# ---- design 1 ----
Fig. 1: design 1, gate-type map
The bar under the picture is 20 µm long.
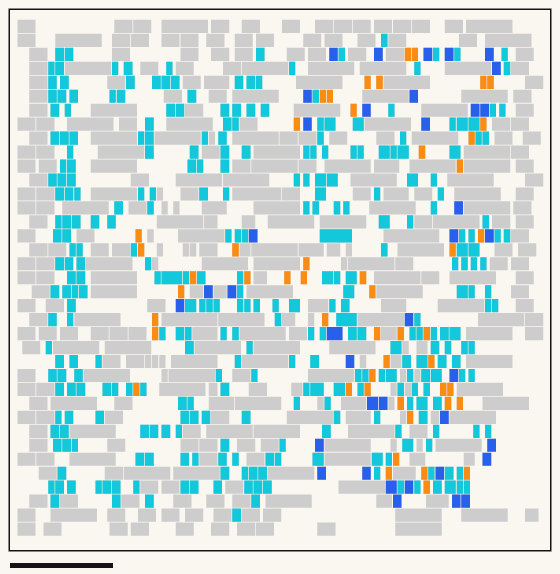

==> src/rtl/zsdram_port_arbiter_pkg.sv <==
// Shared definitions for the SDRAM port arbiter: call encodings, bus widths
// and the arbiter state encoding.
package zsdram_pkg;

  localparam int SDRAM_AW = 24;
  localparam int SDRAM_DW = 16;

  localparam logic [1:0] CALL_NONE = 2'b00;
  localparam logic [1:0] CALL_RD   = 2'b01;
  localparam logic [1:0] CALL_WR   = 2'b10;

  typedef enum logic [1:0] {
    ST_IDLE    = 2'd0,
    ST_ISSUE   = 2'd1,
    ST_RELEASE = 2'd2
  } arb_state_t;

  // A client call with both bits set is treated as a write.
  function automatic logic [1:0] decode_call(input logic [1:0] call);
    if (call[1]) begin
      return CALL_WR;
    end
    if (call[0]) begin
      return CALL_RD;
    end
    return CALL_NONE;
  endfunction

endpackage

==> src/rtl/zsdram_port_arbiter_if.sv <==
// Bundle of the two client ports and the base-controller port.
// master: the arbiter's view; slave: the clients and base controller.
interface zsdram_port_arbiter_if;
  import zsdram_pkg::*;

  logic [1:0]          c0_call;
  logic [1:0]          c1_call;
  logic [SDRAM_AW-1:0] c0_addr;
  logic [SDRAM_AW-1:0] c1_addr;
  logic [SDRAM_DW-1:0] c0_wdata;
  logic [SDRAM_DW-1:0] c1_wdata;
  logic                c0_done;
  logic                c1_done;
  logic                c0_err;
  logic                c1_err;
  logic [SDRAM_DW-1:0] c0_rdata;
  logic [SDRAM_DW-1:0] c1_rdata;
  logic [1:0]          m_call;
  logic [SDRAM_AW-1:0] m_addr;
  logic [SDRAM_DW-1:0] m_wdata;
  logic [1:0]          m_done;
  logic [SDRAM_DW-1:0] m_rdata;
  logic                busy;

  modport master (
    input  c0_call, c1_call, c0_addr, c1_addr, c0_wdata, c1_wdata,
    input  m_done, m_rdata,
    output c0_done, c1_done, c0_err, c1_err, c0_rdata, c1_rdata,
    output m_call, m_addr, m_wdata, busy
  );

  modport slave (
    output c0_call, c1_call, c0_addr, c1_addr, c0_wdata, c1_wdata,
    output m_done, m_rdata,
    input  c0_done, c1_done, c0_err, c1_err, c0_rdata, c1_rdata,
    input  m_call, m_addr, m_wdata, busy
  );

endinterface

==> src/rtl/zsdram_port_arbiter_pick2.sv <==
// Two-way round-robin selector: a lone requester wins, a tie goes to the
// client that was not granted last time.
module zrr_pick2 (
  input  logic [1:0] i_req,
  input  logic       i_last,
  output logic [1:0] o_gnt,
  output logic       o_valid
);

  // One-hot grant from the request pair and the last winner
  always_comb begin
    o_gnt = 2'b00;
    case (i_req)
      2'b01:   o_gnt = 2'b01;
      2'b10:   o_gnt = 2'b10;
      2'b11:   o_gnt = i_last ? 2'b01 : 2'b10;
      default: o_gnt = 2'b00;
    endcase
  end

  assign o_valid = |i_req;

endmodule

==> src/rtl/zsdram_port_arbiter.sv <==
// Shares one single-word SDRAM controller port between two clients:
// one transaction at a time, fair alternation, watchdog abort.
module zsdram_port_arbiter
  import zsdram_pkg::*;
#(
  parameter int unsigned TIMEOUT = 4095
) (
  input  logic                  clk,
  input  logic                  rst_n,
  zsdram_port_arbiter_if.master io_bus
);

  // Watchdog fires on the ISSUE cycle where the counter would reach TIMEOUT.
  localparam logic [15:0] TO_LAST = 16'(TIMEOUT - 1);

  arb_state_t          r_state;
  logic [15:0]         r_count;
  logic                r_last;
  logic                r_owner;
  logic                r_mask;
  logic                r_busy;
  logic [1:0]          r_op;
  logic [1:0]          r_m_call;
  logic [SDRAM_AW-1:0] r_m_addr;
  logic [SDRAM_DW-1:0] r_m_wdata;
  logic                r_c0_done;
  logic                r_c1_done;
  logic                r_c0_err;
  logic                r_c1_err;
  logic [SDRAM_DW-1:0] r_c0_rdata;
  logic [SDRAM_DW-1:0] r_c1_rdata;

  logic [1:0]          w_req;
  logic [1:0]          w_gnt;
  logic                w_valid;
  logic                w_sel;
  logic [1:0]          w_sel_call;
  logic [SDRAM_AW-1:0] w_sel_addr;
  logic [SDRAM_DW-1:0] w_sel_wdata;
  logic                w_hit;

  // The client just served is ignored for the first IDLE cycle after RELEASE.
  assign w_req[0] = (io_bus.c0_call != CALL_NONE) && !(r_mask && !r_owner);
  assign w_req[1] = (io_bus.c1_call != CALL_NONE) && !(r_mask && r_owner);

  zrr_pick2 u_pick (
    .i_req   (w_req),
    .i_last  (r_last),
    .o_gnt   (w_gnt),
    .o_valid (w_valid)
  );

  assign w_sel       = w_gnt[1];
  assign w_sel_call  = decode_call(({2{w_gnt[0]}} & io_bus.c0_call) |
                                   ({2{w_gnt[1]}} & io_bus.c1_call));
  assign w_sel_addr  = ({SDRAM_AW{w_gnt[0]}} & io_bus.c0_addr) |
                       ({SDRAM_AW{w_gnt[1]}} & io_bus.c1_addr);
  assign w_sel_wdata = ({SDRAM_DW{w_gnt[0]}} & io_bus.c0_wdata) |
                       ({SDRAM_DW{w_gnt[1]}} & io_bus.c1_wdata);

  // Only the done bit matching the latched operation ends ISSUE.
  assign w_hit = (r_op == CALL_WR) ? io_bus.m_done[1] : io_bus.m_done[0];

  // Arbiter FSM with all outputs registered
  always_ff @(posedge clk or negedge rst_n) begin
    if (!rst_n) begin
      r_state    <= ST_IDLE;
      r_count    <= '0;
      r_last     <= 1'b1;
      r_owner    <= 1'b0;
      r_mask     <= 1'b0;
      r_busy     <= 1'b0;
      r_op       <= CALL_NONE;
      r_m_call   <= CALL_NONE;
      r_m_addr   <= '0;
      r_m_wdata  <= '0;
      r_c0_done  <= 1'b0;
      r_c1_done  <= 1'b0;
      r_c0_err   <= 1'b0;
      r_c1_err   <= 1'b0;
      r_c0_rdata <= '0;
      r_c1_rdata <= '0;
    end else begin
      r_c0_done <= 1'b0;
      r_c1_done <= 1'b0;
      r_c0_err  <= 1'b0;
      r_c1_err  <= 1'b0;
      case (r_state)
        ST_IDLE: begin
          r_mask <= 1'b0;
          if (w_valid) begin
            r_owner   <= w_sel;
            r_last    <= w_sel;
            r_op      <= w_sel_call;
            r_m_call  <= w_sel_call;
            r_m_addr  <= w_sel_addr;
            r_m_wdata <= w_sel_wdata;
            r_count   <= '0;
            r_busy    <= 1'b1;
            r_state   <= ST_ISSUE;
          end
        end
        ST_ISSUE: begin
          r_count <= r_count + 16'd1;
          if (w_hit || (r_count == TO_LAST)) begin
            r_m_call <= CALL_NONE;
            r_state  <= ST_RELEASE;
            if (r_owner) begin
              r_c1_done <= 1'b1;
              r_c1_err  <= !w_hit;
            end else begin
              r_c0_done <= 1'b1;
              r_c0_err  <= !w_hit;
            end
            if (w_hit && (r_op == CALL_RD)) begin
              if (r_owner) begin
                r_c1_rdata <= io_bus.m_rdata;
              end else begin
                r_c0_rdata <= io_bus.m_rdata;
              end
            end
          end
        end
        ST_RELEASE: begin
          r_mask  <= 1'b1;
          r_busy  <= 1'b0;
          r_state <= ST_IDLE;
        end
        default: begin
          r_m_call <= CALL_NONE;
          r_busy   <= 1'b0;
          r_state  <= ST_IDLE;
        end
      endcase
    end
  end

  assign io_bus.m_call   = r_m_call;
  assign io_bus.m_addr   = r_m_addr;
  assign io_bus.m_wdata  = r_m_wdata;
  assign io_bus.c0_done  = r_c0_done;
  assign io_bus.c1_done  = r_c1_done;
  assign io_bus.c0_err   = r_c0_err;
  assign io_bus.c1_err   = r_c1_err;
  assign io_bus.c0_rdata = r_c0_rdata;
  assign io_bus.c1_rdata = r_c1_rdata;
  assign io_bus.busy     = r_busy;

endmodule

==> src/flat_wrapper.sv <==
// flat-port wrapper written by rule: the top's interface ports become plain ports
module zsdram_port_arbiter_flat import zsdram_pkg::*;
#(
  parameter int unsigned TIMEOUT = 4095
)
  (clk, rst_n, io_bus_c0_call, io_bus_c1_call, io_bus_c0_addr, io_bus_c1_addr, io_bus_c0_wdata, io_bus_c1_wdata, io_bus_m_done, io_bus_m_rdata, io_bus_c0_done, io_bus_c1_done, io_bus_c0_err, io_bus_c1_err, io_bus_c0_rdata, io_bus_c1_rdata, io_bus_m_call, io_bus_m_addr, io_bus_m_wdata, io_bus_busy);
  zsdram_port_arbiter_if io_bus_i ();
  input  logic clk;
  input  logic rst_n;
  input wire logic [$bits(io_bus_i.c0_call)-1:0] io_bus_c0_call;
  input wire logic [$bits(io_bus_i.c1_call)-1:0] io_bus_c1_call;
  input wire logic [$bits(io_bus_i.c0_addr)-1:0] io_bus_c0_addr;
  input wire logic [$bits(io_bus_i.c1_addr)-1:0] io_bus_c1_addr;
  input wire logic [$bits(io_bus_i.c0_wdata)-1:0] io_bus_c0_wdata;
  input wire logic [$bits(io_bus_i.c1_wdata)-1:0] io_bus_c1_wdata;
  input wire logic [$bits(io_bus_i.m_done)-1:0] io_bus_m_done;
  input wire logic [$bits(io_bus_i.m_rdata)-1:0] io_bus_m_rdata;
  output wire logic [$bits(io_bus_i.c0_done)-1:0] io_bus_c0_done;
  output wire logic [$bits(io_bus_i.c1_done)-1:0] io_bus_c1_done;
  output wire logic [$bits(io_bus_i.c0_err)-1:0] io_bus_c0_err;
  output wire logic [$bits(io_bus_i.c1_err)-1:0] io_bus_c1_err;
  output wire logic [$bits(io_bus_i.c0_rdata)-1:0] io_bus_c0_rdata;
  output wire logic [$bits(io_bus_i.c1_rdata)-1:0] io_bus_c1_rdata;
  output wire logic [$bits(io_bus_i.m_call)-1:0] io_bus_m_call;
  output wire logic [$bits(io_bus_i.m_addr)-1:0] io_bus_m_addr;
  output wire logic [$bits(io_bus_i.m_wdata)-1:0] io_bus_m_wdata;
  output wire logic [$bits(io_bus_i.busy)-1:0] io_bus_busy;
  assign io_bus_i.c0_call = io_bus_c0_call;
  assign io_bus_i.c1_call = io_bus_c1_call;
  assign io_bus_i.c0_addr = io_bus_c0_addr;
  assign io_bus_i.c1_addr = io_bus_c1_addr;
  assign io_bus_i.c0_wdata = io_bus_c0_wdata;
  assign io_bus_i.c1_wdata = io_bus_c1_wdata;
  assign io_bus_i.m_done = io_bus_m_done;
  assign io_bus_i.m_rdata = io_bus_m_rdata;
  assign io_bus_c0_done = io_bus_i.c0_done;
  assign io_bus_c1_done = io_bus_i.c1_done;
  assign io_bus_c0_err = io_bus_i.c0_err;
  assign io_bus_c1_err = io_bus_i.c1_err;
  assign io_bus_c0_rdata = io_bus_i.c0_rdata;
  assign io_bus_c1_rdata = io_bus_i.c1_rdata;
  assign io_bus_m_call = io_bus_i.m_call;
  assign io_bus_m_addr = io_bus_i.m_addr;
  assign io_bus_m_wdata = io_bus_i.m_wdata;
  assign io_bus_busy = io_bus_i.busy;
  zsdram_port_arbiter #(.TIMEOUT(TIMEOUT)) u_core (.clk(clk), .rst_n(rst_n), .io_bus(io_bus_i));
endmodule
==> config.mk <==
export PLATFORM = sky130hd
export DESIGN_NAME = zsdram_port_arbiter_flat
export DESIGN_NICKNAME = d
export VERILOG_FILES = /design/src/rtl/zsdram_port_arbiter_pkg.sv /design/src/rtl/zsdram_port_arbiter_if.sv /design/src/rtl/zsdram_port_arbiter_pick2.sv /design/src/rtl/zsdram_port_arbiter.sv /design/src/flat_wrapper.sv
export SDC_FILE = /design/constraint.sdc
export NUM_CORES = 1
export LEC_CHECK = 0
export ABC_AREA = 1
export CORE_UTILIZATION = 45
export DETAILED_ROUTE_END_ITERATION = 6
export HOLD_SLACK_MARGIN = 0.05
export PLACE_DENSITY_LB_ADDON = 0.05
export SYNTH_ARGS = -nofsm -noshare
export SYNTH_HDL_FRONTEND = slang
export SYNTH_SLANG_ARGS = --single-unit
==> constraint.sdc <==
create_clock -name clk -period 3.8 [get_ports clk]
set_input_delay 0.76 -clock clk [delete_from_list [all_inputs] [get_ports clk]]
set_output_delay 0.76 -clock clk [all_outputs]
set_load 0.1 [all_outputs]
# ---- design 2 ----
===== src/rtl/ctrl_result_drain.sv =====
// Drains per-row partial-sum words from the array into the result SRAM,
// reversing column order and buffering through a small FIFO.
module ctrl_result_drain #(
    parameter int NUM_COL    = 16,
    parameter int PSUM_BW    = 20,
    parameter int WORDSIZE   = NUM_COL * PSUM_BW,
    parameter int ADDR_W     = 8,
    parameter int ROW_W      = 8,
    parameter int FIFO_DEPTH = 4
) (
    input  logic                clk,
    input  logic                rst_n,
    input  logic                start,
    input  logic [ADDR_W-1:0]   base_addr,
    input  logic [ROW_W-1:0]    num_rows,
    input  logic                psum_valid,
    input  logic [WORDSIZE-1:0] psum_data,
    output logic                psum_ready,
    output logic                mem_wr_en,
    output logic [ADDR_W-1:0]   mem_addr,
    output logic [WORDSIZE-1:0] mem_wdata,
    input  logic                mem_ready,
    output logic                busy,
    output logic                done,
    output logic                err
);

    localparam int PTR_W = $clog2(FIFO_DEPTH);

    typedef enum logic [1:0] {
        IDLE,
        DRAIN,
        FLUSH,
        DONE
    } state_t;

    state_t              state, state_nxt;
    logic [ADDR_W-1:0]   base_q;
    logic [ROW_W:0]      rows_q;
    logic [ROW_W:0]      acc_cnt;
    logic [ROW_W:0]      wr_cnt;
    logic                err_q;

    logic [WORDSIZE-1:0] fifo_mem [FIFO_DEPTH];
    logic [PTR_W:0]      wptr, rptr;
    logic                fifo_full, fifo_empty;
    logic                push, pop, start_ok;
    logic [WORDSIZE-1:0] rev_word;

    // Column reversal is pure wiring in front of the FIFO.
    for (genvar j = 0; j < NUM_COL; j++) begin : g_rev
        assign rev_word[j*PSUM_BW +: PSUM_BW] = psum_data[(NUM_COL-1-j)*PSUM_BW +: PSUM_BW];
    end

    assign fifo_empty = (wptr == rptr);
    assign fifo_full  = (wptr[PTR_W] != rptr[PTR_W]) &&
                        (wptr[PTR_W-1:0] == rptr[PTR_W-1:0]);

    assign start_ok   = (state == IDLE) && start;
    assign psum_ready = (state == DRAIN) && !fifo_full && (acc_cnt < rows_q);
    assign mem_wr_en  = ((state == DRAIN) || (state == FLUSH)) && !fifo_empty;
    assign push       = psum_valid && psum_ready;
    assign pop        = mem_wr_en && mem_ready;

    assign busy      = (state != IDLE);
    assign done      = (state == DONE);
    assign err       = err_q;
    assign mem_addr  = base_q + ADDR_W'(wr_cnt);
    // Head is gated so the unreset storage never leaks onto the bus when idle.
    assign mem_wdata = mem_wr_en ? fifo_mem[rptr[PTR_W-1:0]] : '0;

    // NOTE: every combinational output gets a default first so no latch is inferred.
    always_comb begin
        state_nxt = state;
        case (state)
            IDLE:  if (start) state_nxt = (num_rows == '0) ? DONE : DRAIN;
            DRAIN: if (push && (acc_cnt + 1'b1 == rows_q)) state_nxt = FLUSH;
            FLUSH: if (fifo_empty && (wr_cnt == rows_q)) state_nxt = DONE;
            DONE:  state_nxt = IDLE;
            default: state_nxt = IDLE;
        endcase
    end

    // NOTE: sequential state uses non-blocking assignments only, so all
    // registers update from the same pre-edge values.
    always_ff @(posedge clk or negedge rst_n) begin
        if (!rst_n) begin
            state   <= IDLE;
            base_q  <= '0;
            rows_q  <= '0;
            acc_cnt <= '0;
            wr_cnt  <= '0;
            err_q   <= 1'b0;
            wptr    <= '0;
            rptr    <= '0;
        end else begin
            state <= state_nxt;
            if (start_ok) begin
                base_q  <= base_addr;
                rows_q  <= {1'b0, num_rows};
                acc_cnt <= '0;
                wr_cnt  <= '0;
                err_q   <= 1'b0;
            end else begin
                if (push) acc_cnt <= acc_cnt + 1'b1;
                if (pop)  wr_cnt  <= wr_cnt + 1'b1;
                if ((state == DRAIN) && psum_valid && fifo_full) err_q <= 1'b1;
            end
            if (push) wptr <= wptr + 1'b1;
            if (pop)  rptr <= rptr + 1'b1;
        end
    end

    // NOTE: FIFO storage is deliberately not reset; the pointers alone define
    // validity, and the output gate keeps stale entries invisible.
    always_ff @(posedge clk) begin
        if (push) fifo_mem[wptr[PTR_W-1:0]] <= rev_word;
    end

endmodule


===== config.mk =====
export PLATFORM = sky130hd
export DESIGN_NAME = ctrl_result_drain
export DESIGN_NICKNAME = d
export VERILOG_FILES = /design/src/rtl/ctrl_result_drain.sv
export SDC_FILE = /design/constraint.sdc
export NUM_CORES = 2
export LEC_CHECK = 0
export ABC_AREA = 0
export CAP_MARGIN = 20
export CORE_UTILIZATION = 45
export DETAILED_ROUTE_END_ITERATION = 16
export GPL_ROUTABILITY_DRIVEN = 0
export GPL_TIMING_DRIVEN = 0
export PLACE_DENSITY_LB_ADDON = 0.12
export SLEW_MARGIN = 40
export SYNTH_ARGS = -nofsm -noshare
export SYNTH_HDL_FRONTEND = slang
export SYNTH_SLANG_ARGS = --single-unit

===== constraint.sdc =====
create_clock -name clk -period 12.2 [get_ports clk]
set_input_delay 1.22 -clock clk [delete_from_list [all_inputs] [get_ports clk]]
set_output_delay 1.22 -clock clk [all_outputs]
set_load 0.1 [all_outputs]

# ---- design 3 ----
===== config.mk =====
export PLATFORM = sky130hd
export DESIGN_NAME = mini_text_line_engine
export DESIGN_NICKNAME = d
export VERILOG_FILES = /design/src/rtl/mini_text_pkg.sv /design/src/rtl/mini_text_line_buffer.sv /design/src/rtl/mini_text_line_engine.sv
export SDC_FILE = /design/constraint.sdc
export NUM_CORES = 1
export LEC_CHECK = 0
export CAP_MARGIN = 20
export CORE_ASPECT_RATIO = 2
export CORE_MARGIN = 2
export CORE_UTILIZATION = 50
export CTS_BUF_LIST = sky130_fd_sc_hd__clkbuf_8
export CTS_CLUSTER_SIZE = 25
export DETAILED_ROUTE_END_ITERATION = 8
export PLACE_DENSITY = 0.83
export SETUP_SLACK_MARGIN = 0.2
export SYNTH_ARGS = -nofsm -noshare
export SYNTH_HDL_FRONTEND = slang
export SYNTH_SLANG_ARGS = --single-unit

===== constraint.sdc =====
create_clock -name clk -period 7.55 [get_ports clk]
set_clock_uncertainty 0.15 [all_clocks]
set_input_delay 1.1325 -clock clk [delete_from_list [all_inputs] [get_ports clk]]
set_output_delay 1.1325 -clock clk [all_outputs]
set_load 0.005 [all_outputs]

===== src/rtl/mini_text_pkg.sv =====
`default_nettype none
// ============================================================================
// Module   : mini_text_pkg
// Brief    : Shared types and constants for the HUD scanline text engine.
// Revision : 1.0 - initial release
// ============================================================================
package mini_text_pkg;

    typedef enum logic {IDLE, FETCH} mt_state_e;

    localparam logic [5:0] MT_BLANK   = 6'd63;
    localparam int         MT_GLYPH_W = 8;
    localparam int         MT_GLYPH_H = 8;

endpackage
`default_nettype wire


===== src/rtl/mini_text_line_buffer.sv =====
`default_nettype none
// ============================================================================
// Module   : mini_text_line_buffer
// Brief    : One fetched glyph row per character, with a bit-select read port.
// Revision : 1.0 - initial release
// ============================================================================
module mini_text_line_buffer #(
    parameter int NUM_CHARS = 8,
    parameter int IDX_W     = 3
) (
    input  logic             clk,
    input  logic             rst_n,
    input  logic             clr,
    input  logic             wr_en,
    input  logic [IDX_W-1:0] wr_idx,
    input  logic [7:0]       wr_data,
    input  logic [IDX_W-1:0] rd_char,
    input  logic [2:0]       rd_bit,
    output logic             rd_out
);

    logic [NUM_CHARS*8-1:0] w_flat;

    genvar gi;
    generate
        for (gi = 0; gi < NUM_CHARS; gi++) begin : g_entry
            logic [7:0] r_row;

            // Clear wins so an aborted fetch never leaves a half-written line.
            always_ff @(posedge clk or negedge rst_n) begin
                if (!rst_n) begin
                    r_row <= '0;
                end else if (clr) begin
                    r_row <= '0;
                end else if (wr_en && (wr_idx == IDX_W'(gi))) begin
                    r_row <= wr_data;
                end
            end

            assign w_flat[gi*8 +: 8] = r_row;
        end
    endgenerate

    always_comb begin
        rd_out = 1'b0;
        if (32'(rd_char) < NUM_CHARS) begin
            rd_out = w_flat[{rd_char, rd_bit}];
        end
    end

endmodule
`default_nettype wire


===== src/rtl/mini_text_line_engine.sv =====
`default_nettype none
// ============================================================================
// Module   : mini_text_line_engine
// Brief    : Scanline text renderer; fetches glyph rows in hblank, lights pixels
//            in active video. Define MINI_TEXT_SHADOW_EN for frame-synced slots.
// Revision : 1.0 - initial release
// ============================================================================
module mini_text_line_engine
    import mini_text_pkg::*;
#(
    parameter int         NUM_CHARS   = 8,
    parameter logic [9:0] X_POS       = 10'd0,
    parameter logic [9:0] Y_POS       = 10'd0,
    parameter int         SCALE_SHIFT = 0
) (
    input  logic       clk,
    input  logic       rst_n,
    input  logic       frame_start,
    input  logic       line_start,
    input  logic [9:0] line_y,
    input  logic       de,
    input  logic [9:0] x_pixel,
    input  logic       wr_en,
    input  logic [4:0] wr_addr,
    input  logic [5:0] wr_data,
    output logic [5:0] font_char_idx,
    output logic [2:0] font_row_addr,
    input  logic [7:0] font_row_data,
    output logic       pixel_on,
    output logic       busy
);

    localparam int          c_IDX_W  = (NUM_CHARS > 1) ? $clog2(NUM_CHARS) : 1;
    localparam logic [5:0]  c_NUM    = 6'(NUM_CHARS);
    localparam logic [5:0]  c_LAST   = 6'(NUM_CHARS - 1);
    localparam logic [10:0] c_BAND_H = 11'(MT_GLYPH_H << SCALE_SHIFT);
    localparam logic [10:0] c_SPAN   = 11'(NUM_CHARS * (MT_GLYPH_W << SCALE_SHIFT));

    // Async assert, synchronous release.
    logic [1:0] r_rst_sync;
    logic       w_rst_n;

    always_ff @(posedge clk or negedge rst_n) begin
        if (!rst_n) r_rst_sync <= 2'b00;
        else        r_rst_sync <= {r_rst_sync[0], 1'b1};
    end
    assign w_rst_n = r_rst_sync[1];

    logic               w_wr_ok;
    logic [c_IDX_W-1:0] w_wr_idx;
    logic [5:0]         r_slot [NUM_CHARS];

    assign w_wr_ok  = wr_en && ({1'b0, wr_addr} < c_NUM);
    assign w_wr_idx = wr_addr[c_IDX_W-1:0];

`ifdef MINI_TEXT_SHADOW_EN
    localparam bit c_FWD = 1'b0;
    logic [5:0] r_shadow [NUM_CHARS];

    // Non-blocking copy takes the pre-write shadow when a write coincides.
    always_ff @(posedge clk or negedge w_rst_n) begin
        if (!w_rst_n) begin
            for (int i = 0; i < NUM_CHARS; i++) begin
                r_shadow[i] <= MT_BLANK;
                r_slot[i]   <= MT_BLANK;
            end
        end else begin
            if (frame_start) r_slot <= r_shadow;
            if (w_wr_ok)     r_shadow[w_wr_idx] <= wr_data;
        end
    end
`else
    localparam bit c_FWD = 1'b1;
    logic w_unused_frame;
    assign w_unused_frame = frame_start;

    always_ff @(posedge clk or negedge w_rst_n) begin
        if (!w_rst_n) begin
            for (int i = 0; i < NUM_CHARS; i++) r_slot[i] <= MT_BLANK;
        end else if (w_wr_ok) begin
            r_slot[w_wr_idx] <= wr_data;
        end
    end
`endif

    logic [10:0] w_dy;
    logic        w_in_band;
    logic [2:0]  w_row;

    assign w_dy      = {1'b0, line_y} - {1'b0, Y_POS};
    assign w_in_band = (line_y >= Y_POS) && (w_dy < c_BAND_H);
    assign w_row     = 3'(w_dy >> SCALE_SHIFT);

    mt_state_e          r_state;
    logic [c_IDX_W-1:0] r_cnt;
    logic               r_busy;
    logic               r_done;
    logic               r_line_valid;
    logic [5:0]         r_char_idx;
    logic [2:0]         r_row_addr;
    logic               r_pixel_on;

    // Code for the slot the ROM must present next cycle; a same-edge write
    // is forwarded so a not-yet-fetched slot shows its new code this line.
    logic [5:0] w_sel_pos;
    logic [5:0] w_sel_code;

    always_comb begin
        w_sel_pos  = ((r_state == FETCH) && !line_start) ? (6'(r_cnt) + 6'd1) : 6'd0;
        w_sel_code = MT_BLANK;
        if (w_sel_pos <= c_LAST) w_sel_code = r_slot[w_sel_pos[c_IDX_W-1:0]];
        if (c_FWD && w_wr_ok && ({1'b0, wr_addr} == w_sel_pos)) w_sel_code = wr_data;
    end

    always_ff @(posedge clk or negedge w_rst_n) begin
        if (!w_rst_n) begin
            r_state      <= IDLE;
            r_cnt        <= '0;
            r_busy       <= 1'b0;
            r_done       <= 1'b0;
            r_line_valid <= 1'b0;
            r_char_idx   <= 6'd0;
            r_row_addr   <= 3'd0;
        end else begin
            r_done <= 1'b0;
            if (r_done) r_line_valid <= 1'b1;
            if (line_start) begin
                r_line_valid <= 1'b0;
                r_cnt        <= '0;
                if (w_in_band) begin
                    r_state    <= FETCH;
                    r_busy     <= 1'b1;
                    r_row_addr <= w_row;
                    r_char_idx <= w_sel_code;
                end else begin
                    r_state <= IDLE;
                    r_busy  <= 1'b0;
                end
            end else if (r_state == FETCH) begin
                r_cnt <= r_cnt + 1'b1;
                if (6'(r_cnt) == c_LAST) begin
                    r_state <= IDLE;
                    r_busy  <= 1'b0;
                    r_done  <= 1'b1;
                end else begin
                    r_char_idx <= w_sel_code;
                end
            end
        end
    end

    logic [10:0]        w_off;
    logic               w_hit;
    logic [c_IDX_W-1:0] w_rd_char;
    logic [2:0]         w_rd_bit;
    logic               w_buf_bit;

    assign w_off     = {1'b0, x_pixel} - {1'b0, X_POS};
    assign w_hit     = de && r_line_valid && (x_pixel >= X_POS) && (w_off < c_SPAN);
    assign w_rd_char = c_IDX_W'(w_off >> (3 + SCALE_SHIFT));
    assign w_rd_bit  = 3'd7 - 3'(w_off >> SCALE_SHIFT);

    mini_text_line_buffer #(
        .NUM_CHARS (NUM_CHARS),
        .IDX_W     (c_IDX_W)
    ) u_line_buffer (
        .clk     (clk),
        .rst_n   (w_rst_n),
        .clr     (line_start),
        .wr_en   (r_state == FETCH),
        .wr_idx  (r_cnt),
        .wr_data (font_row_data),
        .rd_char (w_rd_char),
        .rd_bit  (w_rd_bit),
        .rd_out  (w_buf_bit)
    );

    always_ff @(posedge clk or negedge w_rst_n) begin
        if (!w_rst_n) r_pixel_on <= 1'b0;
        else          r_pixel_on <= w_hit && w_buf_bit;
    end

    assign font_char_idx = r_char_idx;
    assign font_row_addr = r_row_addr;
    assign pixel_on      = r_pixel_on;
    assign busy          = r_busy;

endmodule
`default_nettype wire


# ---- design 4 ----
==> src/rtl/isqrt_pkg.sv <==
// Shared constants and state encoding for the packed integer square-root block.
package isqrt_pkg;

  localparam int LANES = 8;
  localparam int IN_W  = 16;
  localparam int OUT_W = IN_W / 2;
  // Remainder is bounded by 2*root, two spare bits keep the 0xFFFF case safe.
  localparam int REM_W = OUT_W + 2;
  localparam int CNT_W = $clog2(OUT_W);

  typedef enum logic [1:0] {
    IDLE = 2'd0,
    CALC = 2'd1,
    DONE = 2'd2
  } state_t;

endpackage

==> src/rtl/isqrt_lane.sv <==
// One lane of the restoring square root: resolves one root bit per step, MSB first.
// root/exact present the value the lane will hold after the current step.
module isqrt_lane
  import isqrt_pkg::*;
(
  input  logic             clk,
  input  logic             rst_n,
  input  logic             load,
  input  logic             step,
  input  logic [IN_W-1:0]  radicand,
  output logic [OUT_W-1:0] root,
  output logic             exact
);

  logic [IN_W-1:0]  rad_reg;
  logic [REM_W-1:0] rem_reg;
  logic [OUT_W-1:0] root_reg;

  logic [REM_W+1:0] rem_shift;
  logic [REM_W+1:0] trial;
  logic [REM_W-1:0] rem_sub;
  logic [REM_W-1:0] rem_next;
  logic [OUT_W-1:0] root_next;
  logic             bit_set;

  // Bring down the next radicand bit pair and try subtracting 4*root+1.
  assign rem_shift = {rem_reg, rad_reg[IN_W-1 -: 2]};
  assign trial     = {2'b00, root_reg, 2'b01};
  assign bit_set   = (rem_shift >= trial);
  assign rem_sub   = rem_shift[REM_W-1:0] - trial[REM_W-1:0];
  assign rem_next  = bit_set ? rem_sub : rem_shift[REM_W-1:0];
  assign root_next = {root_reg[OUT_W-2:0], bit_set};

  assign root  = root_next;
  assign exact = (rem_next == '0);

  always_ff @(posedge clk) begin
    if (!rst_n) begin
      rad_reg  <= '0;
      rem_reg  <= '0;
      root_reg <= '0;
    end else if (load) begin
      rad_reg  <= radicand;
      rem_reg  <= '0;
      root_reg <= '0;
    end else if (step) begin
      rad_reg  <= {rad_reg[IN_W-3:0], 2'b00};
      rem_reg  <= rem_next;
      root_reg <= root_next;
    end
  end

endmodule

==> src/rtl/packed_isqrt.sv <==
// Packed 8-lane floor(sqrt) of 16-bit values with per-lane perfect-square flags.
// Bit-serial over OUT_W cycles, valid/ready handshake on both sides.
module packed_isqrt
  import isqrt_pkg::*;
(
  input  logic                   clk,
  input  logic                   rst_n,
  input  logic                   in_valid,
  output logic                   in_ready,
  input  logic [LANES*IN_W-1:0]  data_in,
  output logic                   out_valid,
  input  logic                   out_ready,
  output logic [LANES*OUT_W-1:0] data_out,
  output logic [LANES-1:0]       exact
);

  state_t state_reg, state_next;
  logic [CNT_W-1:0]       cnt_reg;
  logic [LANES*OUT_W-1:0] data_out_reg;
  logic [LANES-1:0]       exact_reg;

  logic [LANES*OUT_W-1:0] root_all;
  logic [LANES-1:0]       exact_all;
  logic                   accept;
  logic                   step;
  logic                   last_step;

  assign accept    = in_valid && in_ready;
  assign step      = (state_reg == CALC);
  assign last_step = step && (cnt_reg == '0);

  generate
    for (genvar gi = 0; gi < LANES; gi++) begin : g_lane
      isqrt_lane u_lane (
        .clk      (clk),
        .rst_n    (rst_n),
        .load     (accept),
        .step     (step),
        .radicand (data_in[gi*IN_W +: IN_W]),
        .root     (root_all[gi*OUT_W +: OUT_W]),
        .exact    (exact_all[gi])
      );
    end
  endgenerate

  always_ff @(posedge clk) begin
    if (!rst_n) begin
      state_reg <= IDLE;
    end else begin
      state_reg <= state_next;
    end
  end

  always_comb begin
    state_next = state_reg;
    case (state_reg)
      IDLE: if (accept) state_next = CALC;
      CALC: if (cnt_reg == '0) state_next = DONE;
      DONE: if (out_ready) state_next = in_valid ? CALC : IDLE;
      default: state_next = IDLE;
    endcase
  end

  // in_ready is forced low while reset is held so nothing is accepted into a dying pipe.
  always_comb begin
    in_ready  = 1'b0;
    out_valid = 1'b0;
    case (state_reg)
      IDLE: in_ready = rst_n;
      DONE: begin
        in_ready  = rst_n && out_ready;
        out_valid = 1'b1;
      end
      default: begin
        in_ready  = 1'b0;
        out_valid = 1'b0;
      end
    endcase
  end

  always_ff @(posedge clk) begin
    if (!rst_n) begin
      cnt_reg      <= '0;
      data_out_reg <= '0;
      exact_reg    <= '0;
    end else begin
      if (accept) begin
        cnt_reg <= CNT_W'(OUT_W - 1);
      end else if (step && cnt_reg != '0) begin
        cnt_reg <= cnt_reg - CNT_W'(1);
      end
      if (last_step) begin
        data_out_reg <= root_all;
        exact_reg    <= exact_all;
      end
    end
  end

  assign data_out = data_out_reg;
  assign exact    = exact_reg;

endmodule

==> config.mk <==
export PLATFORM = sky130hd
export DESIGN_NAME = packed_isqrt
export DESIGN_NICKNAME = d
export VERILOG_FILES = /design/src/rtl/isqrt_pkg.sv /design/src/rtl/isqrt_lane.sv /design/src/rtl/packed_isqrt.sv
export SDC_FILE = /design/constraint.sdc
export NUM_CORES = 1
export LEC_CHECK = 0
export CELL_PAD_IN_SITES_DETAIL_PLACEMENT = 0
export CELL_PAD_IN_SITES_GLOBAL_PLACEMENT = 1
export CORE_MARGIN = 3
export CORE_UTILIZATION = 47
export CTS_BUF_LIST = sky130_fd_sc_hd__clkbuf_4 sky130_fd_sc_hd__clkbuf_8
export DETAILED_ROUTE_END_ITERATION = 7
export GPL_TIMING_DRIVEN = 0
export PLACE_DENSITY = 0.95
export SLEW_MARGIN = 20
export SYNTH_ARGS = -nofsm -noshare
export SYNTH_HDL_FRONTEND = slang
export SYNTH_HIERARCHICAL = 1
export SYNTH_SLANG_ARGS = --single-unit
export TNS_END_PERCENT = 10
==> constraint.sdc <==
create_clock -name clk -period 6.6 [get_ports clk]
set_clock_uncertainty 0.1 [all_clocks]
set_input_delay 0.99 -clock clk [delete_from_list [all_inputs] [get_ports clk]]
set_output_delay 0.99 -clock clk [all_outputs]
set_load 0.02 [all_outputs]
Fig. 2: design 2, metal layers overlaid
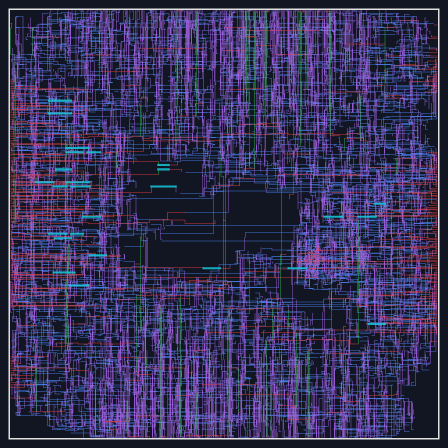
Key: cyan = met5 [wire length 349 µm]; red = met3 [wire length 9,130 µm]; blue = met1 [wire length 44.8 mm]; green = met4 [wire length 4,420 µm]; purple = met2 [wire length 62.8 mm]

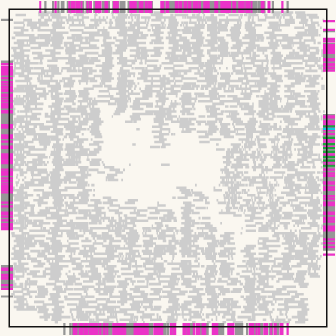
Fig. 3. Pin map (design 2).
Pins as bars across the die edge, other pins in grey.
Key: cyan = mem_wr_en [pins 1, direction output, edge right]; green = mem_addr [pins 8, direction output, edge right]; magenta = mem_wdata [pins 320, direction output, edge 99 bottom, 95 top, 69 left, 57 right]
All pins by edge: 193 bottom, 192 top, 153 left, 136 right.

==> run_results.csv, design 2 <==
group,metric,value,unit
status,run_status,"finished, final reports clean",
clocking,post_cts_buffers,0,
route,finalWirelength,122000,µm
placement,place_worst_setup_slack,7.47,ns
final_timing,timing.hold.ws,0.283,ns
route,postRouteAntennaNets,0,
flow_run,max-cap-violations,0,
clocking,cts-hold-fix-buffers,0,
layout,layout-area-overhead-vs-synth,24.5,%
layout,mi_comb_count,886,
route,routedLengthMet1,44800,µm
layout,dominant_cells,"sequential cells",
synth,syn_area_per_cell,21.7,µm²
final_timing,slew-limit-headroom,0.488,
route,detail_route.wl_per_cell,25.1,µm
layout,layout.area.comb,10900,µm²
clocking,insertion_delay,0.74,ns
grt,grt_pass1_wl,179000,µm
layout,seq_cell_count,1323,
floorplanning,coreArea,112000,µm²
critical_path,timing.reg2reg.worst_path_depth,12,
synth,largest_area_cell,"edfxtp_1",
critical_path,timing.critical_path.to_type,"primary output",
placement,place_inst,4570,
layout,ff_latch_area,39500,µm²
final_timing,fmax,195,MHz
route,maxUsedRoutingLayer,"met5",
layout,clock_buffers,181,
route,num_vias,25563,
synth,synth.top_cell.area_share,0.754,
synth,synth_chip_area,51000,µm²
final_timing,grt_setup_unrepaired,"false",
layout,seq_share,0.623,
placement,place.port_buffers,673,
route,route.met3.wl,9130,µm
clocking,tritoncts,"done",
layout,area_share_clock_buf_inv,0.0713,
clocking,numCtsBuffers,141,
-- design 2: registers in the layout, summed over array words and instances, names as in the netlist --
signal and count:
acc_cnt 9, err 1, fifo_mem 1280, base_q 8, wptr 3, state 2
rptr 3, wr_cnt 9, rows_q 8
-- design 2: logic make-up after synthesis --
logic type / after synthesis / share of synthesized area
XOR/XNOR: 42 / 0.00751
multiplexers: 323 / 0.142
AND-OR/OR-AND: 47 / 0.00582
buffers and inverters: 143 / 0.0116
AND/OR/NAND/NOR: 446 / 0.0511
flip-flops: 1323 / 0.775
adder cells (fa/ha/maj): 28 / 0.00702
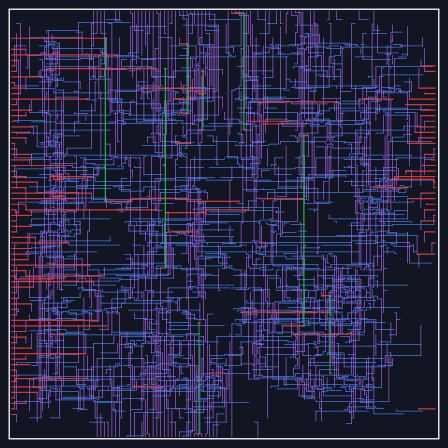
Fig. 4. Metal layers overlaid (design 1).
Key: purple = met2 [wire length 6,630 µm]; blue = met1 [wire length 5,580 µm]; red = met3 [wire length 877 µm]; green = met4 [wire length 242 µm]

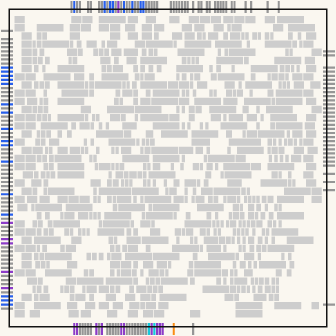
Fig. 5. Pin map (design 1).
Pins as bars across the die edge, other pins in grey.
Key: purple = io_bus_m_wdata [pins 16, direction output, edge 10 bottom, 5 left, 1 top]; blue = io_bus_c1_addr [pins 24, direction input, edge 16 left, 8 top]; cyan = io_bus_m_call [pins 2, direction output, edge bottom]; orange = io_bus_busy [pins 1, direction output, edge bottom]
All pins by edge: 68 left, 51 top, 33 bottom, 31 right.

## Picture notes: Fig. 1
Key: orange = inverters [cells 50, most used inv_1]; cyan = NAND gates [cells 318, most used nand2_1, where spread over the die]; blue = inverting AOI/OAI gates [cells 38, most used o21ai_1]

==> run_results.csv, design 1 <==
group,metric,value,unit
flow_run,warnings,27,
clocking,cts.sinks,102,
layout,ff_latch_area,2550,µm²
grt,grt_util_met1,0.316,
floorplanning,io_pins,183,
status,run_status,"finished, final reports clean",
synth,synth-edff-count,0,
floorplanning,placement_rows,37,
route,met2_routed_wirelength,6630,µm
layout,bufAreaShareNonClock,0.271,
clocking,tritoncts,"done",
final_timing,clock-skew-final,0.0169,ns
critical_path,worst_path_class_setup,"reg -> reg",
synth,netlist_top_cells_area,"dfrtp_1 (53%), nand3_1 (13%), nand2_1 (12%)",
grt,grt_antenna_before_repair,0,
grt,globalRouteOverflowTotal,0,
critical_path,crit_end,"u_core.r_op[0]$_DFFE_PN0P_",
floorplanning,fp.dieH,105,µm
floorplanning,initial_utilization,0.464,
synth,synth.top_cell.area_share,0.527,
clocking,post_cts_resize_count,0,
synth,ys_dominant_reg_cell,"dfrtp_1",
flow_run,max-cap-violations,0,
## design 1: cell families (layout without fill, tap and decap cells)
| family | after synthesis | after routing | synth area share |
|---|---|---|---|
| adder cells (fa/ha/maj) | 2 | 2 | 0.00522 |
| flip-flops | 102 | 102 | 0.533 |
| buffers and inverters | 81 | 253 | 0.0778 |
| AND/OR/NAND/NOR | 352 | 352 | 0.338 |
| AND-OR/OR-AND | 39 | 39 | 0.0425 |
| XOR/XNOR | 2 | 2 | 0.00366 |
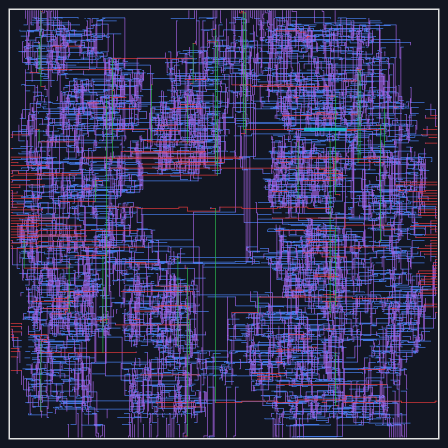
Fig. 6. Metal layers overlaid (design 4).
Key: blue = met1 [wire length 23.6 mm]; green = met4 [wire length 1,300 µm]; purple = met2 [wire length 23.2 mm]; cyan = met5 [wire length 19.3 µm]; red = met3 [wire length 3,110 µm]

==> run_results.csv, design 4 <==
group,metric,value,unit
route,drt_first_pass_iters,5,
min_path,worst_hold_startpoint,"data_out[9]$_SDFFE_PN0P_",
flow_run,max-cap-violations,0,
route,maxUsedRoutingLayer,"met5",
final_timing,slew-limit-headroom,0.497,
layout,count_of_plain_and_timing_repair_buffers_in_the_layout,391,
synth,synth.comb.largest_family,"simple AND/OR/NAND/NOR gates",
critical_path,worstReg2RegEnd,"g_lane[4].u_lane/rem_reg[5]$_SDFFE_PP0P_",
clocking,buffer_levels_on_the_longest_clock_path,3,
critical_path,worstSetupStartpoint,"rst_n",
synth,synthMostInstantiatedCell,"dfxtp_1",
layout,clock_buffers,97,
clocking,numCtsBuffers,59,
min_path,whs_endpoint,"data_out[9]$_SDFFE_PN0P_",
route,vias_per_cell,5.37,
layout,num_antenna_cells,1,
status,run_status,"finished, final reports clean",
final_timing,timing.final.setup_violations,0,
critical_path,regToRegStartpoint,"state_reg[0]$_SDFFE_PN0P_",
route,routedLengthMet1,23600,µm
synth,syn-cell-area,19500,µm²
layout,filler_cells,3767,
floorplanning,die_w,210,µm
synth,common_cells,"dfxtp_1 (349), nand2_1 (304), mux2i_1 (225)",
synth,synth.yosys.warnings,6,
layout,comb_share,0.465,
route,drt-initial-drc-count,994,
final_timing,layout_min_cycle_time,3.58,ns
synth,synth_compound_gate_area_share,0.180,
critical_path,arr_time_crit_path,2.49,ns
## design 4: worst max-delay path, stage by stage
cell and delay [ns]:
buf_4 0.39, buf_12 0.26, and3_1 0.18, clkdlybuf4s50_1 0.63
## design 4: placed cells by master, fill, tap and decap left out, types with 24 or more instances in the layout
cell type	count
a211oi_1	56
a21oi_1	119
and2_1	113
buf_4	66
clkbuf_1	75
clkbuf_8	81
clkdlybuf4s50_1	204
dfxtp_1	349
ha_1	82
inv_1	108
mux2i_1	225
nand2_1	304
nand2b_1	26
nor2_1	194
nor4_1	24
o21ai_0	122
xnor2_1	48
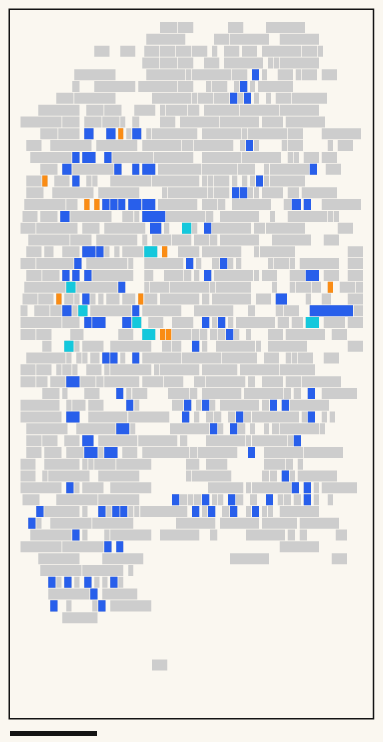
Fig. 7. Gate-type map (design 3).
The bar under the picture is 20 µm long.
Key: cyan = AND and OR gates [cells 8]; orange = inverters [cells 10, most used inv_1]; blue = inverting AOI/OAI gates [cells 105, most used a21oi_1]

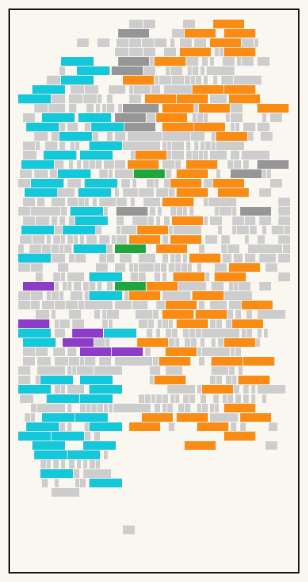
Fig. 8. Sequential cells coloured by netlist name (design 3).
Key: orange = u_line_buffer.g_entry.r_row [sequential cells 64]; purple = font_char_idx [sequential cells 6, where left middle]; cyan = r_slot [sequential cells 48]; green = r_cnt [sequential cells 3]
Another 10 sequential cells are not coloured.

==> run_results.csv, design 3 <==
group,metric,value,unit
synth,synth_nets,634,
layout,clock_buffers,17,
critical_path,critical_path_depth,7,
clocking,path_clk_slew,0.08,ns
critical_path,arr_time_crit_path,3.64,ns
layout,inverters_excl_clock,10,
status,run_status,"finished, final reports clean",
route,vias_per_cell,6.03,
synth,synth_chip_area,6330,µm²
placement,hpwl,10300,µm
clocking,numCtsBuffers,17,
placement,place.port_buffers,54,
clocking,cts-hold-fix-buffers,0,
floorplanning,placement_rows,58,
layout,comb_share,0.373,
synth,synth_compound_gate_area_share,0.104,
layout,layout-drive-gt1-share,0.219,
layout,area_share_clock_buf_inv,0.0581,
critical_path,crit_end,"font_char_idx[1]$_DFFE_PN0P_",
floorplanning,coreArea,12500,µm²
==> design 3: per-stage QoR <==
stage                     utilization  hold WS [ns]  worst slack, ns
after floorplan                     -         0.181             3.56
after global placement          0.550         0.189             3.74
after detailed placement        0.550         0.190             3.68
after CTS                       0.584         0.211             4.14
after global routing            0.586         0.229             3.93
final                           0.586         0.201             4.09
==> design 3: state kept, by name, indices dropped and copies added, names as in the netlist <==
signal / count
r_state: 1
font_row_addr: 3
r_cnt: 3
busy: 1
r_slot: 48
u_line_buffer.g_entry.r_row: 64
r_line_valid: 1
pixel_on: 1
font_char_idx: 6
r_done: 1
r_rst_sync: 2

==> gallery <==
The clock network.
shot_01.png
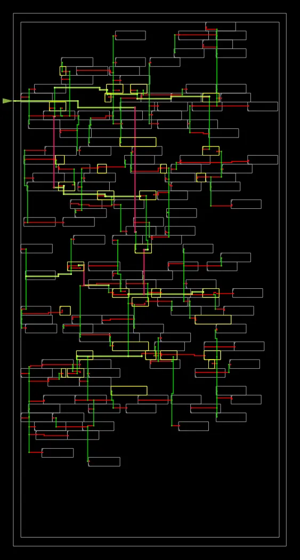
shot_02.png
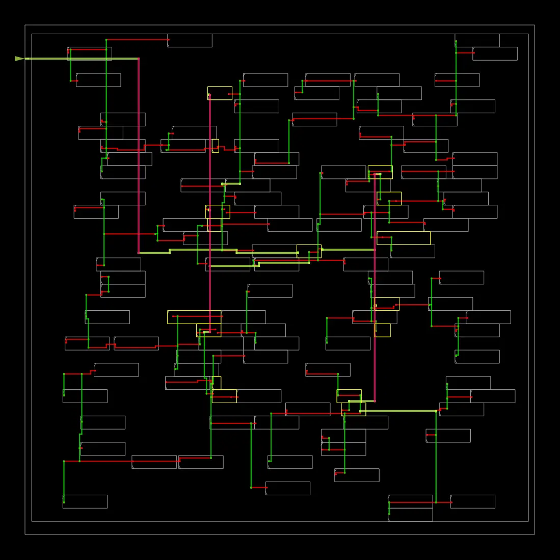
shot_03.png
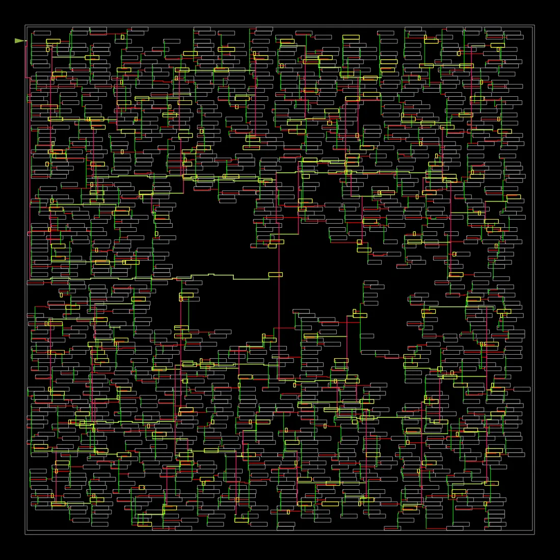
shot_04.png
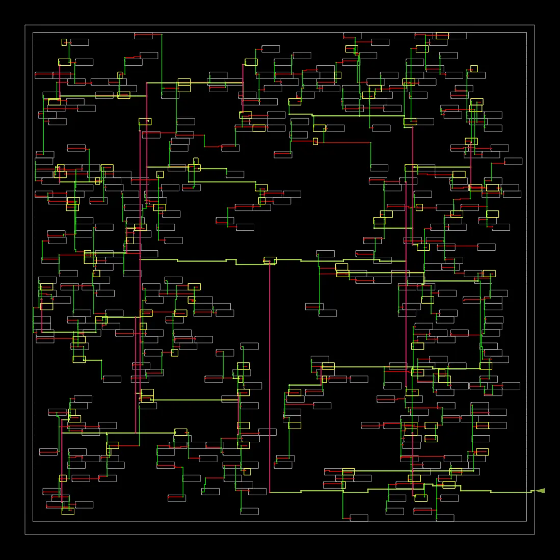
- most clock buffers: shot_03.png
- fewest sequential cells: shot_02.png
shot_04.png -> design 4
shot_02.png -> design 1
shot_03.png -> design 2
shot_01.png -> design 3


# ---- design 5 ----
Fig. 9: design 5, the clock network
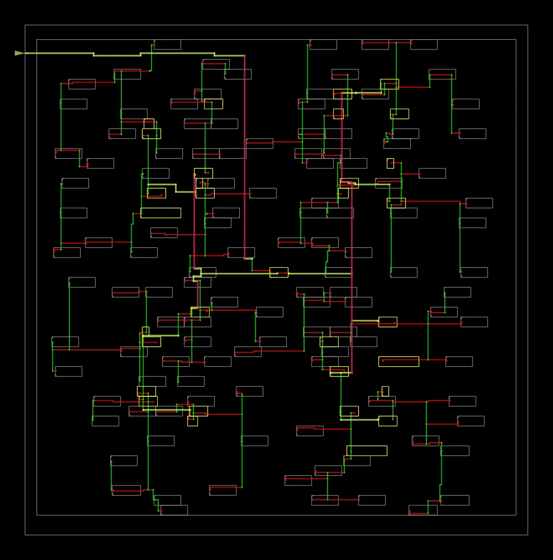

$ cat src/rtl/i2s_tx_frame_sched_pkg.sv
// Shared types and sizing for the I2S transmit frame scheduler.
package i2s_tx_10xe_defines;

  localparam int AUD_WIDTH    = 24;
  localparam int SLOTS_PER_CH = 32;
  localparam int FRAME_SLOTS  = 2 * SLOTS_PER_CH;
  localparam int SLOT_W       = $clog2(FRAME_SLOTS);

  typedef enum logic [1:0] {SCHED_IDLE, SCHED_PRIME, SCHED_RUN} i2s_sched_state_e;

  typedef logic [AUD_WIDTH-1:0] aud_sample;

endpackage

$ cat src/rtl/i2s_tx_frame_sched_sclk_gen.sv
// SCLK divider: a down-counter reloaded with max(div,1)-1 at terminal count,
// toggling SCLK there. The divider value is re-sampled at each terminal count.
module i2s_tx_sclk_gen #(
  parameter int DIV_WIDTH = 8
) (
  input  logic                 aud_mclk,
  input  logic                 aud_mrst,
  input  logic                 run,
  input  logic [DIV_WIDTH-1:0] cfg_sclk_div,
  output logic                 sclk,
  output logic                 rise_stb,
  output logic                 fall_stb
);

  logic [DIV_WIDTH-1:0] cnt;
  logic [DIV_WIDTH-1:0] reload;
  logic                 tc;

  always_comb begin
    reload = (cfg_sclk_div == '0) ? '0 : cfg_sclk_div - DIV_WIDTH'(1);
    tc       = run && (cnt == '0);
    rise_stb = tc && !sclk;
    fall_stb = tc && sclk;
  end

  always_ff @(posedge aud_mclk) begin
    if (aud_mrst || !run) begin
      cnt  <= reload;
      sclk <= 1'b0;
    end else if (tc) begin
      cnt  <= reload;
      sclk <= ~sclk;
    end else begin
      cnt <= cnt - DIV_WIDTH'(1);
    end
  end

endmodule

$ cat src/rtl/i2s_tx_frame_sched.sv
// I2S transmit frame scheduler: stages L/R pairs from AXI-Stream and serialises
// them MSB-first. Optional macro I2S_TX_UNDERFLOW_CNT_EN adds a saturating underflow counter.
//
// state       | meaning
// SCHED_IDLE  | core disabled, outputs and staging cleared
// SCHED_PRIME | collecting the first L/R pair, SCLK held low
// SCHED_RUN   | SCLK running, frames serialised, next pair staged
module i2s_tx_frame_sched
  import i2s_tx_10xe_defines::*;
#(
  parameter int DIV_WIDTH = 8
) (
  input  logic                 aud_mclk,
  input  logic                 aud_mrst,
  input  logic                 cfg_enable,
  input  logic [DIV_WIDTH-1:0] cfg_sclk_div,
  input  logic [31:0]          s_axis_tdata,
  input  logic [2:0]           s_axis_tid,
  input  logic                 s_axis_tvalid,
  output logic                 s_axis_tready,
  output logic                 i2s_sclk,
  output logic                 i2s_lrclk,
  output logic                 i2s_sdata,
  output logic                 busy,
  output logic                 underflow,
`ifdef I2S_TX_UNDERFLOW_CNT_EN
  output logic [15:0]          underflow_cnt,
`endif
  output logic                 tid_err
);

  i2s_sched_state_e  state, state_nxt;
  aud_sample         stg_l, stg_r, sh_l, sh_r, beat;
  logic              stg_l_vld, stg_r_vld, exp_r;
  logic [SLOT_W-1:0] slot, slot_nxt, ch_pos;
  logic              pair_full, fire, tid_ok, wrap, ch_nxt, data_slot;
  logic              load_prime, go_idle, rise_stb, fall_stb;
  logic              unused_bits;

  i2s_tx_sclk_gen #(.DIV_WIDTH(DIV_WIDTH)) u_sclk_gen (
    .aud_mclk     (aud_mclk),
    .aud_mrst     (aud_mrst),
    .run          (state == SCHED_RUN),
    .cfg_sclk_div (cfg_sclk_div),
    .sclk         (i2s_sclk),
    .rise_stb     (rise_stb),
    .fall_stb     (fall_stb)
  );

  always_comb begin
    beat          = s_axis_tdata[AUD_WIDTH+3:4];
    unused_bits   = ^{s_axis_tdata[31:AUD_WIDTH+4], s_axis_tdata[3:0], rise_stb};
    pair_full     = stg_l_vld && stg_r_vld;
    busy          = (state != SCHED_IDLE);
    s_axis_tready = cfg_enable && busy && !pair_full;
    fire          = s_axis_tvalid && s_axis_tready;
    tid_ok        = (s_axis_tid == {2'b00, exp_r});
    wrap          = fall_stb && (slot == SLOT_W'(FRAME_SLOTS - 1));
    slot_nxt      = wrap ? '0 : slot + SLOT_W'(1);
    ch_nxt        = (slot_nxt >= SLOT_W'(SLOTS_PER_CH));
    ch_pos        = ch_nxt ? slot_nxt - SLOT_W'(SLOTS_PER_CH) : slot_nxt;
    data_slot     = (ch_pos != '0) && (ch_pos <= SLOT_W'(AUD_WIDTH));
  end

  always_comb begin
    state_nxt = state;
    case (state)
      SCHED_IDLE:  if (cfg_enable) state_nxt = SCHED_PRIME;
      SCHED_PRIME: begin
        if (!cfg_enable)    state_nxt = SCHED_IDLE;
        else if (pair_full) state_nxt = SCHED_RUN;
      end
      SCHED_RUN:   if (wrap && !cfg_enable) state_nxt = SCHED_IDLE;
      default:     state_nxt = SCHED_IDLE;
    endcase
    load_prime = (state == SCHED_PRIME) && (state_nxt == SCHED_RUN);
    go_idle    = (state == SCHED_RUN) && (state_nxt == SCHED_IDLE);
  end

  always_ff @(posedge aud_mclk) begin
    if (aud_mrst) state <= SCHED_IDLE;
    else          state <= state_nxt;
  end

  // Staging never accepts a beat while full, so a wrap load and a beat are exclusive.
  always_ff @(posedge aud_mclk) begin
    if (aud_mrst) begin
      stg_l     <= '0;
      stg_r     <= '0;
      stg_l_vld <= 1'b0;
      stg_r_vld <= 1'b0;
      exp_r     <= 1'b0;
      tid_err   <= 1'b0;
    end else begin
      tid_err <= fire && !tid_ok;
      if (state_nxt == SCHED_IDLE || load_prime || (wrap && pair_full)) begin
        stg_l     <= '0;
        stg_r     <= '0;
        stg_l_vld <= 1'b0;
        stg_r_vld <= 1'b0;
        exp_r     <= 1'b0;
      end else if (fire && tid_ok) begin
        if (exp_r) begin
          stg_r     <= beat;
          stg_r_vld <= 1'b1;
        end else begin
          stg_l     <= beat;
          stg_l_vld <= 1'b1;
        end
        exp_r <= ~exp_r;
      end
    end
  end

  always_ff @(posedge aud_mclk) begin
    if (aud_mrst) begin
      sh_l      <= '0;
      sh_r      <= '0;
      slot      <= '0;
      i2s_lrclk <= 1'b0;
      i2s_sdata <= 1'b0;
      underflow <= 1'b0;
    end else begin
      underflow <= 1'b0;
      if (load_prime || go_idle) begin
        sh_l      <= load_prime ? stg_l : '0;
        sh_r      <= load_prime ? stg_r : '0;
        slot      <= '0;
        i2s_lrclk <= 1'b0;
        i2s_sdata <= 1'b0;
      end else if (fall_stb) begin
        slot      <= slot_nxt;
        i2s_lrclk <= ch_nxt;
        i2s_sdata <= 1'b0;
        if (wrap) begin
          sh_l      <= pair_full ? stg_l : '0;
          sh_r      <= pair_full ? stg_r : '0;
          underflow <= !pair_full;
        end else if (data_slot) begin
          if (ch_nxt) begin
            i2s_sdata <= sh_r[AUD_WIDTH-1];
            sh_r      <= {sh_r[AUD_WIDTH-2:0], 1'b0};
          end else begin
            i2s_sdata <= sh_l[AUD_WIDTH-1];
            sh_l      <= {sh_l[AUD_WIDTH-2:0], 1'b0};
          end
        end
      end
    end
  end

`ifdef I2S_TX_UNDERFLOW_CNT_EN
  always_ff @(posedge aud_mclk) begin
    if (aud_mrst)                                 underflow_cnt <= '0;
    else if (underflow && underflow_cnt != 16'hFFFF) underflow_cnt <= underflow_cnt + 16'd1;
  end
`endif

endmodule
$ cat config.mk
export PLATFORM = sky130hd
export DESIGN_NAME = i2s_tx_frame_sched
export DESIGN_NICKNAME = d
export VERILOG_FILES = /design/src/rtl/i2s_tx_frame_sched_pkg.sv /design/src/rtl/i2s_tx_frame_sched_sclk_gen.sv /design/src/rtl/i2s_tx_frame_sched.sv
export SDC_FILE = /design/constraint.sdc
export NUM_CORES = 1
export LEC_CHECK = 0
export ABC_AREA = 1
export CAP_MARGIN = 20
export CORE_AREA = 3 3 135 137
export CTS_BUF_LIST = sky130_fd_sc_hd__clkbuf_4 sky130_fd_sc_hd__clkbuf_8
export DETAILED_ROUTE_END_ITERATION = 16
export DIE_AREA = 0 0 138 140
export PLACE_DENSITY_LB_ADDON = 0.1
export RECOVER_POWER = 25
export SYNTH_ARGS = -nofsm -noshare
export SYNTH_HDL_FRONTEND = slang
export SYNTH_SLANG_ARGS = --single-unit
$ cat constraint.sdc
create_clock -name aud_mclk -period 2.05 [get_ports aud_mclk]
set_clock_uncertainty 0.1 [all_clocks]
set_input_delay 0.3075 -clock aud_mclk [delete_from_list [all_inputs] [get_ports aud_mclk]]
set_output_delay 0.3075 -clock aud_mclk [all_outputs]
set_load 0.01 [all_outputs]
# ---- design 6 ----
## src/rtl/cac_combine_n.sv

```systemverilog
// N-lane compare-and-combine: folds same-ID lanes of one beat into the lowest lane.
// Latency PIPE_DEPTH cycles; one beat per cycle while OutReady is high.
// OutReady low freezes every stage and MergeCount; InReady mirrors OutReady.
module cac_combine_n #(
  parameter int DATA_W     = 32,
  parameter int VID_W      = 32,
  parameter int LANES      = 4,
  parameter int PIPE_DEPTH = 3,
  parameter int MODE       = 0
) (
  input  logic                    clk,
  input  logic                    rst,
  input  logic [LANES-1:0]        InputValid,
  input  logic [LANES*VID_W-1:0]  InDestVid,
  input  logic [LANES*DATA_W-1:0] InUpdate,
  input  logic                    OutReady,
  output logic                    InReady,
  output logic [LANES-1:0]        OutValid,
  output logic [LANES*VID_W-1:0]  OutDestVid,
  output logic [LANES*DATA_W-1:0] OutUpdate,
  output logic [15:0]             MergeCount
);

  // Three extra bits hold the sum of up to 8 full-scale values without overflow.
  localparam int SUM_W = DATA_W + 3;
  localparam int CNT_W = 4;

  if (LANES < 2 || LANES > 8) begin : g_bad_lanes
    $error("cac_combine_n: LANES must be in 2..8");
  end
  if (PIPE_DEPTH < 2) begin : g_bad_depth
    $error("cac_combine_n: PIPE_DEPTH must be at least 2");
  end
  if (MODE < 0 || MODE > 2) begin : g_bad_mode
    $error("cac_combine_n: MODE must be 0, 1 or 2");
  end

  // A single global enable: the whole pipe advances only when downstream takes the output.
  logic adv;
  assign adv     = OutReady;
  assign InReady = OutReady;

  logic [LANES-1:0]        s1_vld;
  logic [LANES*VID_W-1:0]  s1_vid;
  logic [LANES*DATA_W-1:0] s1_upd;

  // Stage 1: capture the raw beat.
  always_ff @(posedge clk or negedge rst) begin
    if (!rst) begin
      s1_vld <= '0;
      s1_vid <= '0;
      s1_upd <= '0;
    end else if (adv) begin
      s1_vld <= InputValid;
      s1_vid <= InDestVid;
      s1_upd <= InUpdate;
    end
  end

  logic [LANES-1:0]        c_vld;
  logic [LANES*VID_W-1:0]  c_vid;
  logic [LANES*DATA_W-1:0] c_upd;
  logic [CNT_W-1:0]        c_merges;
  logic [CNT_W-1:0]        n_in;
  logic [CNT_W-1:0]        n_out;
  logic [SUM_W-1:0]        acc_sum;
  logic [DATA_W-1:0]       acc_red;
  logic [DATA_W-1:0]       upd_j;
  logic                    first;

  // Combine: a lane survives if no lower valid lane shares its ID; it reduces itself and all
  // higher valid lanes with the same ID. Lower matching lanes cannot exist for a survivor.
  always_comb begin
    c_vld   = '0;
    c_vid   = '0;
    c_upd   = '0;
    n_in    = '0;
    n_out   = '0;
    acc_sum = '0;
    acc_red = '0;
    upd_j   = '0;
    first   = 1'b0;
    for (int i = 0; i < LANES; i++) begin
      first = s1_vld[i];
      for (int k = 0; k < i; k++) begin
        if (s1_vld[k] && (s1_vid[k*VID_W +: VID_W] == s1_vid[i*VID_W +: VID_W])) begin
          first = 1'b0;
        end
      end
      acc_sum = '0;
      acc_red = s1_upd[i*DATA_W +: DATA_W];
      for (int j = i; j < LANES; j++) begin
        upd_j = s1_upd[j*DATA_W +: DATA_W];
        if (s1_vld[j] && (s1_vid[j*VID_W +: VID_W] == s1_vid[i*VID_W +: VID_W])) begin
          acc_sum = acc_sum + SUM_W'(upd_j);
          if (MODE == 1 && upd_j < acc_red) acc_red = upd_j;
          if (MODE == 2 && upd_j > acc_red) acc_red = upd_j;
        end
      end
      if (MODE == 0) begin
        acc_red = (acc_sum > SUM_W'({DATA_W{1'b1}})) ? {DATA_W{1'b1}} : acc_sum[DATA_W-1:0];
      end
      if (s1_vld[i]) n_in = n_in + CNT_W'(1);
      if (first) begin
        n_out                      = n_out + CNT_W'(1);
        c_vld[i]                   = 1'b1;
        c_vid[i*VID_W +: VID_W]    = s1_vid[i*VID_W +: VID_W];
        c_upd[i*DATA_W +: DATA_W]  = acc_red;
      end
    end
    c_merges = n_in - n_out;
  end

  logic [LANES-1:0]        p_vld [2:PIPE_DEPTH];
  logic [LANES*VID_W-1:0]  p_vid [2:PIPE_DEPTH];
  logic [LANES*DATA_W-1:0] p_upd [2:PIPE_DEPTH];

  // Stage 2 takes the combined beat; later stages are a plain delay line.
  always_ff @(posedge clk or negedge rst) begin
    if (!rst) begin
      for (int s = 2; s <= PIPE_DEPTH; s++) begin
        p_vld[s] <= '0;
        p_vid[s] <= '0;
        p_upd[s] <= '0;
      end
    end else if (adv) begin
      p_vld[2] <= c_vld;
      p_vid[2] <= c_vid;
      p_upd[2] <= c_upd;
      for (int s = 3; s <= PIPE_DEPTH; s++) begin
        p_vld[s] <= p_vld[s-1];
        p_vid[s] <= p_vid[s-1];
        p_upd[s] <= p_upd[s-1];
      end
    end
  end

  assign OutValid   = p_vld[PIPE_DEPTH];
  assign OutDestVid = p_vid[PIPE_DEPTH];
  assign OutUpdate  = p_upd[PIPE_DEPTH];

  logic [16:0] mc_next;
  assign mc_next = {1'b0, MergeCount} + 17'(c_merges);

  // Merge counter advances together with the stage-2 load and sticks at all-ones.
  always_ff @(posedge clk or negedge rst) begin
    if (!rst) begin
      MergeCount <= '0;
    end else if (adv) begin
      MergeCount <= mc_next[16] ? 16'hFFFF : mc_next[15:0];
    end
  end

endmodule
```

## config.mk

```make
export PLATFORM = sky130hd
export DESIGN_NAME = cac_combine_n
export DESIGN_NICKNAME = d
export VERILOG_FILES = /design/src/rtl/cac_combine_n.sv
export SDC_FILE = /design/constraint.sdc
export NUM_CORES = 2
export LEC_CHECK = 0
export ABC_CLOCK_PERIOD_IN_PS = 9400
export CORE_ASPECT_RATIO = 1.1
export CORE_MARGIN = 3
export CORE_UTILIZATION = 50
export CTS_CLUSTER_DIAMETER = 100
export DETAILED_ROUTE_END_ITERATION = 7
export PLACE_DENSITY = 0.72
export RECOVER_POWER = 25
export SKIP_LAST_GASP = 1
export SLEW_MARGIN = 25
export SYNTH_ARGS = -nofsm -noshare
export SYNTH_HDL_FRONTEND = slang
export SYNTH_SLANG_ARGS = --single-unit
```

## constraint.sdc

```tcl
create_clock -name clk -period 9.4 [get_ports clk]
set_input_delay 1.88 -clock clk [delete_from_list [all_inputs] [get_ports clk]]
set_output_delay 1.88 -clock clk [all_outputs]
set_load 0.01 [all_outputs]
```

Fig. 10: design 6, gate-type map
The bar under the picture is 100 µm long.
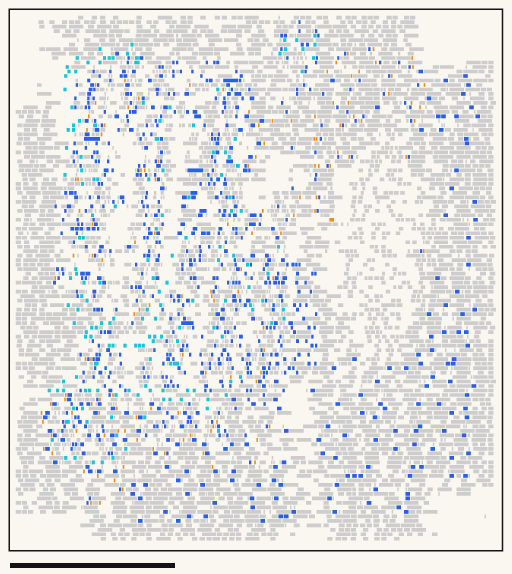
Key: blue = inverting AOI/OAI gates [cells 794, most used a21oi_1, where spread over the die]; cyan = AND and OR gates [cells 162, most used and2_1]; orange = inverters [cells 131, most used inv_1]

==> run_results.csv, design 6 <==
group,metric,value,unit
power,comb_power_share,0.259,
min_path,min_path_type,"reg -> reg",
flow_run,warnings,39,
floorplanning,die_w,298,µm
grt,met2_usage,0.535,
synth,synthesized_flop_and_latch_total,796,
synth,synth.top_cell.area_share,0.426,
final_timing,slew-limit-headroom,-2.53,
placement,place_inst,5872,
route,drt-initial-drc-count,2616,
critical_path,arr_time_crit_path,9.21,ns
layout,finish.utilization,0.587,
route,detail_route.wl_per_cell,26.0,µm
layout,post_layout_nonfiller_instances,6032,
status,run_status,"finished with violations",
placement,place.port_buffers,539,
flow_run,max-cap-violations,6,
critical_path,reg2reg_setup_slack,0.73,ns
critical_path,critical_path_buf_inv_count,4,
final_timing,slew_violations,588,
layout,filler_cells,7888,
layout,bufAreaShareNonClock,0.108,
grt,gr-usage-met3,0.0463,
critical_path,timing.critical_path.from_type,"flop",
clocking,numCtsBuffers,85,
critical_path,timing.critical_path.to_type,"flop",
floorplanning,fp.dieH,327,µm
layout,clock_buffers,125,
layout,mi_comb_count,3105,
power,internal_power,7.13,mW
clocking,tritoncts,"done",
floorplanning,well_tap_count,1249,
final_timing,clock-skew-final,0.0259,ns
layout,num_antenna_cells,2,
route,finalWirelength,157000,µm
layout,dominant_cells,"combinational gates",
min_path,whs_endpoint,"p_vid[168]$_DFFE_PN0P_",
synth,synth-edff-count,0,
status,violations,"max-capacitance violations, max-slew violations",
critical_path,regToRegStartpoint,"s1_vld[0]$_DFFE_PN0P_",
final_timing,timing.final.hold_violations,0,
synth,syn-cell-area,46800,µm²
grt,grt_util_met1,0.394,
power,switching_share,0.324,
critical_path,crit_end,"p_upd[138]$_DFFE_PN0P_",
design 6: state kept, by name, summed over array words and instances (netlist names):
register	cells
p_upd	128
OutDestVid	128
OutValid	4
p_vld	4
MergeCount	16
s1_upd	128
s1_vld	4
p_vid	128
s1_vid	128
OutUpdate	128
design 6: metal layers:
metal	vias up	share of wire	wire [µm]
met3	336	0.055	8570
met1	17716	0.40	62700
met5	-	0	0
met2	1205	0.49	76200
li1	16226	-	-
met4	0	0.060	9360
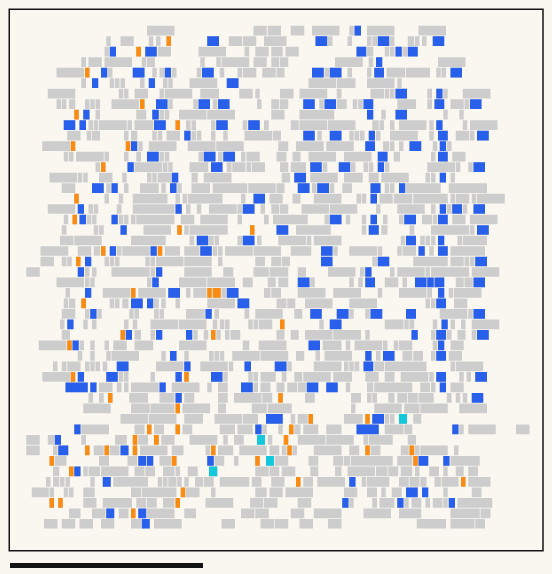
Fig. 11. Gate-type map (design 5).
The bar under the picture is 50 µm long.
Key: cyan = AND and OR gates [cells 4, most used or2_2, where bottom middle]; blue = inverting AOI/OAI gates [cells 191, most used a21oi_2, where spread over the die]; orange = inverters [cells 56, most used inv_1]

About Fig. 9:
clock buffer count: 24
power drawn by the clock network: 2.34 mW
total number of sequential cells: 120
number of CTS-inserted buffers: 17
insertion delay at the late pin of the worst-skew pair: 0.44 ns

==> run_results.csv, design 5 <==
group,metric,value,unit
floorplanning,fp.dieH,140,µm
power,power_density,553,nW/µm²
synth,synth.cellmix.adderShare,0.00997,
power,sequential_fraction_of_design_power,0.468,
final_timing,worst_slack,-0.0680,ns
flow_run,warnings,38,
route,postRouteAntennaNets,0,
min_path,worst_hold_startpoint,"cfg_sclk_div[0]",
synth,syn_area_per_cell,6.64,µm²
route,detail_route.wl_per_cell,15.1,µm
power,power.net_switching,1.15,mW
layout,comb_share,0.438,
layout,post_layout_nonfiller_instances,1285,
critical_path,worstSetupStartpoint,"u_sclk_gen.cnt[0]$_DFF_P_",
final_timing,timing.final.setup_violations,76,
power,total_leakage_power,3.68,nW
route,maxUsedRoutingLayer,"met4",
critical_path,worst_path_max_delay_cell,"dfxtp_2",
final_timing,timing.setup.tns,-2.72,ns
grt,via_count_of_the_first_global_routing_pass,5647,
final_timing,slew_violations,0,
status,violations,"negative setup slack",
power,largestPowerGroup,"registers",
route,finalWirelength,19500,µm
min_path,min_path_type,"in -> reg",
critical_path,critical_path_depth,16,
layout,seq_share,0.264,
grt,grt.total_usage,0.184,
grt,met2_usage,0.303,
status,run_status,"finished with violations",
layout,dominant_cells,"combinational gates",
synth,synth.yosys.num_cells,944,
floorplanning,well_tap_count,225,
synth,synth_compound_gate_area_share,0.165,
synth,synthMostInstantiatedCell,"nand2_1",
synth,xor_area_frac,0.0223,
route,drt-initial-drc-count,397,
power,seq_cell_power,2.36,mW
floorplanning,io_pins,54,
design 5: per-stage QoR:
step | utilization | hold WS (ns)
after floorplan | - | 0.277
after global placement | 0.426 | 0.345
after detailed placement | 0.426 | 0.359
after CTS | 0.477 | 0.332
after global routing | 0.531 | 0.355
final | 0.531 | 0.361
design 5: what timing repair did:
item | CTS | global route
endpoints found under the hold margin | 0 | 0
buffers inserted | 15 | 6
gates resized | 45 | 140
pin swaps | 2 | 28
endpoints found under the setup margin | 90 | 104
gates cloned | 6 | 14

# ---- design 7 ----
Fig. 12: design 7, the clock network
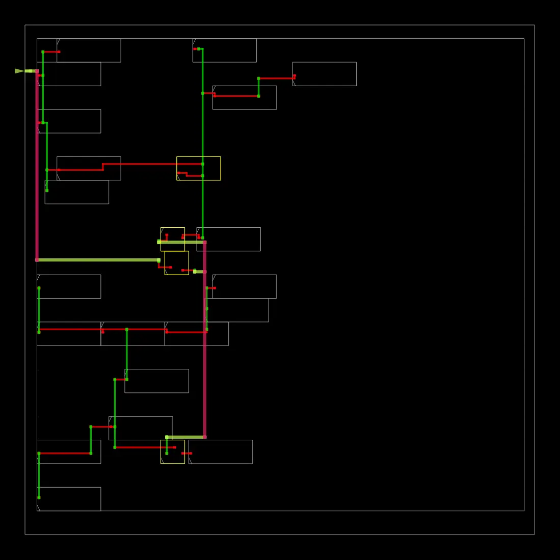

--- src/rtl/v_rr_priority_arbiter_pkg.sv ---
// v_rr_priority_arbiter_pkg: FSM state encodings and a constant clog2 shared by the arbiter files
package v_rr_priority_arbiter_pkg;

    typedef enum logic {
        ST_IDLE  = 1'b0,
        ST_GRANT = 1'b1
    } state_e;

    function automatic int clog2(input int v);
        int r;
        r = 0;
        for (int k = 0; k < 32; k++) begin
            if ((1 << r) < v) r++;
        end
        return r;
    endfunction

endpackage

--- src/rtl/v_rr_priority_arbiter_pick.sv ---
// v_rr_pick: round-robin pick, done by rotating req by ptr, taking the lowest set index, then un-rotating
module v_rr_pick #(
    parameter int NREQ = 8,
    parameter int CW   = 3
) (
    input  logic [NREQ-1:0] req,
    input  logic [CW-1:0]   ptr,
    output logic [CW-1:0]   pick_code,
    output logic            pick_valid
);

    logic [NREQ-1:0] rot;
    logic [CW-1:0]   enc;

    function automatic logic [CW-1:0] wrap_add(input logic [CW-1:0] a, input logic [CW-1:0] b);
        int s;
        s = int'(a) + int'(b);
        if (s >= NREQ) s -= NREQ;
        return s[CW-1:0];
    endfunction

    always_comb begin
        rot = '0;
        for (int i = 0; i < NREQ; i++) rot[i] = req[wrap_add(CW'(i), ptr)];
        enc = '0;
        for (int i = NREQ - 1; i >= 0; i--) if (rot[i]) enc = CW'(i);
        pick_valid = |req;
        pick_code  = pick_valid ? wrap_add(enc, ptr) : '0;
    end

endmodule

--- src/rtl/v_rr_priority_arbiter.sv ---
// v_rr_priority_arbiter: round-robin arbiter with registered grants, release on done/req drop/hold timeout
module v_rr_priority_arbiter
    import v_rr_priority_arbiter_pkg::*;
#(
    parameter int NREQ     = 8,
    parameter int CW       = 3,
    parameter int MAX_HOLD = 16
) (
    input  logic            clk,
    input  logic            rst,
    input  logic            en,
    input  logic [NREQ-1:0] req,
    input  logic            done,
    output logic [NREQ-1:0] gnt,
    output logic [CW-1:0]   gnt_code,
    output logic            gnt_valid
);

    localparam int HW = clog2(MAX_HOLD + 1);

    state_e          state_q, state_d;
    logic [CW-1:0]   ptr_q, ptr_d;
    logic [HW-1:0]   hold_q, hold_d;
    logic [CW-1:0]   code_q, code_d;
    logic            valid_q, valid_d;
    logic [NREQ-1:0] gnt_q, gnt_d;
    logic [CW-1:0]   pick_code;
    logic            pick_valid;
    logic            at_max, rel, take;

    // The picker sees the post-release pointer so the old owner ranks last on a back-to-back re-pick
    v_rr_pick #(.NREQ(NREQ), .CW(CW)) u_pick (
        .req       (req),
        .ptr       (ptr_d),
        .pick_code (pick_code),
        .pick_valid(pick_valid)
    );

    always_comb begin
        at_max  = hold_q == HW'(MAX_HOLD);
        rel     = done | ~req[code_q] | at_max;
        take    = (state_q == ST_IDLE) | rel;
        ptr_d   = (state_q == ST_GRANT && rel) ? ((code_q == CW'(NREQ - 1)) ? '0 : code_q + 1'b1) : ptr_q;
        state_d = state_q;
        hold_d  = at_max ? hold_q : hold_q + 1'b1;
        code_d  = code_q;
        valid_d = valid_q;
        gnt_d   = gnt_q;
        if (take) begin
            valid_d = en & pick_valid;
            state_d = valid_d ? ST_GRANT : ST_IDLE;
            code_d  = valid_d ? pick_code : '0;
            hold_d  = valid_d ? HW'(1) : '0;
            gnt_d   = valid_d ? ({{(NREQ-1){1'b0}}, 1'b1} << pick_code) : '0;
        end
    end

    always_ff @(posedge clk) begin
        if (rst) begin
            state_q <= ST_IDLE;
            ptr_q   <= '0;
            hold_q  <= '0;
            code_q  <= '0;
            valid_q <= 1'b0;
            gnt_q   <= '0;
        end else begin
            state_q <= state_d;
            ptr_q   <= ptr_d;
            hold_q  <= hold_d;
            code_q  <= code_d;
            valid_q <= valid_d;
            gnt_q   <= gnt_d;
        end
    end

    assign gnt       = gnt_q;
    assign gnt_code  = code_q;
    assign gnt_valid = valid_q;

endmodule

--- config.mk ---
export PLATFORM = sky130hd
export DESIGN_NAME = v_rr_priority_arbiter
export DESIGN_NICKNAME = d
export VERILOG_FILES = /design/src/rtl/v_rr_priority_arbiter_pkg.sv /design/src/rtl/v_rr_priority_arbiter_pick.sv /design/src/rtl/v_rr_priority_arbiter.sv
export SDC_FILE = /design/constraint.sdc
export NUM_CORES = 1
export LEC_CHECK = 0
export CORE_UTILIZATION = 60
export DETAILED_ROUTE_END_ITERATION = 8
export PLACE_DENSITY_LB_ADDON = 0.25
export SLEW_MARGIN = 5
export SYNTH_ARGS = -nofsm -noshare
export SYNTH_HDL_FRONTEND = slang
export SYNTH_SLANG_ARGS = --single-unit
--- constraint.sdc ---
create_clock -name clk -period 7.3 [get_ports clk]
set_clock_uncertainty 0.2 [all_clocks]
set_input_delay 0.73 -clock clk [delete_from_list [all_inputs] [get_ports clk]]
set_output_delay 0.73 -clock clk [all_outputs]
set_load 0.005 [all_outputs]
# ---- design 8 ----
### src/rtl/alu_share_arbiter.sv
// Purpose: round-robin share of one ALU among NUM_REQ requesters, returning result+flags with requester id.
// Latency: accept at t -> rsp_valid from t+2; at most one operation in flight, next accept at t+3 earliest.
// Backpressure: rsp_ready low holds the response and blocks all new accepts (req_ready stays 0).
module alu_share_arbiter #(
    parameter int DATA_WIDTH    = 32,
    parameter int OPCODE_LENGTH = 7,
    parameter int FUNCT3_LENGTH = 3,
    parameter int FUNCT7_LENGTH = 7,
    parameter int NUM_REQ       = 2
) (
    input  logic                               clock,
    input  logic                               reset_n,
    input  logic [NUM_REQ-1:0]                 req_valid,
    output logic [NUM_REQ-1:0]                 req_ready,
    input  logic [NUM_REQ*DATA_WIDTH-1:0]      req_rs1,
    input  logic [NUM_REQ*DATA_WIDTH-1:0]      req_rs2,
    input  logic [NUM_REQ*OPCODE_LENGTH-1:0]   req_opcode,
    input  logic [NUM_REQ*FUNCT3_LENGTH-1:0]   req_funct3,
    input  logic [NUM_REQ*FUNCT7_LENGTH-1:0]   req_funct7,
    input  logic [NUM_REQ*12-1:0]              req_immI,
    input  logic [NUM_REQ*20-1:0]              req_immU,
    output logic [DATA_WIDTH-1:0]              alu_rs1,
    output logic [DATA_WIDTH-1:0]              alu_rs2,
    output logic [OPCODE_LENGTH-1:0]           alu_Opcode,
    output logic [FUNCT3_LENGTH-1:0]           alu_Funct3,
    output logic [FUNCT7_LENGTH-1:0]           alu_Funct7,
    output logic [11:0]                        alu_immI,
    output logic [19:0]                        alu_immU,
    input  logic [DATA_WIDTH-1:0]              alu_rd,
    input  logic                               alu_Con_BLT,
    input  logic                               alu_Con_BGT,
    input  logic                               alu_zero,
    output logic                               rsp_valid,
    input  logic                               rsp_ready,
    output logic [$clog2(NUM_REQ)-1:0]         rsp_id,
    output logic [DATA_WIDTH-1:0]              rsp_rd,
    output logic                               rsp_blt,
    output logic                               rsp_bgt,
    output logic                               rsp_zero,
    output logic                               busy
);

    localparam int ID_W = $clog2(NUM_REQ);
    // One extra bit so rr_ptr + offset never overflows before the modulo fold.
    localparam int SW   = ID_W + 1;

    typedef enum logic [1:0] {IDLE, EXEC, RESP} state_t;

    state_t                     state;
    state_t                     state_nxt;
    logic [ID_W-1:0]            rr_ptr;
    logic [ID_W-1:0]            ptr_nxt;
    logic                       grant_vld;
    logic [ID_W-1:0]            grant_idx;
    logic [SW-1:0]              scan;
    logic [ID_W-1:0]            cand;
    logic                       accept;

    logic [DATA_WIDTH-1:0]      rs1_a    [NUM_REQ];
    logic [DATA_WIDTH-1:0]      rs2_a    [NUM_REQ];
    logic [OPCODE_LENGTH-1:0]   opcode_a [NUM_REQ];
    logic [FUNCT3_LENGTH-1:0]   funct3_a [NUM_REQ];
    logic [FUNCT7_LENGTH-1:0]   funct7_a [NUM_REQ];
    logic [11:0]                immi_a   [NUM_REQ];
    logic [19:0]                immu_a   [NUM_REQ];

    for (genvar i = 0; i < NUM_REQ; i++) begin : g_unpack
        assign rs1_a[i]    = req_rs1[i*DATA_WIDTH +: DATA_WIDTH];
        assign rs2_a[i]    = req_rs2[i*DATA_WIDTH +: DATA_WIDTH];
        assign opcode_a[i] = req_opcode[i*OPCODE_LENGTH +: OPCODE_LENGTH];
        assign funct3_a[i] = req_funct3[i*FUNCT3_LENGTH +: FUNCT3_LENGTH];
        assign funct7_a[i] = req_funct7[i*FUNCT7_LENGTH +: FUNCT7_LENGTH];
        assign immi_a[i]   = req_immI[i*12 +: 12];
        assign immu_a[i]   = req_immU[i*20 +: 20];
    end

    // Round-robin search: first valid requester at or after rr_ptr, wrapping.
    always_comb begin
        grant_vld = 1'b0;
        grant_idx = '0;
        scan      = '0;
        cand      = '0;
        for (int k = 0; k < NUM_REQ; k++) begin
            scan = {1'b0, rr_ptr} + SW'(k);
            if (scan >= SW'(NUM_REQ)) begin
                scan = scan - SW'(NUM_REQ);
            end
            cand = scan[ID_W-1:0];
            if (!grant_vld && req_valid[cand]) begin
                grant_vld = 1'b1;
                grant_idx = cand;
            end
        end
    end

    assign ptr_nxt = (grant_idx == ID_W'(NUM_REQ - 1)) ? '0 : grant_idx + ID_W'(1);

    // Next state plus req_ready/busy; ready is only offered from IDLE and never while in reset.
    always_comb begin
        state_nxt = state;
        req_ready = '0;
        busy      = 1'b1;
        unique case (state)
            IDLE: begin
                busy = 1'b0;
                if (grant_vld && reset_n) begin
                    req_ready[grant_idx] = 1'b1;
                    state_nxt            = EXEC;
                end
            end
            EXEC:    state_nxt = RESP;
            RESP:    if (rsp_ready) state_nxt = IDLE;
            default: state_nxt = IDLE;
        endcase
    end

    assign accept = |req_ready;

    // State register.
    always_ff @(posedge clock or negedge reset_n) begin
        if (!reset_n) begin
            state <= IDLE;
        end else begin
            state <= state_nxt;
        end
    end

    // Operand capture on accept, result capture after the EXEC cycle, response release on consume.
    always_ff @(posedge clock or negedge reset_n) begin
        if (!reset_n) begin
            rr_ptr     <= '0;
            alu_rs1    <= '0;
            alu_rs2    <= '0;
            alu_Opcode <= '0;
            alu_Funct3 <= '0;
            alu_Funct7 <= '0;
            alu_immI   <= '0;
            alu_immU   <= '0;
            rsp_valid  <= 1'b0;
            rsp_id     <= '0;
            rsp_rd     <= '0;
            rsp_blt    <= 1'b0;
            rsp_bgt    <= 1'b0;
            rsp_zero   <= 1'b0;
        end else begin
            if (accept) begin
                alu_rs1    <= rs1_a[grant_idx];
                alu_rs2    <= rs2_a[grant_idx];
                alu_Opcode <= opcode_a[grant_idx];
                alu_Funct3 <= funct3_a[grant_idx];
                alu_Funct7 <= funct7_a[grant_idx];
                alu_immI   <= immi_a[grant_idx];
                alu_immU   <= immu_a[grant_idx];
                rsp_id     <= grant_idx;
                rr_ptr     <= ptr_nxt;
            end
            if (state == EXEC) begin
                rsp_rd    <= alu_rd;
                rsp_blt   <= alu_Con_BLT;
                rsp_bgt   <= alu_Con_BGT;
                rsp_zero  <= alu_zero;
                rsp_valid <= 1'b1;
            end
            if (state == RESP && rsp_ready) begin
                rsp_valid <= 1'b0;
            end
        end
    end

endmodule

### config.mk
export PLATFORM = sky130hd
export DESIGN_NAME = alu_share_arbiter
export DESIGN_NICKNAME = d
export VERILOG_FILES = /design/src/rtl/alu_share_arbiter.sv
export SDC_FILE = /design/constraint.sdc
export NUM_CORES = 1
export LEC_CHECK = 0
export ABC_CLOCK_PERIOD_IN_PS = 2000
export CORE_MARGIN = 5
export CORE_UTILIZATION = 30
export CTS_CLUSTER_DIAMETER = 40
export CTS_CLUSTER_SIZE = 40
export DETAILED_ROUTE_END_ITERATION = 12
export PLACE_DENSITY = 0.7
export REMOVE_ABC_BUFFERS = 1
export SLEW_MARGIN = 40
export SYNTH_ARGS = -nofsm -noshare
export SYNTH_HDL_FRONTEND = slang
export SYNTH_SLANG_ARGS = --single-unit
### constraint.sdc
create_clock -name clock -period 2 [get_ports clock]
set_input_delay 0.4 -clock clock [delete_from_list [all_inputs] [get_ports clock]]
set_output_delay 0.4 -clock clock [all_outputs]
set_load 0.05 [all_outputs]
# ---- design 9 ----
==> src/rtl/lcd_pkg.sv <==
// Shared constants and types for the SPI LCD controller responder.
// Holds panel geometry, instruction opcode masks/values, the decode FSM
// state type and the configuration register bundle with its reset value.
package lcd_pkg;

  localparam int unsigned LCD_COLS = 84;
  localparam int unsigned LCD_ROWS = 6;

  // Opcode mask/value pairs: a byte b matches when (b & MASK) == VAL.
  localparam logic [7:0] OP_NOP    = 8'h00;
  localparam logic [7:0] FSET_MASK = 8'hE0;
  localparam logic [7:0] FSET_VAL  = 8'h20;
  localparam logic [7:0] DISP_MASK = 8'hFA;
  localparam logic [7:0] DISP_VAL  = 8'h08;
  localparam logic [7:0] SETY_MASK = 8'hF8;
  localparam logic [7:0] SETY_VAL  = 8'h40;
  localparam logic [7:0] SETX_MASK = 8'h80;
  localparam logic [7:0] SETX_VAL  = 8'h80;
  localparam logic [7:0] TC_MASK   = 8'hFC;
  localparam logic [7:0] TC_VAL    = 8'h04;
  localparam logic [7:0] BIAS_MASK = 8'hF8;
  localparam logic [7:0] BIAS_VAL  = 8'h10;
  localparam logic [7:0] VOP_MASK  = 8'h80;
  localparam logic [7:0] VOP_VAL   = 8'h80;

  typedef enum logic [1:0] {
    ST_IDLE  = 2'd0,
    ST_SHIFT = 2'd1,
    ST_DONE  = 2'd2
  } state_e;

  typedef struct packed {
    logic       pd;
    logic       v_mode;
    logic       h;
    logic [1:0] disp_de;
    logic [6:0] vop;
    logic [2:0] bias;
    logic [1:0] tc;
  } cfg_t;

  // Panel powers up in power-down with everything else cleared.
  localparam cfg_t CFG_RST = '{pd: 1'b1, v_mode: 1'b0, h: 1'b0, disp_de: 2'b00,
                               vop: 7'h00, bias: 3'b000, tc: 2'b00};

  function automatic logic op_match(input logic [7:0] b, input logic [7:0] mask,
                                    input logic [7:0] val);
    return (b & mask) == val;
  endfunction

endpackage

==> src/rtl/lcd_spi_sync.sv <==
// Input synchronizer and SPI clock rising-edge detector.
// Ports: clk/rst_n system clock and async active-low reset;
//   sclk_i/sce_i/mosi_i/dc_i/lcd_rst_i raw pins from the SPI master;
//   sce_s_o/mosi_s_o/dc_s_o/lcd_rst_s_o synchronized levels;
//   sclk_rise_c_o combinational one-cycle pulse on a synchronized sclk 0->1.
module lcd_spi_sync #(
  parameter int unsigned SYNC_STAGES = 2
) (
  input  logic clk,
  input  logic rst_n,
  input  logic sclk_i,
  input  logic sce_i,
  input  logic mosi_i,
  input  logic dc_i,
  input  logic lcd_rst_i,
  output logic sce_s_o,
  output logic mosi_s_o,
  output logic dc_s_o,
  output logic lcd_rst_s_o,
  output logic sclk_rise_c_o
);

  localparam int unsigned NSIG = 5;
  // Bit order {lcd_rst, dc, mosi, sce, sclk}. sclk resets high so a pin that
  // is already high when reset releases is not mistaken for a rising edge.
  localparam logic [NSIG-1:0] RST_VAL = 5'b10011;

  logic [NSIG-1:0] stage_q [SYNC_STAGES];
  logic            sclk_prev_q;

  // Synchronizer chains plus the delayed sclk used for edge detection.
  always_ff @(posedge clk or negedge rst_n) begin
    if (!rst_n) begin
      for (int unsigned i = 0; i < SYNC_STAGES; i++) stage_q[i] <= RST_VAL;
      sclk_prev_q <= 1'b1;
    end else begin
      stage_q[0] <= {lcd_rst_i, dc_i, mosi_i, sce_i, sclk_i};
      for (int unsigned i = 1; i < SYNC_STAGES; i++) stage_q[i] <= stage_q[i-1];
      sclk_prev_q <= stage_q[SYNC_STAGES-1][0];
    end
  end

  assign lcd_rst_s_o   = stage_q[SYNC_STAGES-1][4];
  assign dc_s_o        = stage_q[SYNC_STAGES-1][3];
  assign mosi_s_o      = stage_q[SYNC_STAGES-1][2];
  assign sce_s_o       = stage_q[SYNC_STAGES-1][1];
  assign sclk_rise_c_o = stage_q[SYNC_STAGES-1][0] & ~sclk_prev_q;

endmodule

==> src/rtl/lcd_spi_responder.sv <==
// SPI LCD controller responder: receives bytes, decodes commands into
// configuration registers and turns data bytes into frame-buffer writes.
// Ports: clk/rst_n; SPI pins sclk_i, sce_i, mosi_i, dc_i, lcd_rst_i;
//   byte_valid_o/byte_out_o/byte_dc_o received-byte report;
//   wr_en_o/wr_addr_o/wr_data_o frame-buffer write port;
//   x_addr_o/y_addr_o address pointers; pd_o/v_mode_o/h_o/disp_de_o and
//   vop_o/bias_o/tc_o configuration; cmd_err_o sticky range error.
module lcd_spi_responder
  import lcd_pkg::*;
#(
  parameter int unsigned COLS        = LCD_COLS,
  parameter int unsigned ROWS        = LCD_ROWS,
  parameter int unsigned SYNC_STAGES = 2
) (
  input  logic       clk,
  input  logic       rst_n,
  input  logic       sclk_i,
  input  logic       sce_i,
  input  logic       mosi_i,
  input  logic       dc_i,
  input  logic       lcd_rst_i,
  output logic       byte_valid_o,
  output logic [7:0] byte_out_o,
  output logic       byte_dc_o,
  output logic       wr_en_o,
  output logic [8:0] wr_addr_o,
  output logic [7:0] wr_data_o,
  output logic [6:0] x_addr_o,
  output logic [2:0] y_addr_o,
  output logic       pd_o,
  output logic       v_mode_o,
  output logic       h_o,
  output logic [1:0] disp_de_o,
  output logic [6:0] vop_o,
  output logic [2:0] bias_o,
  output logic [1:0] tc_o,
  output logic       cmd_err_o
);

  logic sce_s, mosi_s, dc_s, lcd_rst_s, sclk_rise;

  lcd_spi_sync #(.SYNC_STAGES(SYNC_STAGES)) u_sync (
    .clk          (clk),
    .rst_n        (rst_n),
    .sclk_i       (sclk_i),
    .sce_i        (sce_i),
    .mosi_i       (mosi_i),
    .dc_i         (dc_i),
    .lcd_rst_i    (lcd_rst_i),
    .sce_s_o      (sce_s),
    .mosi_s_o     (mosi_s),
    .dc_s_o       (dc_s),
    .lcd_rst_s_o  (lcd_rst_s),
    .sclk_rise_c_o(sclk_rise)
  );

  state_e     state_q, state_d;
  logic [7:0] shift_q, shift_d;
  logic [2:0] cnt_q, cnt_d;
  logic       byte_valid_q, byte_valid_d;
  logic [7:0] byte_q, byte_d;
  logic       byte_dc_q, byte_dc_d;
  logic       wr_en_q, wr_en_d;
  logic [8:0] wr_addr_q, wr_addr_d;
  logic [7:0] wr_data_q, wr_data_d;
  logic [6:0] x_q, x_d;
  logic [2:0] y_q, y_d;
  cfg_t       cfg_q, cfg_d;
  logic       cmd_err_q, cmd_err_d;

  logic [7:0] rx_byte;
  logic [8:0] lin_addr;
  logic       x_last, y_last;

  assign rx_byte  = {shift_q[6:0], mosi_s};
  assign lin_addr = 9'((32'(y_q) * COLS) + 32'(x_q));
  assign x_last   = (32'(x_q) == COLS - 1);
  assign y_last   = (32'(y_q) == ROWS - 1);

  // Next-state: FSM, shifter, command decode and address pointer update.
  always_comb begin
    state_d      = state_q;
    shift_d      = shift_q;
    cnt_d        = cnt_q;
    byte_valid_d = 1'b0;
    byte_d       = byte_q;
    byte_dc_d    = byte_dc_q;
    wr_en_d      = 1'b0;
    wr_addr_d    = wr_addr_q;
    wr_data_d    = wr_data_q;
    x_d          = x_q;
    y_d          = y_q;
    cfg_d        = cfg_q;
    cmd_err_d    = cmd_err_q;

    case (state_q)
      ST_IDLE:            if (!sce_s) state_d = ST_SHIFT;
      ST_SHIFT, ST_DONE:  state_d = sce_s ? ST_IDLE : ST_SHIFT;
      default:            state_d = ST_IDLE;
    endcase

    if (sce_s) begin
      cnt_d = 3'd0;
    end else if (sclk_rise) begin
      shift_d = rx_byte;
      cnt_d   = cnt_q + 3'd1;
      if (cnt_q == 3'd7) begin
        state_d      = ST_DONE;
        byte_valid_d = 1'b1;
        byte_d       = rx_byte;
        byte_dc_d    = dc_s;
        if (dc_s) begin
          wr_en_d   = 1'b1;
          wr_addr_d = lin_addr;
          wr_data_d = rx_byte;
          // Horizontal mode walks columns first, vertical walks banks first.
          if (!cfg_q.v_mode) begin
            x_d = x_last ? 7'd0 : x_q + 7'd1;
            if (x_last) y_d = y_last ? 3'd0 : y_q + 3'd1;
          end else begin
            y_d = y_last ? 3'd0 : y_q + 3'd1;
            if (y_last) x_d = x_last ? 7'd0 : x_q + 7'd1;
          end
        end else if (rx_byte != OP_NOP) begin
          if (op_match(rx_byte, FSET_MASK, FSET_VAL)) begin
            cfg_d.pd     = rx_byte[2];
            cfg_d.v_mode = rx_byte[1];
            cfg_d.h      = rx_byte[0];
          end else if (!cfg_q.h) begin
            if (op_match(rx_byte, SETX_MASK, SETX_VAL)) begin
              if (32'(rx_byte[6:0]) < COLS) x_d = rx_byte[6:0];
              else                          cmd_err_d = 1'b1;
            end else if (op_match(rx_byte, SETY_MASK, SETY_VAL)) begin
              if (32'(rx_byte[2:0]) < ROWS) y_d = rx_byte[2:0];
              else                          cmd_err_d = 1'b1;
            end else if (op_match(rx_byte, DISP_MASK, DISP_VAL)) begin
              cfg_d.disp_de = {rx_byte[2], rx_byte[0]};
            end
          end else begin
            if (op_match(rx_byte, VOP_MASK, VOP_VAL))        cfg_d.vop  = rx_byte[6:0];
            else if (op_match(rx_byte, BIAS_MASK, BIAS_VAL)) cfg_d.bias = rx_byte[2:0];
            else if (op_match(rx_byte, TC_MASK, TC_VAL))     cfg_d.tc   = rx_byte[1:0];
          end
        end
      end
    end

    // Panel reset from the master wins over everything, aborting any byte.
    if (!lcd_rst_s) begin
      state_d      = ST_IDLE;
      shift_d      = 8'h00;
      cnt_d        = 3'd0;
      byte_valid_d = 1'b0;
      byte_d       = 8'h00;
      byte_dc_d    = 1'b0;
      wr_en_d      = 1'b0;
      wr_addr_d    = 9'd0;
      wr_data_d    = 8'h00;
      x_d          = 7'd0;
      y_d          = 3'd0;
      cfg_d        = CFG_RST;
      cmd_err_d    = 1'b0;
    end
  end

  // State and output registers.
  always_ff @(posedge clk or negedge rst_n) begin
    if (!rst_n) begin
      state_q      <= ST_IDLE;
      shift_q      <= 8'h00;
      cnt_q        <= 3'd0;
      byte_valid_q <= 1'b0;
      byte_q       <= 8'h00;
      byte_dc_q    <= 1'b0;
      wr_en_q      <= 1'b0;
      wr_addr_q    <= 9'd0;
      wr_data_q    <= 8'h00;
      x_q          <= 7'd0;
      y_q          <= 3'd0;
      cfg_q        <= CFG_RST;
      cmd_err_q    <= 1'b0;
    end else begin
      state_q      <= state_d;
      shift_q      <= shift_d;
      cnt_q        <= cnt_d;
      byte_valid_q <= byte_valid_d;
      byte_q       <= byte_d;
      byte_dc_q    <= byte_dc_d;
      wr_en_q      <= wr_en_d;
      wr_addr_q    <= wr_addr_d;
      wr_data_q    <= wr_data_d;
      x_q          <= x_d;
      y_q          <= y_d;
      cfg_q        <= cfg_d;
      cmd_err_q    <= cmd_err_d;
    end
  end

  assign byte_valid_o = byte_valid_q;
  assign byte_out_o   = byte_q;
  assign byte_dc_o    = byte_dc_q;
  assign wr_en_o      = wr_en_q;
  assign wr_addr_o    = wr_addr_q;
  assign wr_data_o    = wr_data_q;
  assign x_addr_o     = x_q;
  assign y_addr_o     = y_q;
  assign pd_o         = cfg_q.pd;
  assign v_mode_o     = cfg_q.v_mode;
  assign h_o          = cfg_q.h;
  assign disp_de_o    = cfg_q.disp_de;
  assign vop_o        = cfg_q.vop;
  assign bias_o       = cfg_q.bias;
  assign tc_o         = cfg_q.tc;
  assign cmd_err_o    = cmd_err_q;

endmodule

==> config.mk <==
export PLATFORM = sky130hd
export DESIGN_NAME = lcd_spi_responder
export DESIGN_NICKNAME = d
export VERILOG_FILES = /design/src/rtl/lcd_pkg.sv /design/src/rtl/lcd_spi_sync.sv /design/src/rtl/lcd_spi_responder.sv
export SDC_FILE = /design/constraint.sdc
export NUM_CORES = 1
export LEC_CHECK = 0
export ABC_AREA = 1
export CORE_MARGIN = 2
export CORE_UTILIZATION = 43
export CTS_BUF_LIST = sky130_fd_sc_hd__clkbuf_16
export CTS_CLUSTER_SIZE = 24
export DETAILED_ROUTE_END_ITERATION = 8
export HOLD_SLACK_MARGIN = 0.15
export PLACE_DENSITY = 0.65
export SLEW_MARGIN = 10
export SYNTH_ARGS = -nofsm -noshare
export SYNTH_HDL_FRONTEND = slang
export SYNTH_HIERARCHICAL = 1
export SYNTH_SLANG_ARGS = --single-unit
==> constraint.sdc <==
create_clock -name clk -period 6.4 [get_ports clk]
set_clock_uncertainty 0.2 [all_clocks]
set_input_delay 0.96 -clock clk [delete_from_list [all_inputs] [get_ports clk]]
set_output_delay 0.96 -clock clk [all_outputs]
set_load 0.005 [all_outputs]
# ---- design 10 ----
## config.mk

```make
export PLATFORM = sky130hd
export DESIGN_NAME = bin_to_bcd_serial
export DESIGN_NICKNAME = d
export VERILOG_FILES = /design/src/rtl/bin_to_bcd_serial.sv
export SDC_FILE = /design/constraint.sdc
export NUM_CORES = 1
export LEC_CHECK = 0
export CAP_MARGIN = 25
export CORE_ASPECT_RATIO = 0.9
export CORE_MARGIN = 3
export CORE_UTILIZATION = 56
export CTS_BUF_LIST = sky130_fd_sc_hd__clkbuf_4 sky130_fd_sc_hd__clkbuf_8
export CTS_CLUSTER_SIZE = 14
export DETAILED_ROUTE_END_ITERATION = 16
export HOLD_SLACK_MARGIN = 0.12
export PLACE_DENSITY_LB_ADDON = 0.05
export RECOVER_POWER = 100
export SLEW_MARGIN = 5
export SYNTH_ARGS = -nofsm -noshare
export SYNTH_HDL_FRONTEND = slang
export SYNTH_SLANG_ARGS = --single-unit
```

## constraint.sdc

```tcl
create_clock -name clk -period 2.1 [get_ports clk]
set_input_delay 0.63 -clock clk [delete_from_list [all_inputs] [get_ports clk]]
set_output_delay 0.63 -clock clk [all_outputs]
set_load 0.02 [all_outputs]
```

## src/rtl/bin_to_bcd_serial.sv

```systemverilog
// Serial binary-to-BCD converter (double dabble), one operand bit per clock, MSB first.
// Results, overflow and leading-zero blanking mask are registered and held between completions.
module bin_to_bcd_serial #(
  parameter int unsigned BIN_WIDTH = 20,
  parameter int unsigned DIGITS    = 6
) (
  input  logic                   clk,
  input  logic                   reset,
  input  logic                   start,
  input  logic [BIN_WIDTH-1:0]   bin_in,
  output logic                   busy,
  output logic                   done,
  output logic [4*DIGITS-1:0]    bcd_out,
  output logic                   overflow,
  output logic [DIGITS-1:0]      blank_mask
);

  localparam int unsigned BCD_W = 4 * DIGITS;
  localparam int unsigned CNT_W = $clog2(BIN_WIDTH);
  localparam logic [DIGITS-1:0] BLANK_RST = ~DIGITS'(1);
  localparam logic [CNT_W-1:0]  CNT_LAST  = CNT_W'(BIN_WIDTH - 1);

  typedef enum logic [1:0] {
    IDLE  = 2'd0,
    SHIFT = 2'd1,
    DONE  = 2'd2
  } state_t;

  state_t               state, state_nxt;
  logic [BIN_WIDTH-1:0] op_q;
  logic [BCD_W-1:0]     acc_q;
  logic                 ovf_q;
  logic [CNT_W-1:0]     cnt_q;

  logic                 start_ok_c;
  logic                 last_c;
  logic [BCD_W-1:0]     adj_c;
  logic [BCD_W-1:0]     acc_nxt_c;
  logic                 ovf_nxt_c;
  logic [DIGITS-1:0]    blank_c;
  logic                 all_zero_c;

  assign start_ok_c = start && (state != SHIFT);
  assign last_c     = (state == SHIFT) && (cnt_q == CNT_LAST);

  // Add-3 correction on every digit that would reach >=10 after doubling
  always_comb begin
    adj_c = acc_q;
    for (int unsigned k = 0; k < DIGITS; k++) begin
      if (acc_q[4*k +: 4] >= 4'd5) begin
        adj_c[4*k +: 4] = acc_q[4*k +: 4] + 4'd3;
      end
    end
    acc_nxt_c = {adj_c[BCD_W-2:0], op_q[BIN_WIDTH-1]};
    ovf_nxt_c = ovf_q | adj_c[BCD_W-1];
  end

  // Leading-zero mask of the finished accumulator; digit 0 is never blanked
  always_comb begin
    blank_c    = '0;
    all_zero_c = 1'b1;
    for (int k = int'(DIGITS) - 1; k >= 1; k--) begin
      all_zero_c = all_zero_c & (acc_nxt_c[4*k +: 4] == 4'd0);
      blank_c[k] = all_zero_c;
    end
    if (ovf_nxt_c) begin
      blank_c = '0;
    end
  end

  always_ff @(posedge clk) begin
    if (!reset) begin
      state <= IDLE;
    end else begin
      state <= state_nxt;
    end
  end

  always_comb begin
    state_nxt = state;
    case (state)
      IDLE:    if (start) state_nxt = SHIFT;
      SHIFT:   if (last_c) state_nxt = DONE;
      DONE:    state_nxt = start ? SHIFT : IDLE;
      default: state_nxt = IDLE;
    endcase
  end

  // Datapath and registered status outputs
  always_ff @(posedge clk) begin
    if (!reset) begin
      op_q       <= '0;
      acc_q      <= '0;
      ovf_q      <= 1'b0;
      cnt_q      <= '0;
      busy       <= 1'b0;
      done       <= 1'b0;
      bcd_out    <= '0;
      overflow   <= 1'b0;
      blank_mask <= BLANK_RST;
    end else begin
      busy <= (state_nxt == SHIFT);
      done <= (state_nxt == DONE);
      if (start_ok_c) begin
        op_q  <= bin_in;
        acc_q <= '0;
        ovf_q <= 1'b0;
        cnt_q <= '0;
      end else if (state == SHIFT) begin
        op_q  <= {op_q[BIN_WIDTH-2:0], 1'b0};
        acc_q <= acc_nxt_c;
        ovf_q <= ovf_nxt_c;
        cnt_q <= cnt_q + CNT_W'(1);
      end
      if (last_c) begin
        bcd_out    <= acc_nxt_c;
        overflow   <= ovf_nxt_c;
        blank_mask <= blank_c;
      end
    end
  end

endmodule
```

Fig. 13: design 9, the clock network
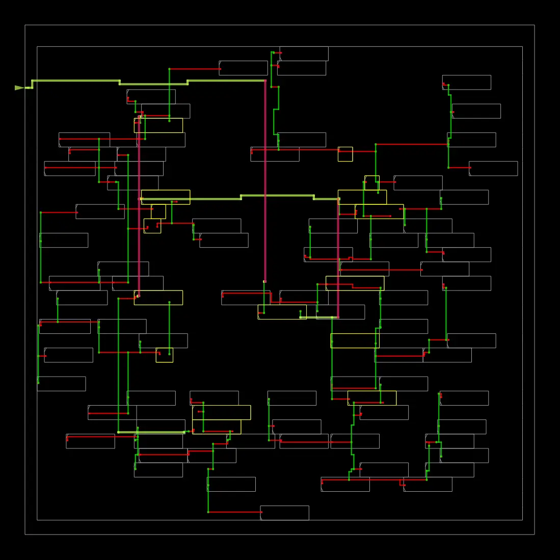
power drawn by the clock network: 0.546 mW
clock buffer count: 9
number of clock sinks seen by CTS: 77
total number of sequential cells: 77
insertion delay at the late pin of the worst-skew pair: 0.33 ns

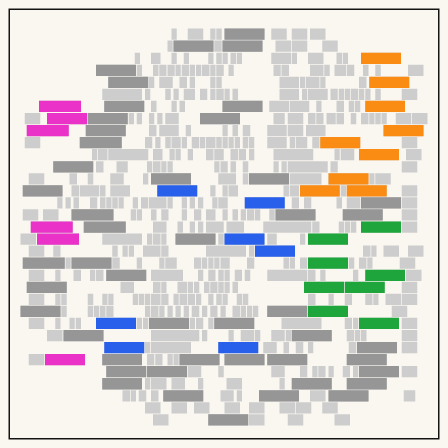
Fig. 14. Sequential cells coloured by netlist name (design 9).
Key: blue = shift_q [sequential cells 7]; magenta = u_sync/stage_q [sequential cells 6]; orange = wr_addr_o [sequential cells 9]; green = wr_data_o [sequential cells 8]

==> run_results.csv, design 9 <==
group,metric,value,unit
route,route.met3.wl,391,µm
grt,gr-usage-met3,0.0357,
min_path,whs_endpoint,"u_sync/dc_s_o$_DFF_PN0_",
placement,hpwl,6100,µm
route,drc_violations_left,0,
power,switching_share,0.268,
clocking,post_cts_buffers,0,
status,run_status,"finished, final reports clean",
route,maxUsedRoutingLayer,"met4",
critical_path,ordered_list_of_cells_on_the_worst_path,"clkdlybuf4s50_1",
layout,layout-area-overhead-vs-synth,28.0,%
route,num_vias,3081,
min_path,min_path_type,"reg -> reg",
synth,synth-seq-area-share,0.526,
synth,post_synthesis_simple_gate_area_fraction,0.258,
grt,globalRouteOverflowTotal,0,
critical_path,critical_path_buf_inv_count,1,
grt,met2_usage,0.303,
final_timing,worst_slack,3.84,ns
min_path,worst_hold_startpoint,"u_sync/stage_q[8]$_DFF_PN0_",
power,internal_power,0.978,mW
final_timing,fmax,391,MHz
synth,xor_area_frac,0.00951,
[design 9: final cells by class]
cell class              count  area [µm²]
flip-flops and latches     77        1940
well taps                 105         131
clock buffers               9         225
fillers                   787        3540
clock inverters             7         100
inverters                  39         149
repair buffers             62         618
multi-input cells         310        1560
[design 9: flip-flops by register name, indices dropped and copies added, names as in the netlist, 2 cells and up]
name,count
wr_data_o,8
disp_de_o,2
bias_o,3
vop_o,7
wr_addr_o,9
tc_o,2
y_addr_o,3
cnt_q,3
x_addr_o,7
u_sync/stage_q,6
byte_out_o,8
shift_q,7
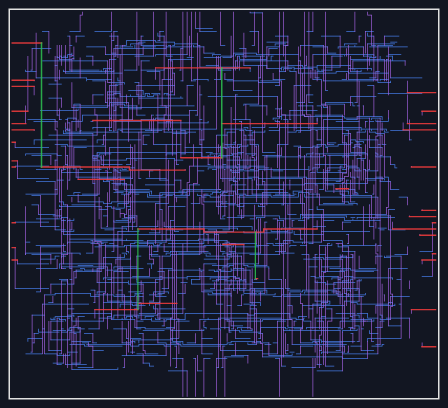
Fig. 15. Metal layers overlaid (design 10).
Key: purple = met2 [wire length 4,000 µm]; blue = met1 [wire length 3,820 µm]; green = met4 [wire length 74.8 µm]; red = met3 [wire length 273 µm]

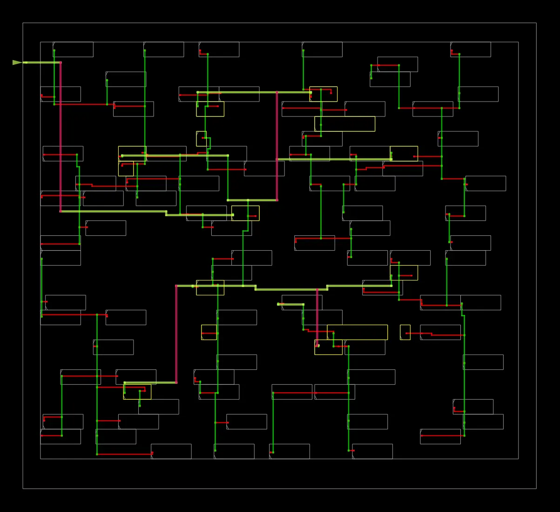
Fig. 16. The clock network (design 10).
number of CTS-inserted buffers: 9
number of clock sinks seen by CTS: 84
clock buffer count: 10

==> run_results.csv, design 10 <==
group,metric,value,unit
status,run_status,"finished, final reports clean",
clocking,buffer_levels_on_the_longest_clock_path,2,
route,detail_route.wl_per_cell,13.7,µm
final_timing,clock-skew-final,0.0120,ns
route,postRouteAntennaNets,0,
layout,seq_share,0.350,
synth,synth.cellmix.adderShare,0.0418,
synth,gate_count_of_the_mapped_netlist,447,
synth,synth_chip_area,3890,µm²
final_timing,timing.final.setup_violations,0,
floorplanning,initial_utilization,0.585,
placement,place_inst,578,
route,finalWirelength,8170,µm
layout,finalNetCount,537,
synth,synth_nets,483,
final_timing,slew-limit-headroom,0.210,
power,seq_cell_power,1.68,mW
clocking,post_cts_buffers,1,
critical_path,timing.critical_path.fanout_max,2,
grt,grt.total_usage,0.218,
critical_path,worst_path_max_delay_cell,"dlygate4sd3_1",
critical_path,worstReg2RegEnd,"blank_mask[3]$_SDFFE_PN1P_",
synth,synthMostInstantiatedCell,"nand2_1",
placement,place.port_buffers,54,
final_timing,fmax,491,MHz
floorplanning,placement_rows,28,
layout,layout-drive-gt1-share,0.0950,
-- design 10: cell usage in the layout, fill, tap and decap left out, drive strengths merged, types with 4 or more instances in the layout --
master	n
dlygate4sd3	30
and3	4
inv	13
a21oi	33
dfxtp	84
buf	13
ha	13
a21boi	12
clkbuf	16
nor2	22
nand2b	7
o211a	29
mux2i	28
o21ai	14
and2	6
a211oi	6
nand2	98
nor3b	10
xnor2	7
nand3	12
clkdlybuf4s50	23
-- design 10: state kept, by name, indices dropped and copies added, names as in the netlist --
register and cells:
acc_q 24, done 1, blank_mask 5, op_q 20, bcd_out 24, state 2
busy 1, ovf_q 1, cnt_q 5, overflow 1
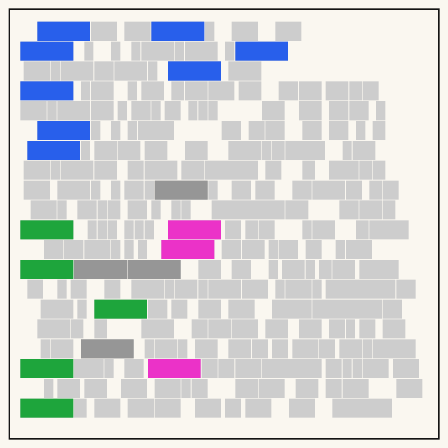
Fig. 17. Sequential cells coloured by netlist name (design 7).
Key: green = hold_q [sequential cells 5]; blue = gnt [sequential cells 8]; magenta = ptr_q [sequential cells 3]
Another 4 sequential cells are not coloured.

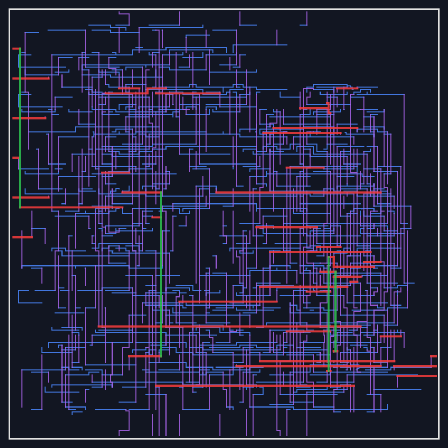
Fig. 18. Metal layers overlaid (design 7).
Key: green = met4 [wire length 70.7 µm]; red = met3 [wire length 318 µm]; purple = met2 [wire length 2,150 µm]; blue = met1 [wire length 2,080 µm]

## Picture notes: Fig. 12
insertion delay at the late pin of the worst-skew pair: 0.30 ns
number of CTS-inserted buffers: 3
power drawn by the clock network: 0.0635 mW

==> run_results.csv, design 7 <==
group,metric,value,unit
power,vdd.ir_drop.worst,0.213,mV
synth,ys_async_sr_fraction,0,
flow_run,warnings,27,
layout,post_layout_nonfiller_instances,294,
route,detail_route.wl_per_cell,15.7,µm
route,num_vias,1952,
critical_path,timing.reg2reg.worst_path_depth,17,
clocking,root_buffer_cell,"clkbuf_4",
final_timing,slew_violations,0,
final_timing,slew-limit-headroom,0.330,
power,power.net_switching,0.393,mW
status,run_status,"finished, final reports clean",
power,power.combinational.total,0.580,mW
synth,netlist_top_cells_area,"dfxtp_1 (21%), o211ai_2 (5.8%), nand2_1 (5.3%)",
layout,seq_share,0.180,
route,drt_first_pass_iters,5,
synth,largest_area_cell,"dfxtp_1",
synth,synth_chip_area,1930,µm²
final_timing,transition_time_of_the_tightest_slew_check_pin,1.00,ns
critical_path,timing.critical_path.fanout_max,9,
critical_path,worstSetupStartpoint,"req[3]",
route,finalWirelength,4620,µm
synth,post_synthesis_simple_gate_area_fraction,0.281,
placement,place.port_buffers,23,
power,largestPowerGroup,"combinational cells",
floorplanning,coreArea,3050,µm²
grt,gr-usage-met3,0.0374,
final_timing,layout_worst_path_cycle_share,0.810,
clocking,buffer_levels_on_the_longest_clock_path,2,
critical_path,timing.critical_path.max_delay_family,"simple AND/OR/NAND/NOR gates",
critical_path,critical_path_required,7.29,ns
layout,area_share_clock_buf_inv,0.0163,
layout,filler_cells,255,
critical_path,critical_path_depth,18,
power,comb_power_share,0.730,
## design 7: worst reg2reg max path, stage by stage, from the launching register on
cell and delay (ns):
dfxtp_1 0.39, ha_1 0.23, ha_1 0.18, or3b_2 0.47
a31oi_1 0.48, nor3_4 0.12, inv_2 0.26, mux4_1 0.66
nor3b_1 0.20, or2_1 0.30, a22oi_1 0.19, o311ai_1 0.14
ha_1 0.21, fa_1 0.41, xnor2_1 0.62, nor2_1 0.11
o2111ai_1 0.15, o211ai_2 0.11
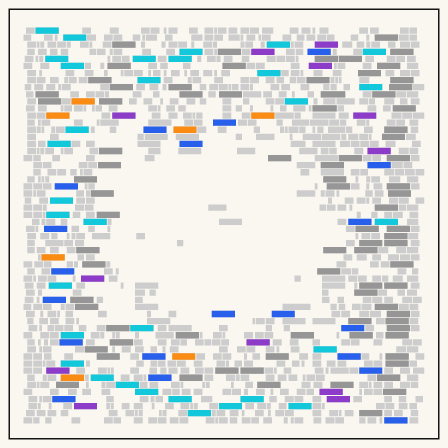
Fig. 19. Sequential cells coloured by netlist name (design 8).
Key: orange = alu_Opcode [sequential cells 7]; cyan = alu_rs1 [sequential cells 32, where spread over the die]; blue = alu_immU [sequential cells 20]; purple = alu_immI [sequential cells 12, where spread over the die]

==> run_results.csv, design 8 <==
group,metric,value,unit
power,power_density,1600,nW/µm²
final_timing,worst_slack,-0.0937,ns
power,vdd.ir_drop.worst,0.712,mV
layout,final_area,12400,µm²
clocking,root_buffer_cell,"clkbuf_16",
final_timing,slew_violations,0,
grt,met2_usage,0.339,
layout,filler_cells,2075,
placement,place_worst_setup_slack,-0.0277,ns
grt,globalRouteOverflowTotal,0,
layout,dominant_cells,"non-clock buffers",
status,violations,"negative setup slack",
final_timing,timing.final.hold_violations,0,
floorplanning,initial_utilization,0.304,
synth,ys_dominant_reg_cell,"dfrtp_1",
floorplanning,well_tap_count,319,
power,p_total,19.8,mW
clocking,post_cts_buffers,2,
grt,grt.total_usage,0.199,
status,run_status,"finished with violations",
critical_path,critPathMaxStageDelay,0.43,ns
layout,bufAreaShareNonClock,0.371,
final_timing,clock-skew-final,0.0148,ns
grt,grt_max_degree,101,
final_timing,timing.final.setup_violations,1,
==> design 8: worst paths after layout <==
kind	start	to
setup / recovery	state[1]$_DFFE_PN0P_	req_ready[1]
hold / removal	reset_n	rsp_valid$_DFFE_PN0P_
setup reg to reg	state[1]$_DFFE_PN0P_	alu_rs2[15]$_DFFE_PN0P_
hold reg to reg	rsp_rd[27]$_DFFE_PN0P_	rsp_rd[27]$_DFFE_PN0P_
max in group asynchronous	reset_n	alu_rs1[23]$_DFFE_PN0P_
min in group clock	req_valid[1]	alu_rs1[28]$_DFFE_PN0P_

==> screenshots <==
Gate-type map.
picture 1
The bar under the picture is 20 µm long.
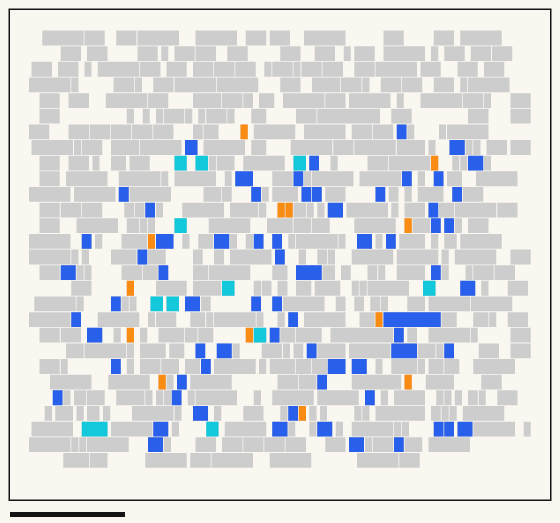
picture 2
The bar under the picture is 20 µm long.
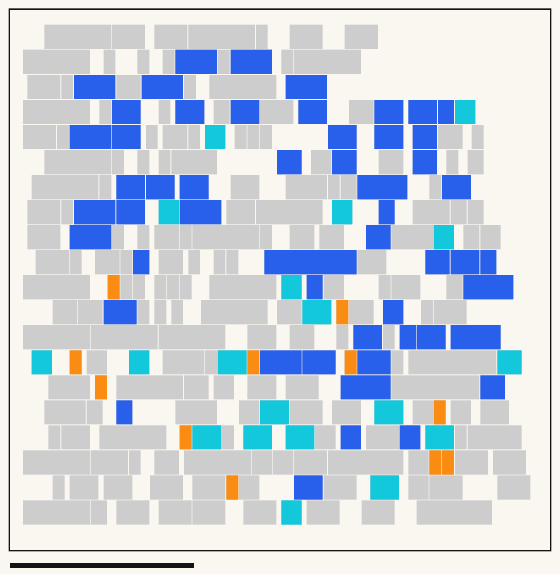
picture 3
The bar under the picture is 50 µm long.
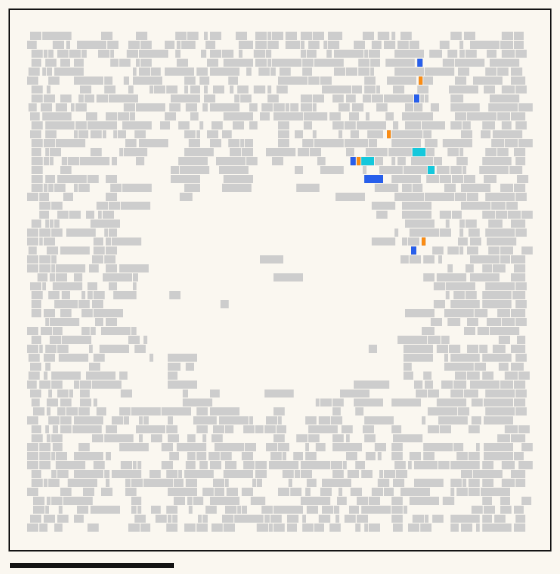
picture 4
The bar under the picture is 20 µm long.
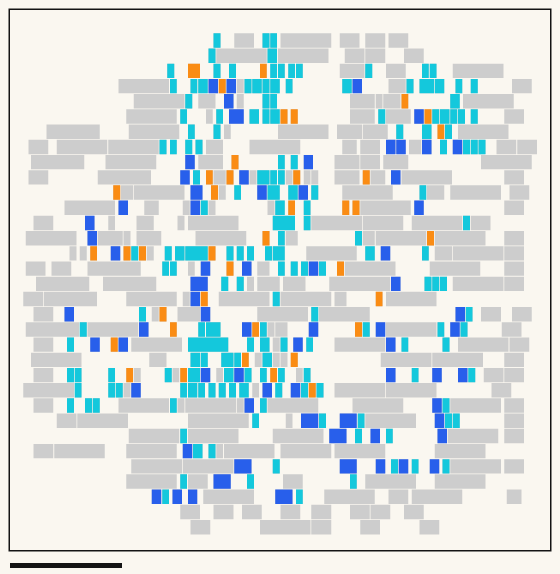
- fewest cells: picture 2
- most cells: picture 3
picture 2: design 7
picture 4: design 9
picture 3: design 8
picture 1: design 10



==> layout pictures side by side <==
Metal layers overlaid.
Plate I
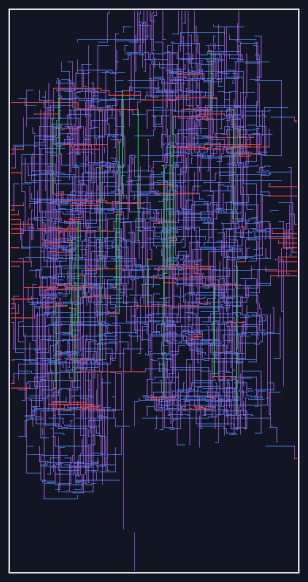
Plate II
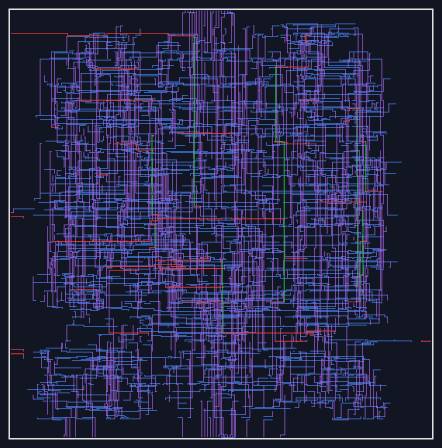
Plate III
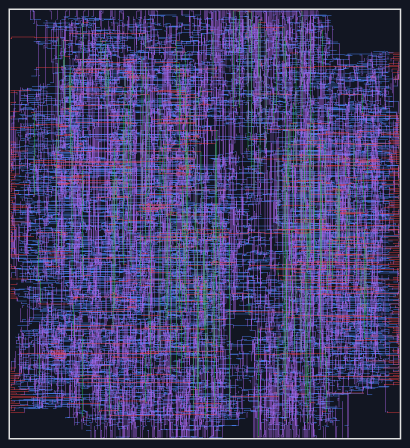
Plate IV
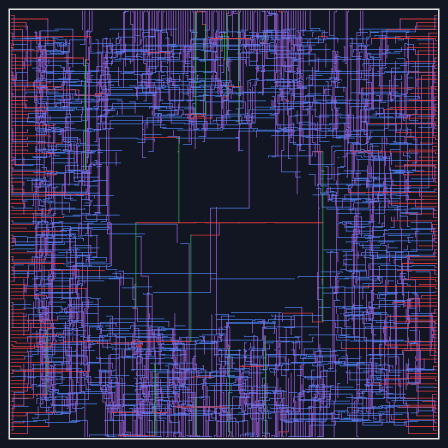
Plate V
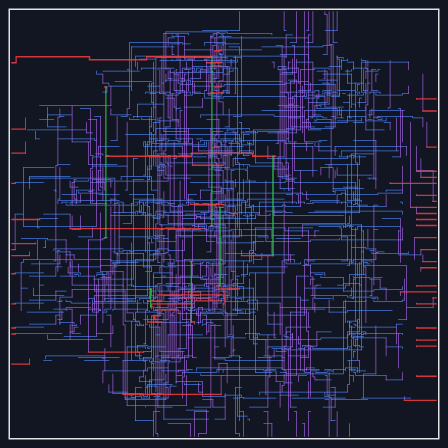
Plate IV: design 8
Plate I: design 3
Plate V: design 9
Plate II: design 5
Plate III: design 6
- most wire: Plate III


## Gallery

Sequential cells coloured by netlist name.
image #1
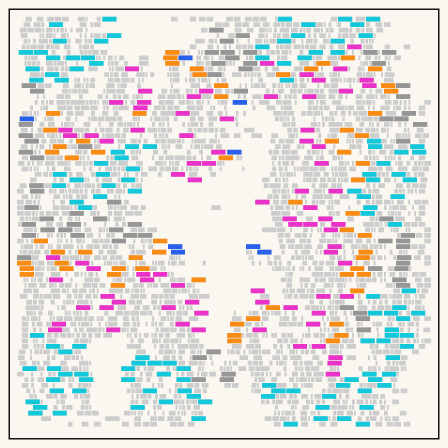
image #2
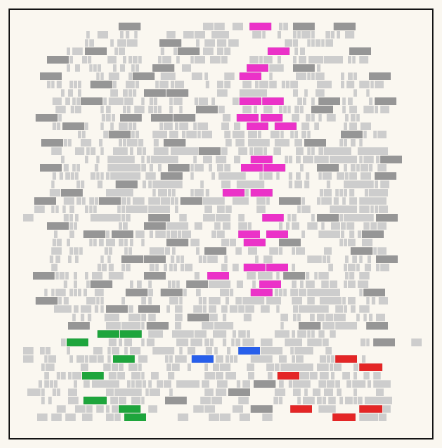
image #3
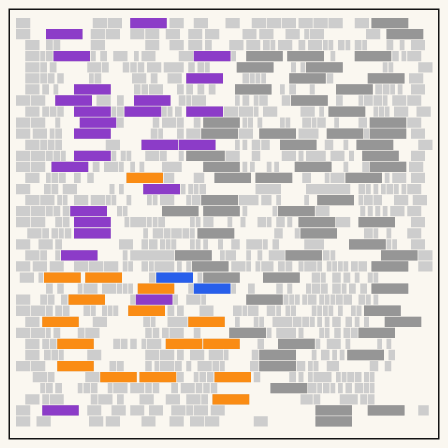
image #4
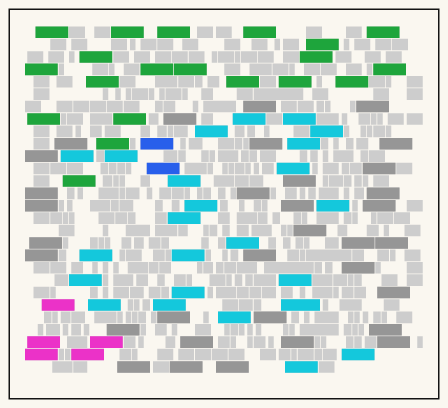
image #5
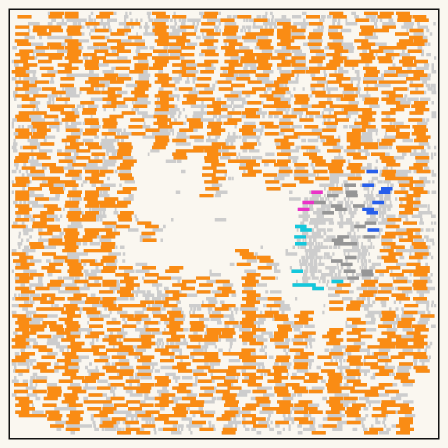
| from | picture |
|---|---|
| design 2 | image #5 |
| design 10 | image #4 |
| design 5 | image #2 |
| design 1 | image #3 |
| design 4 | image #1 |
- fewest sequential cells: image #4
- most sequential cells: image #5

Power and IR drop assume default switching activity.
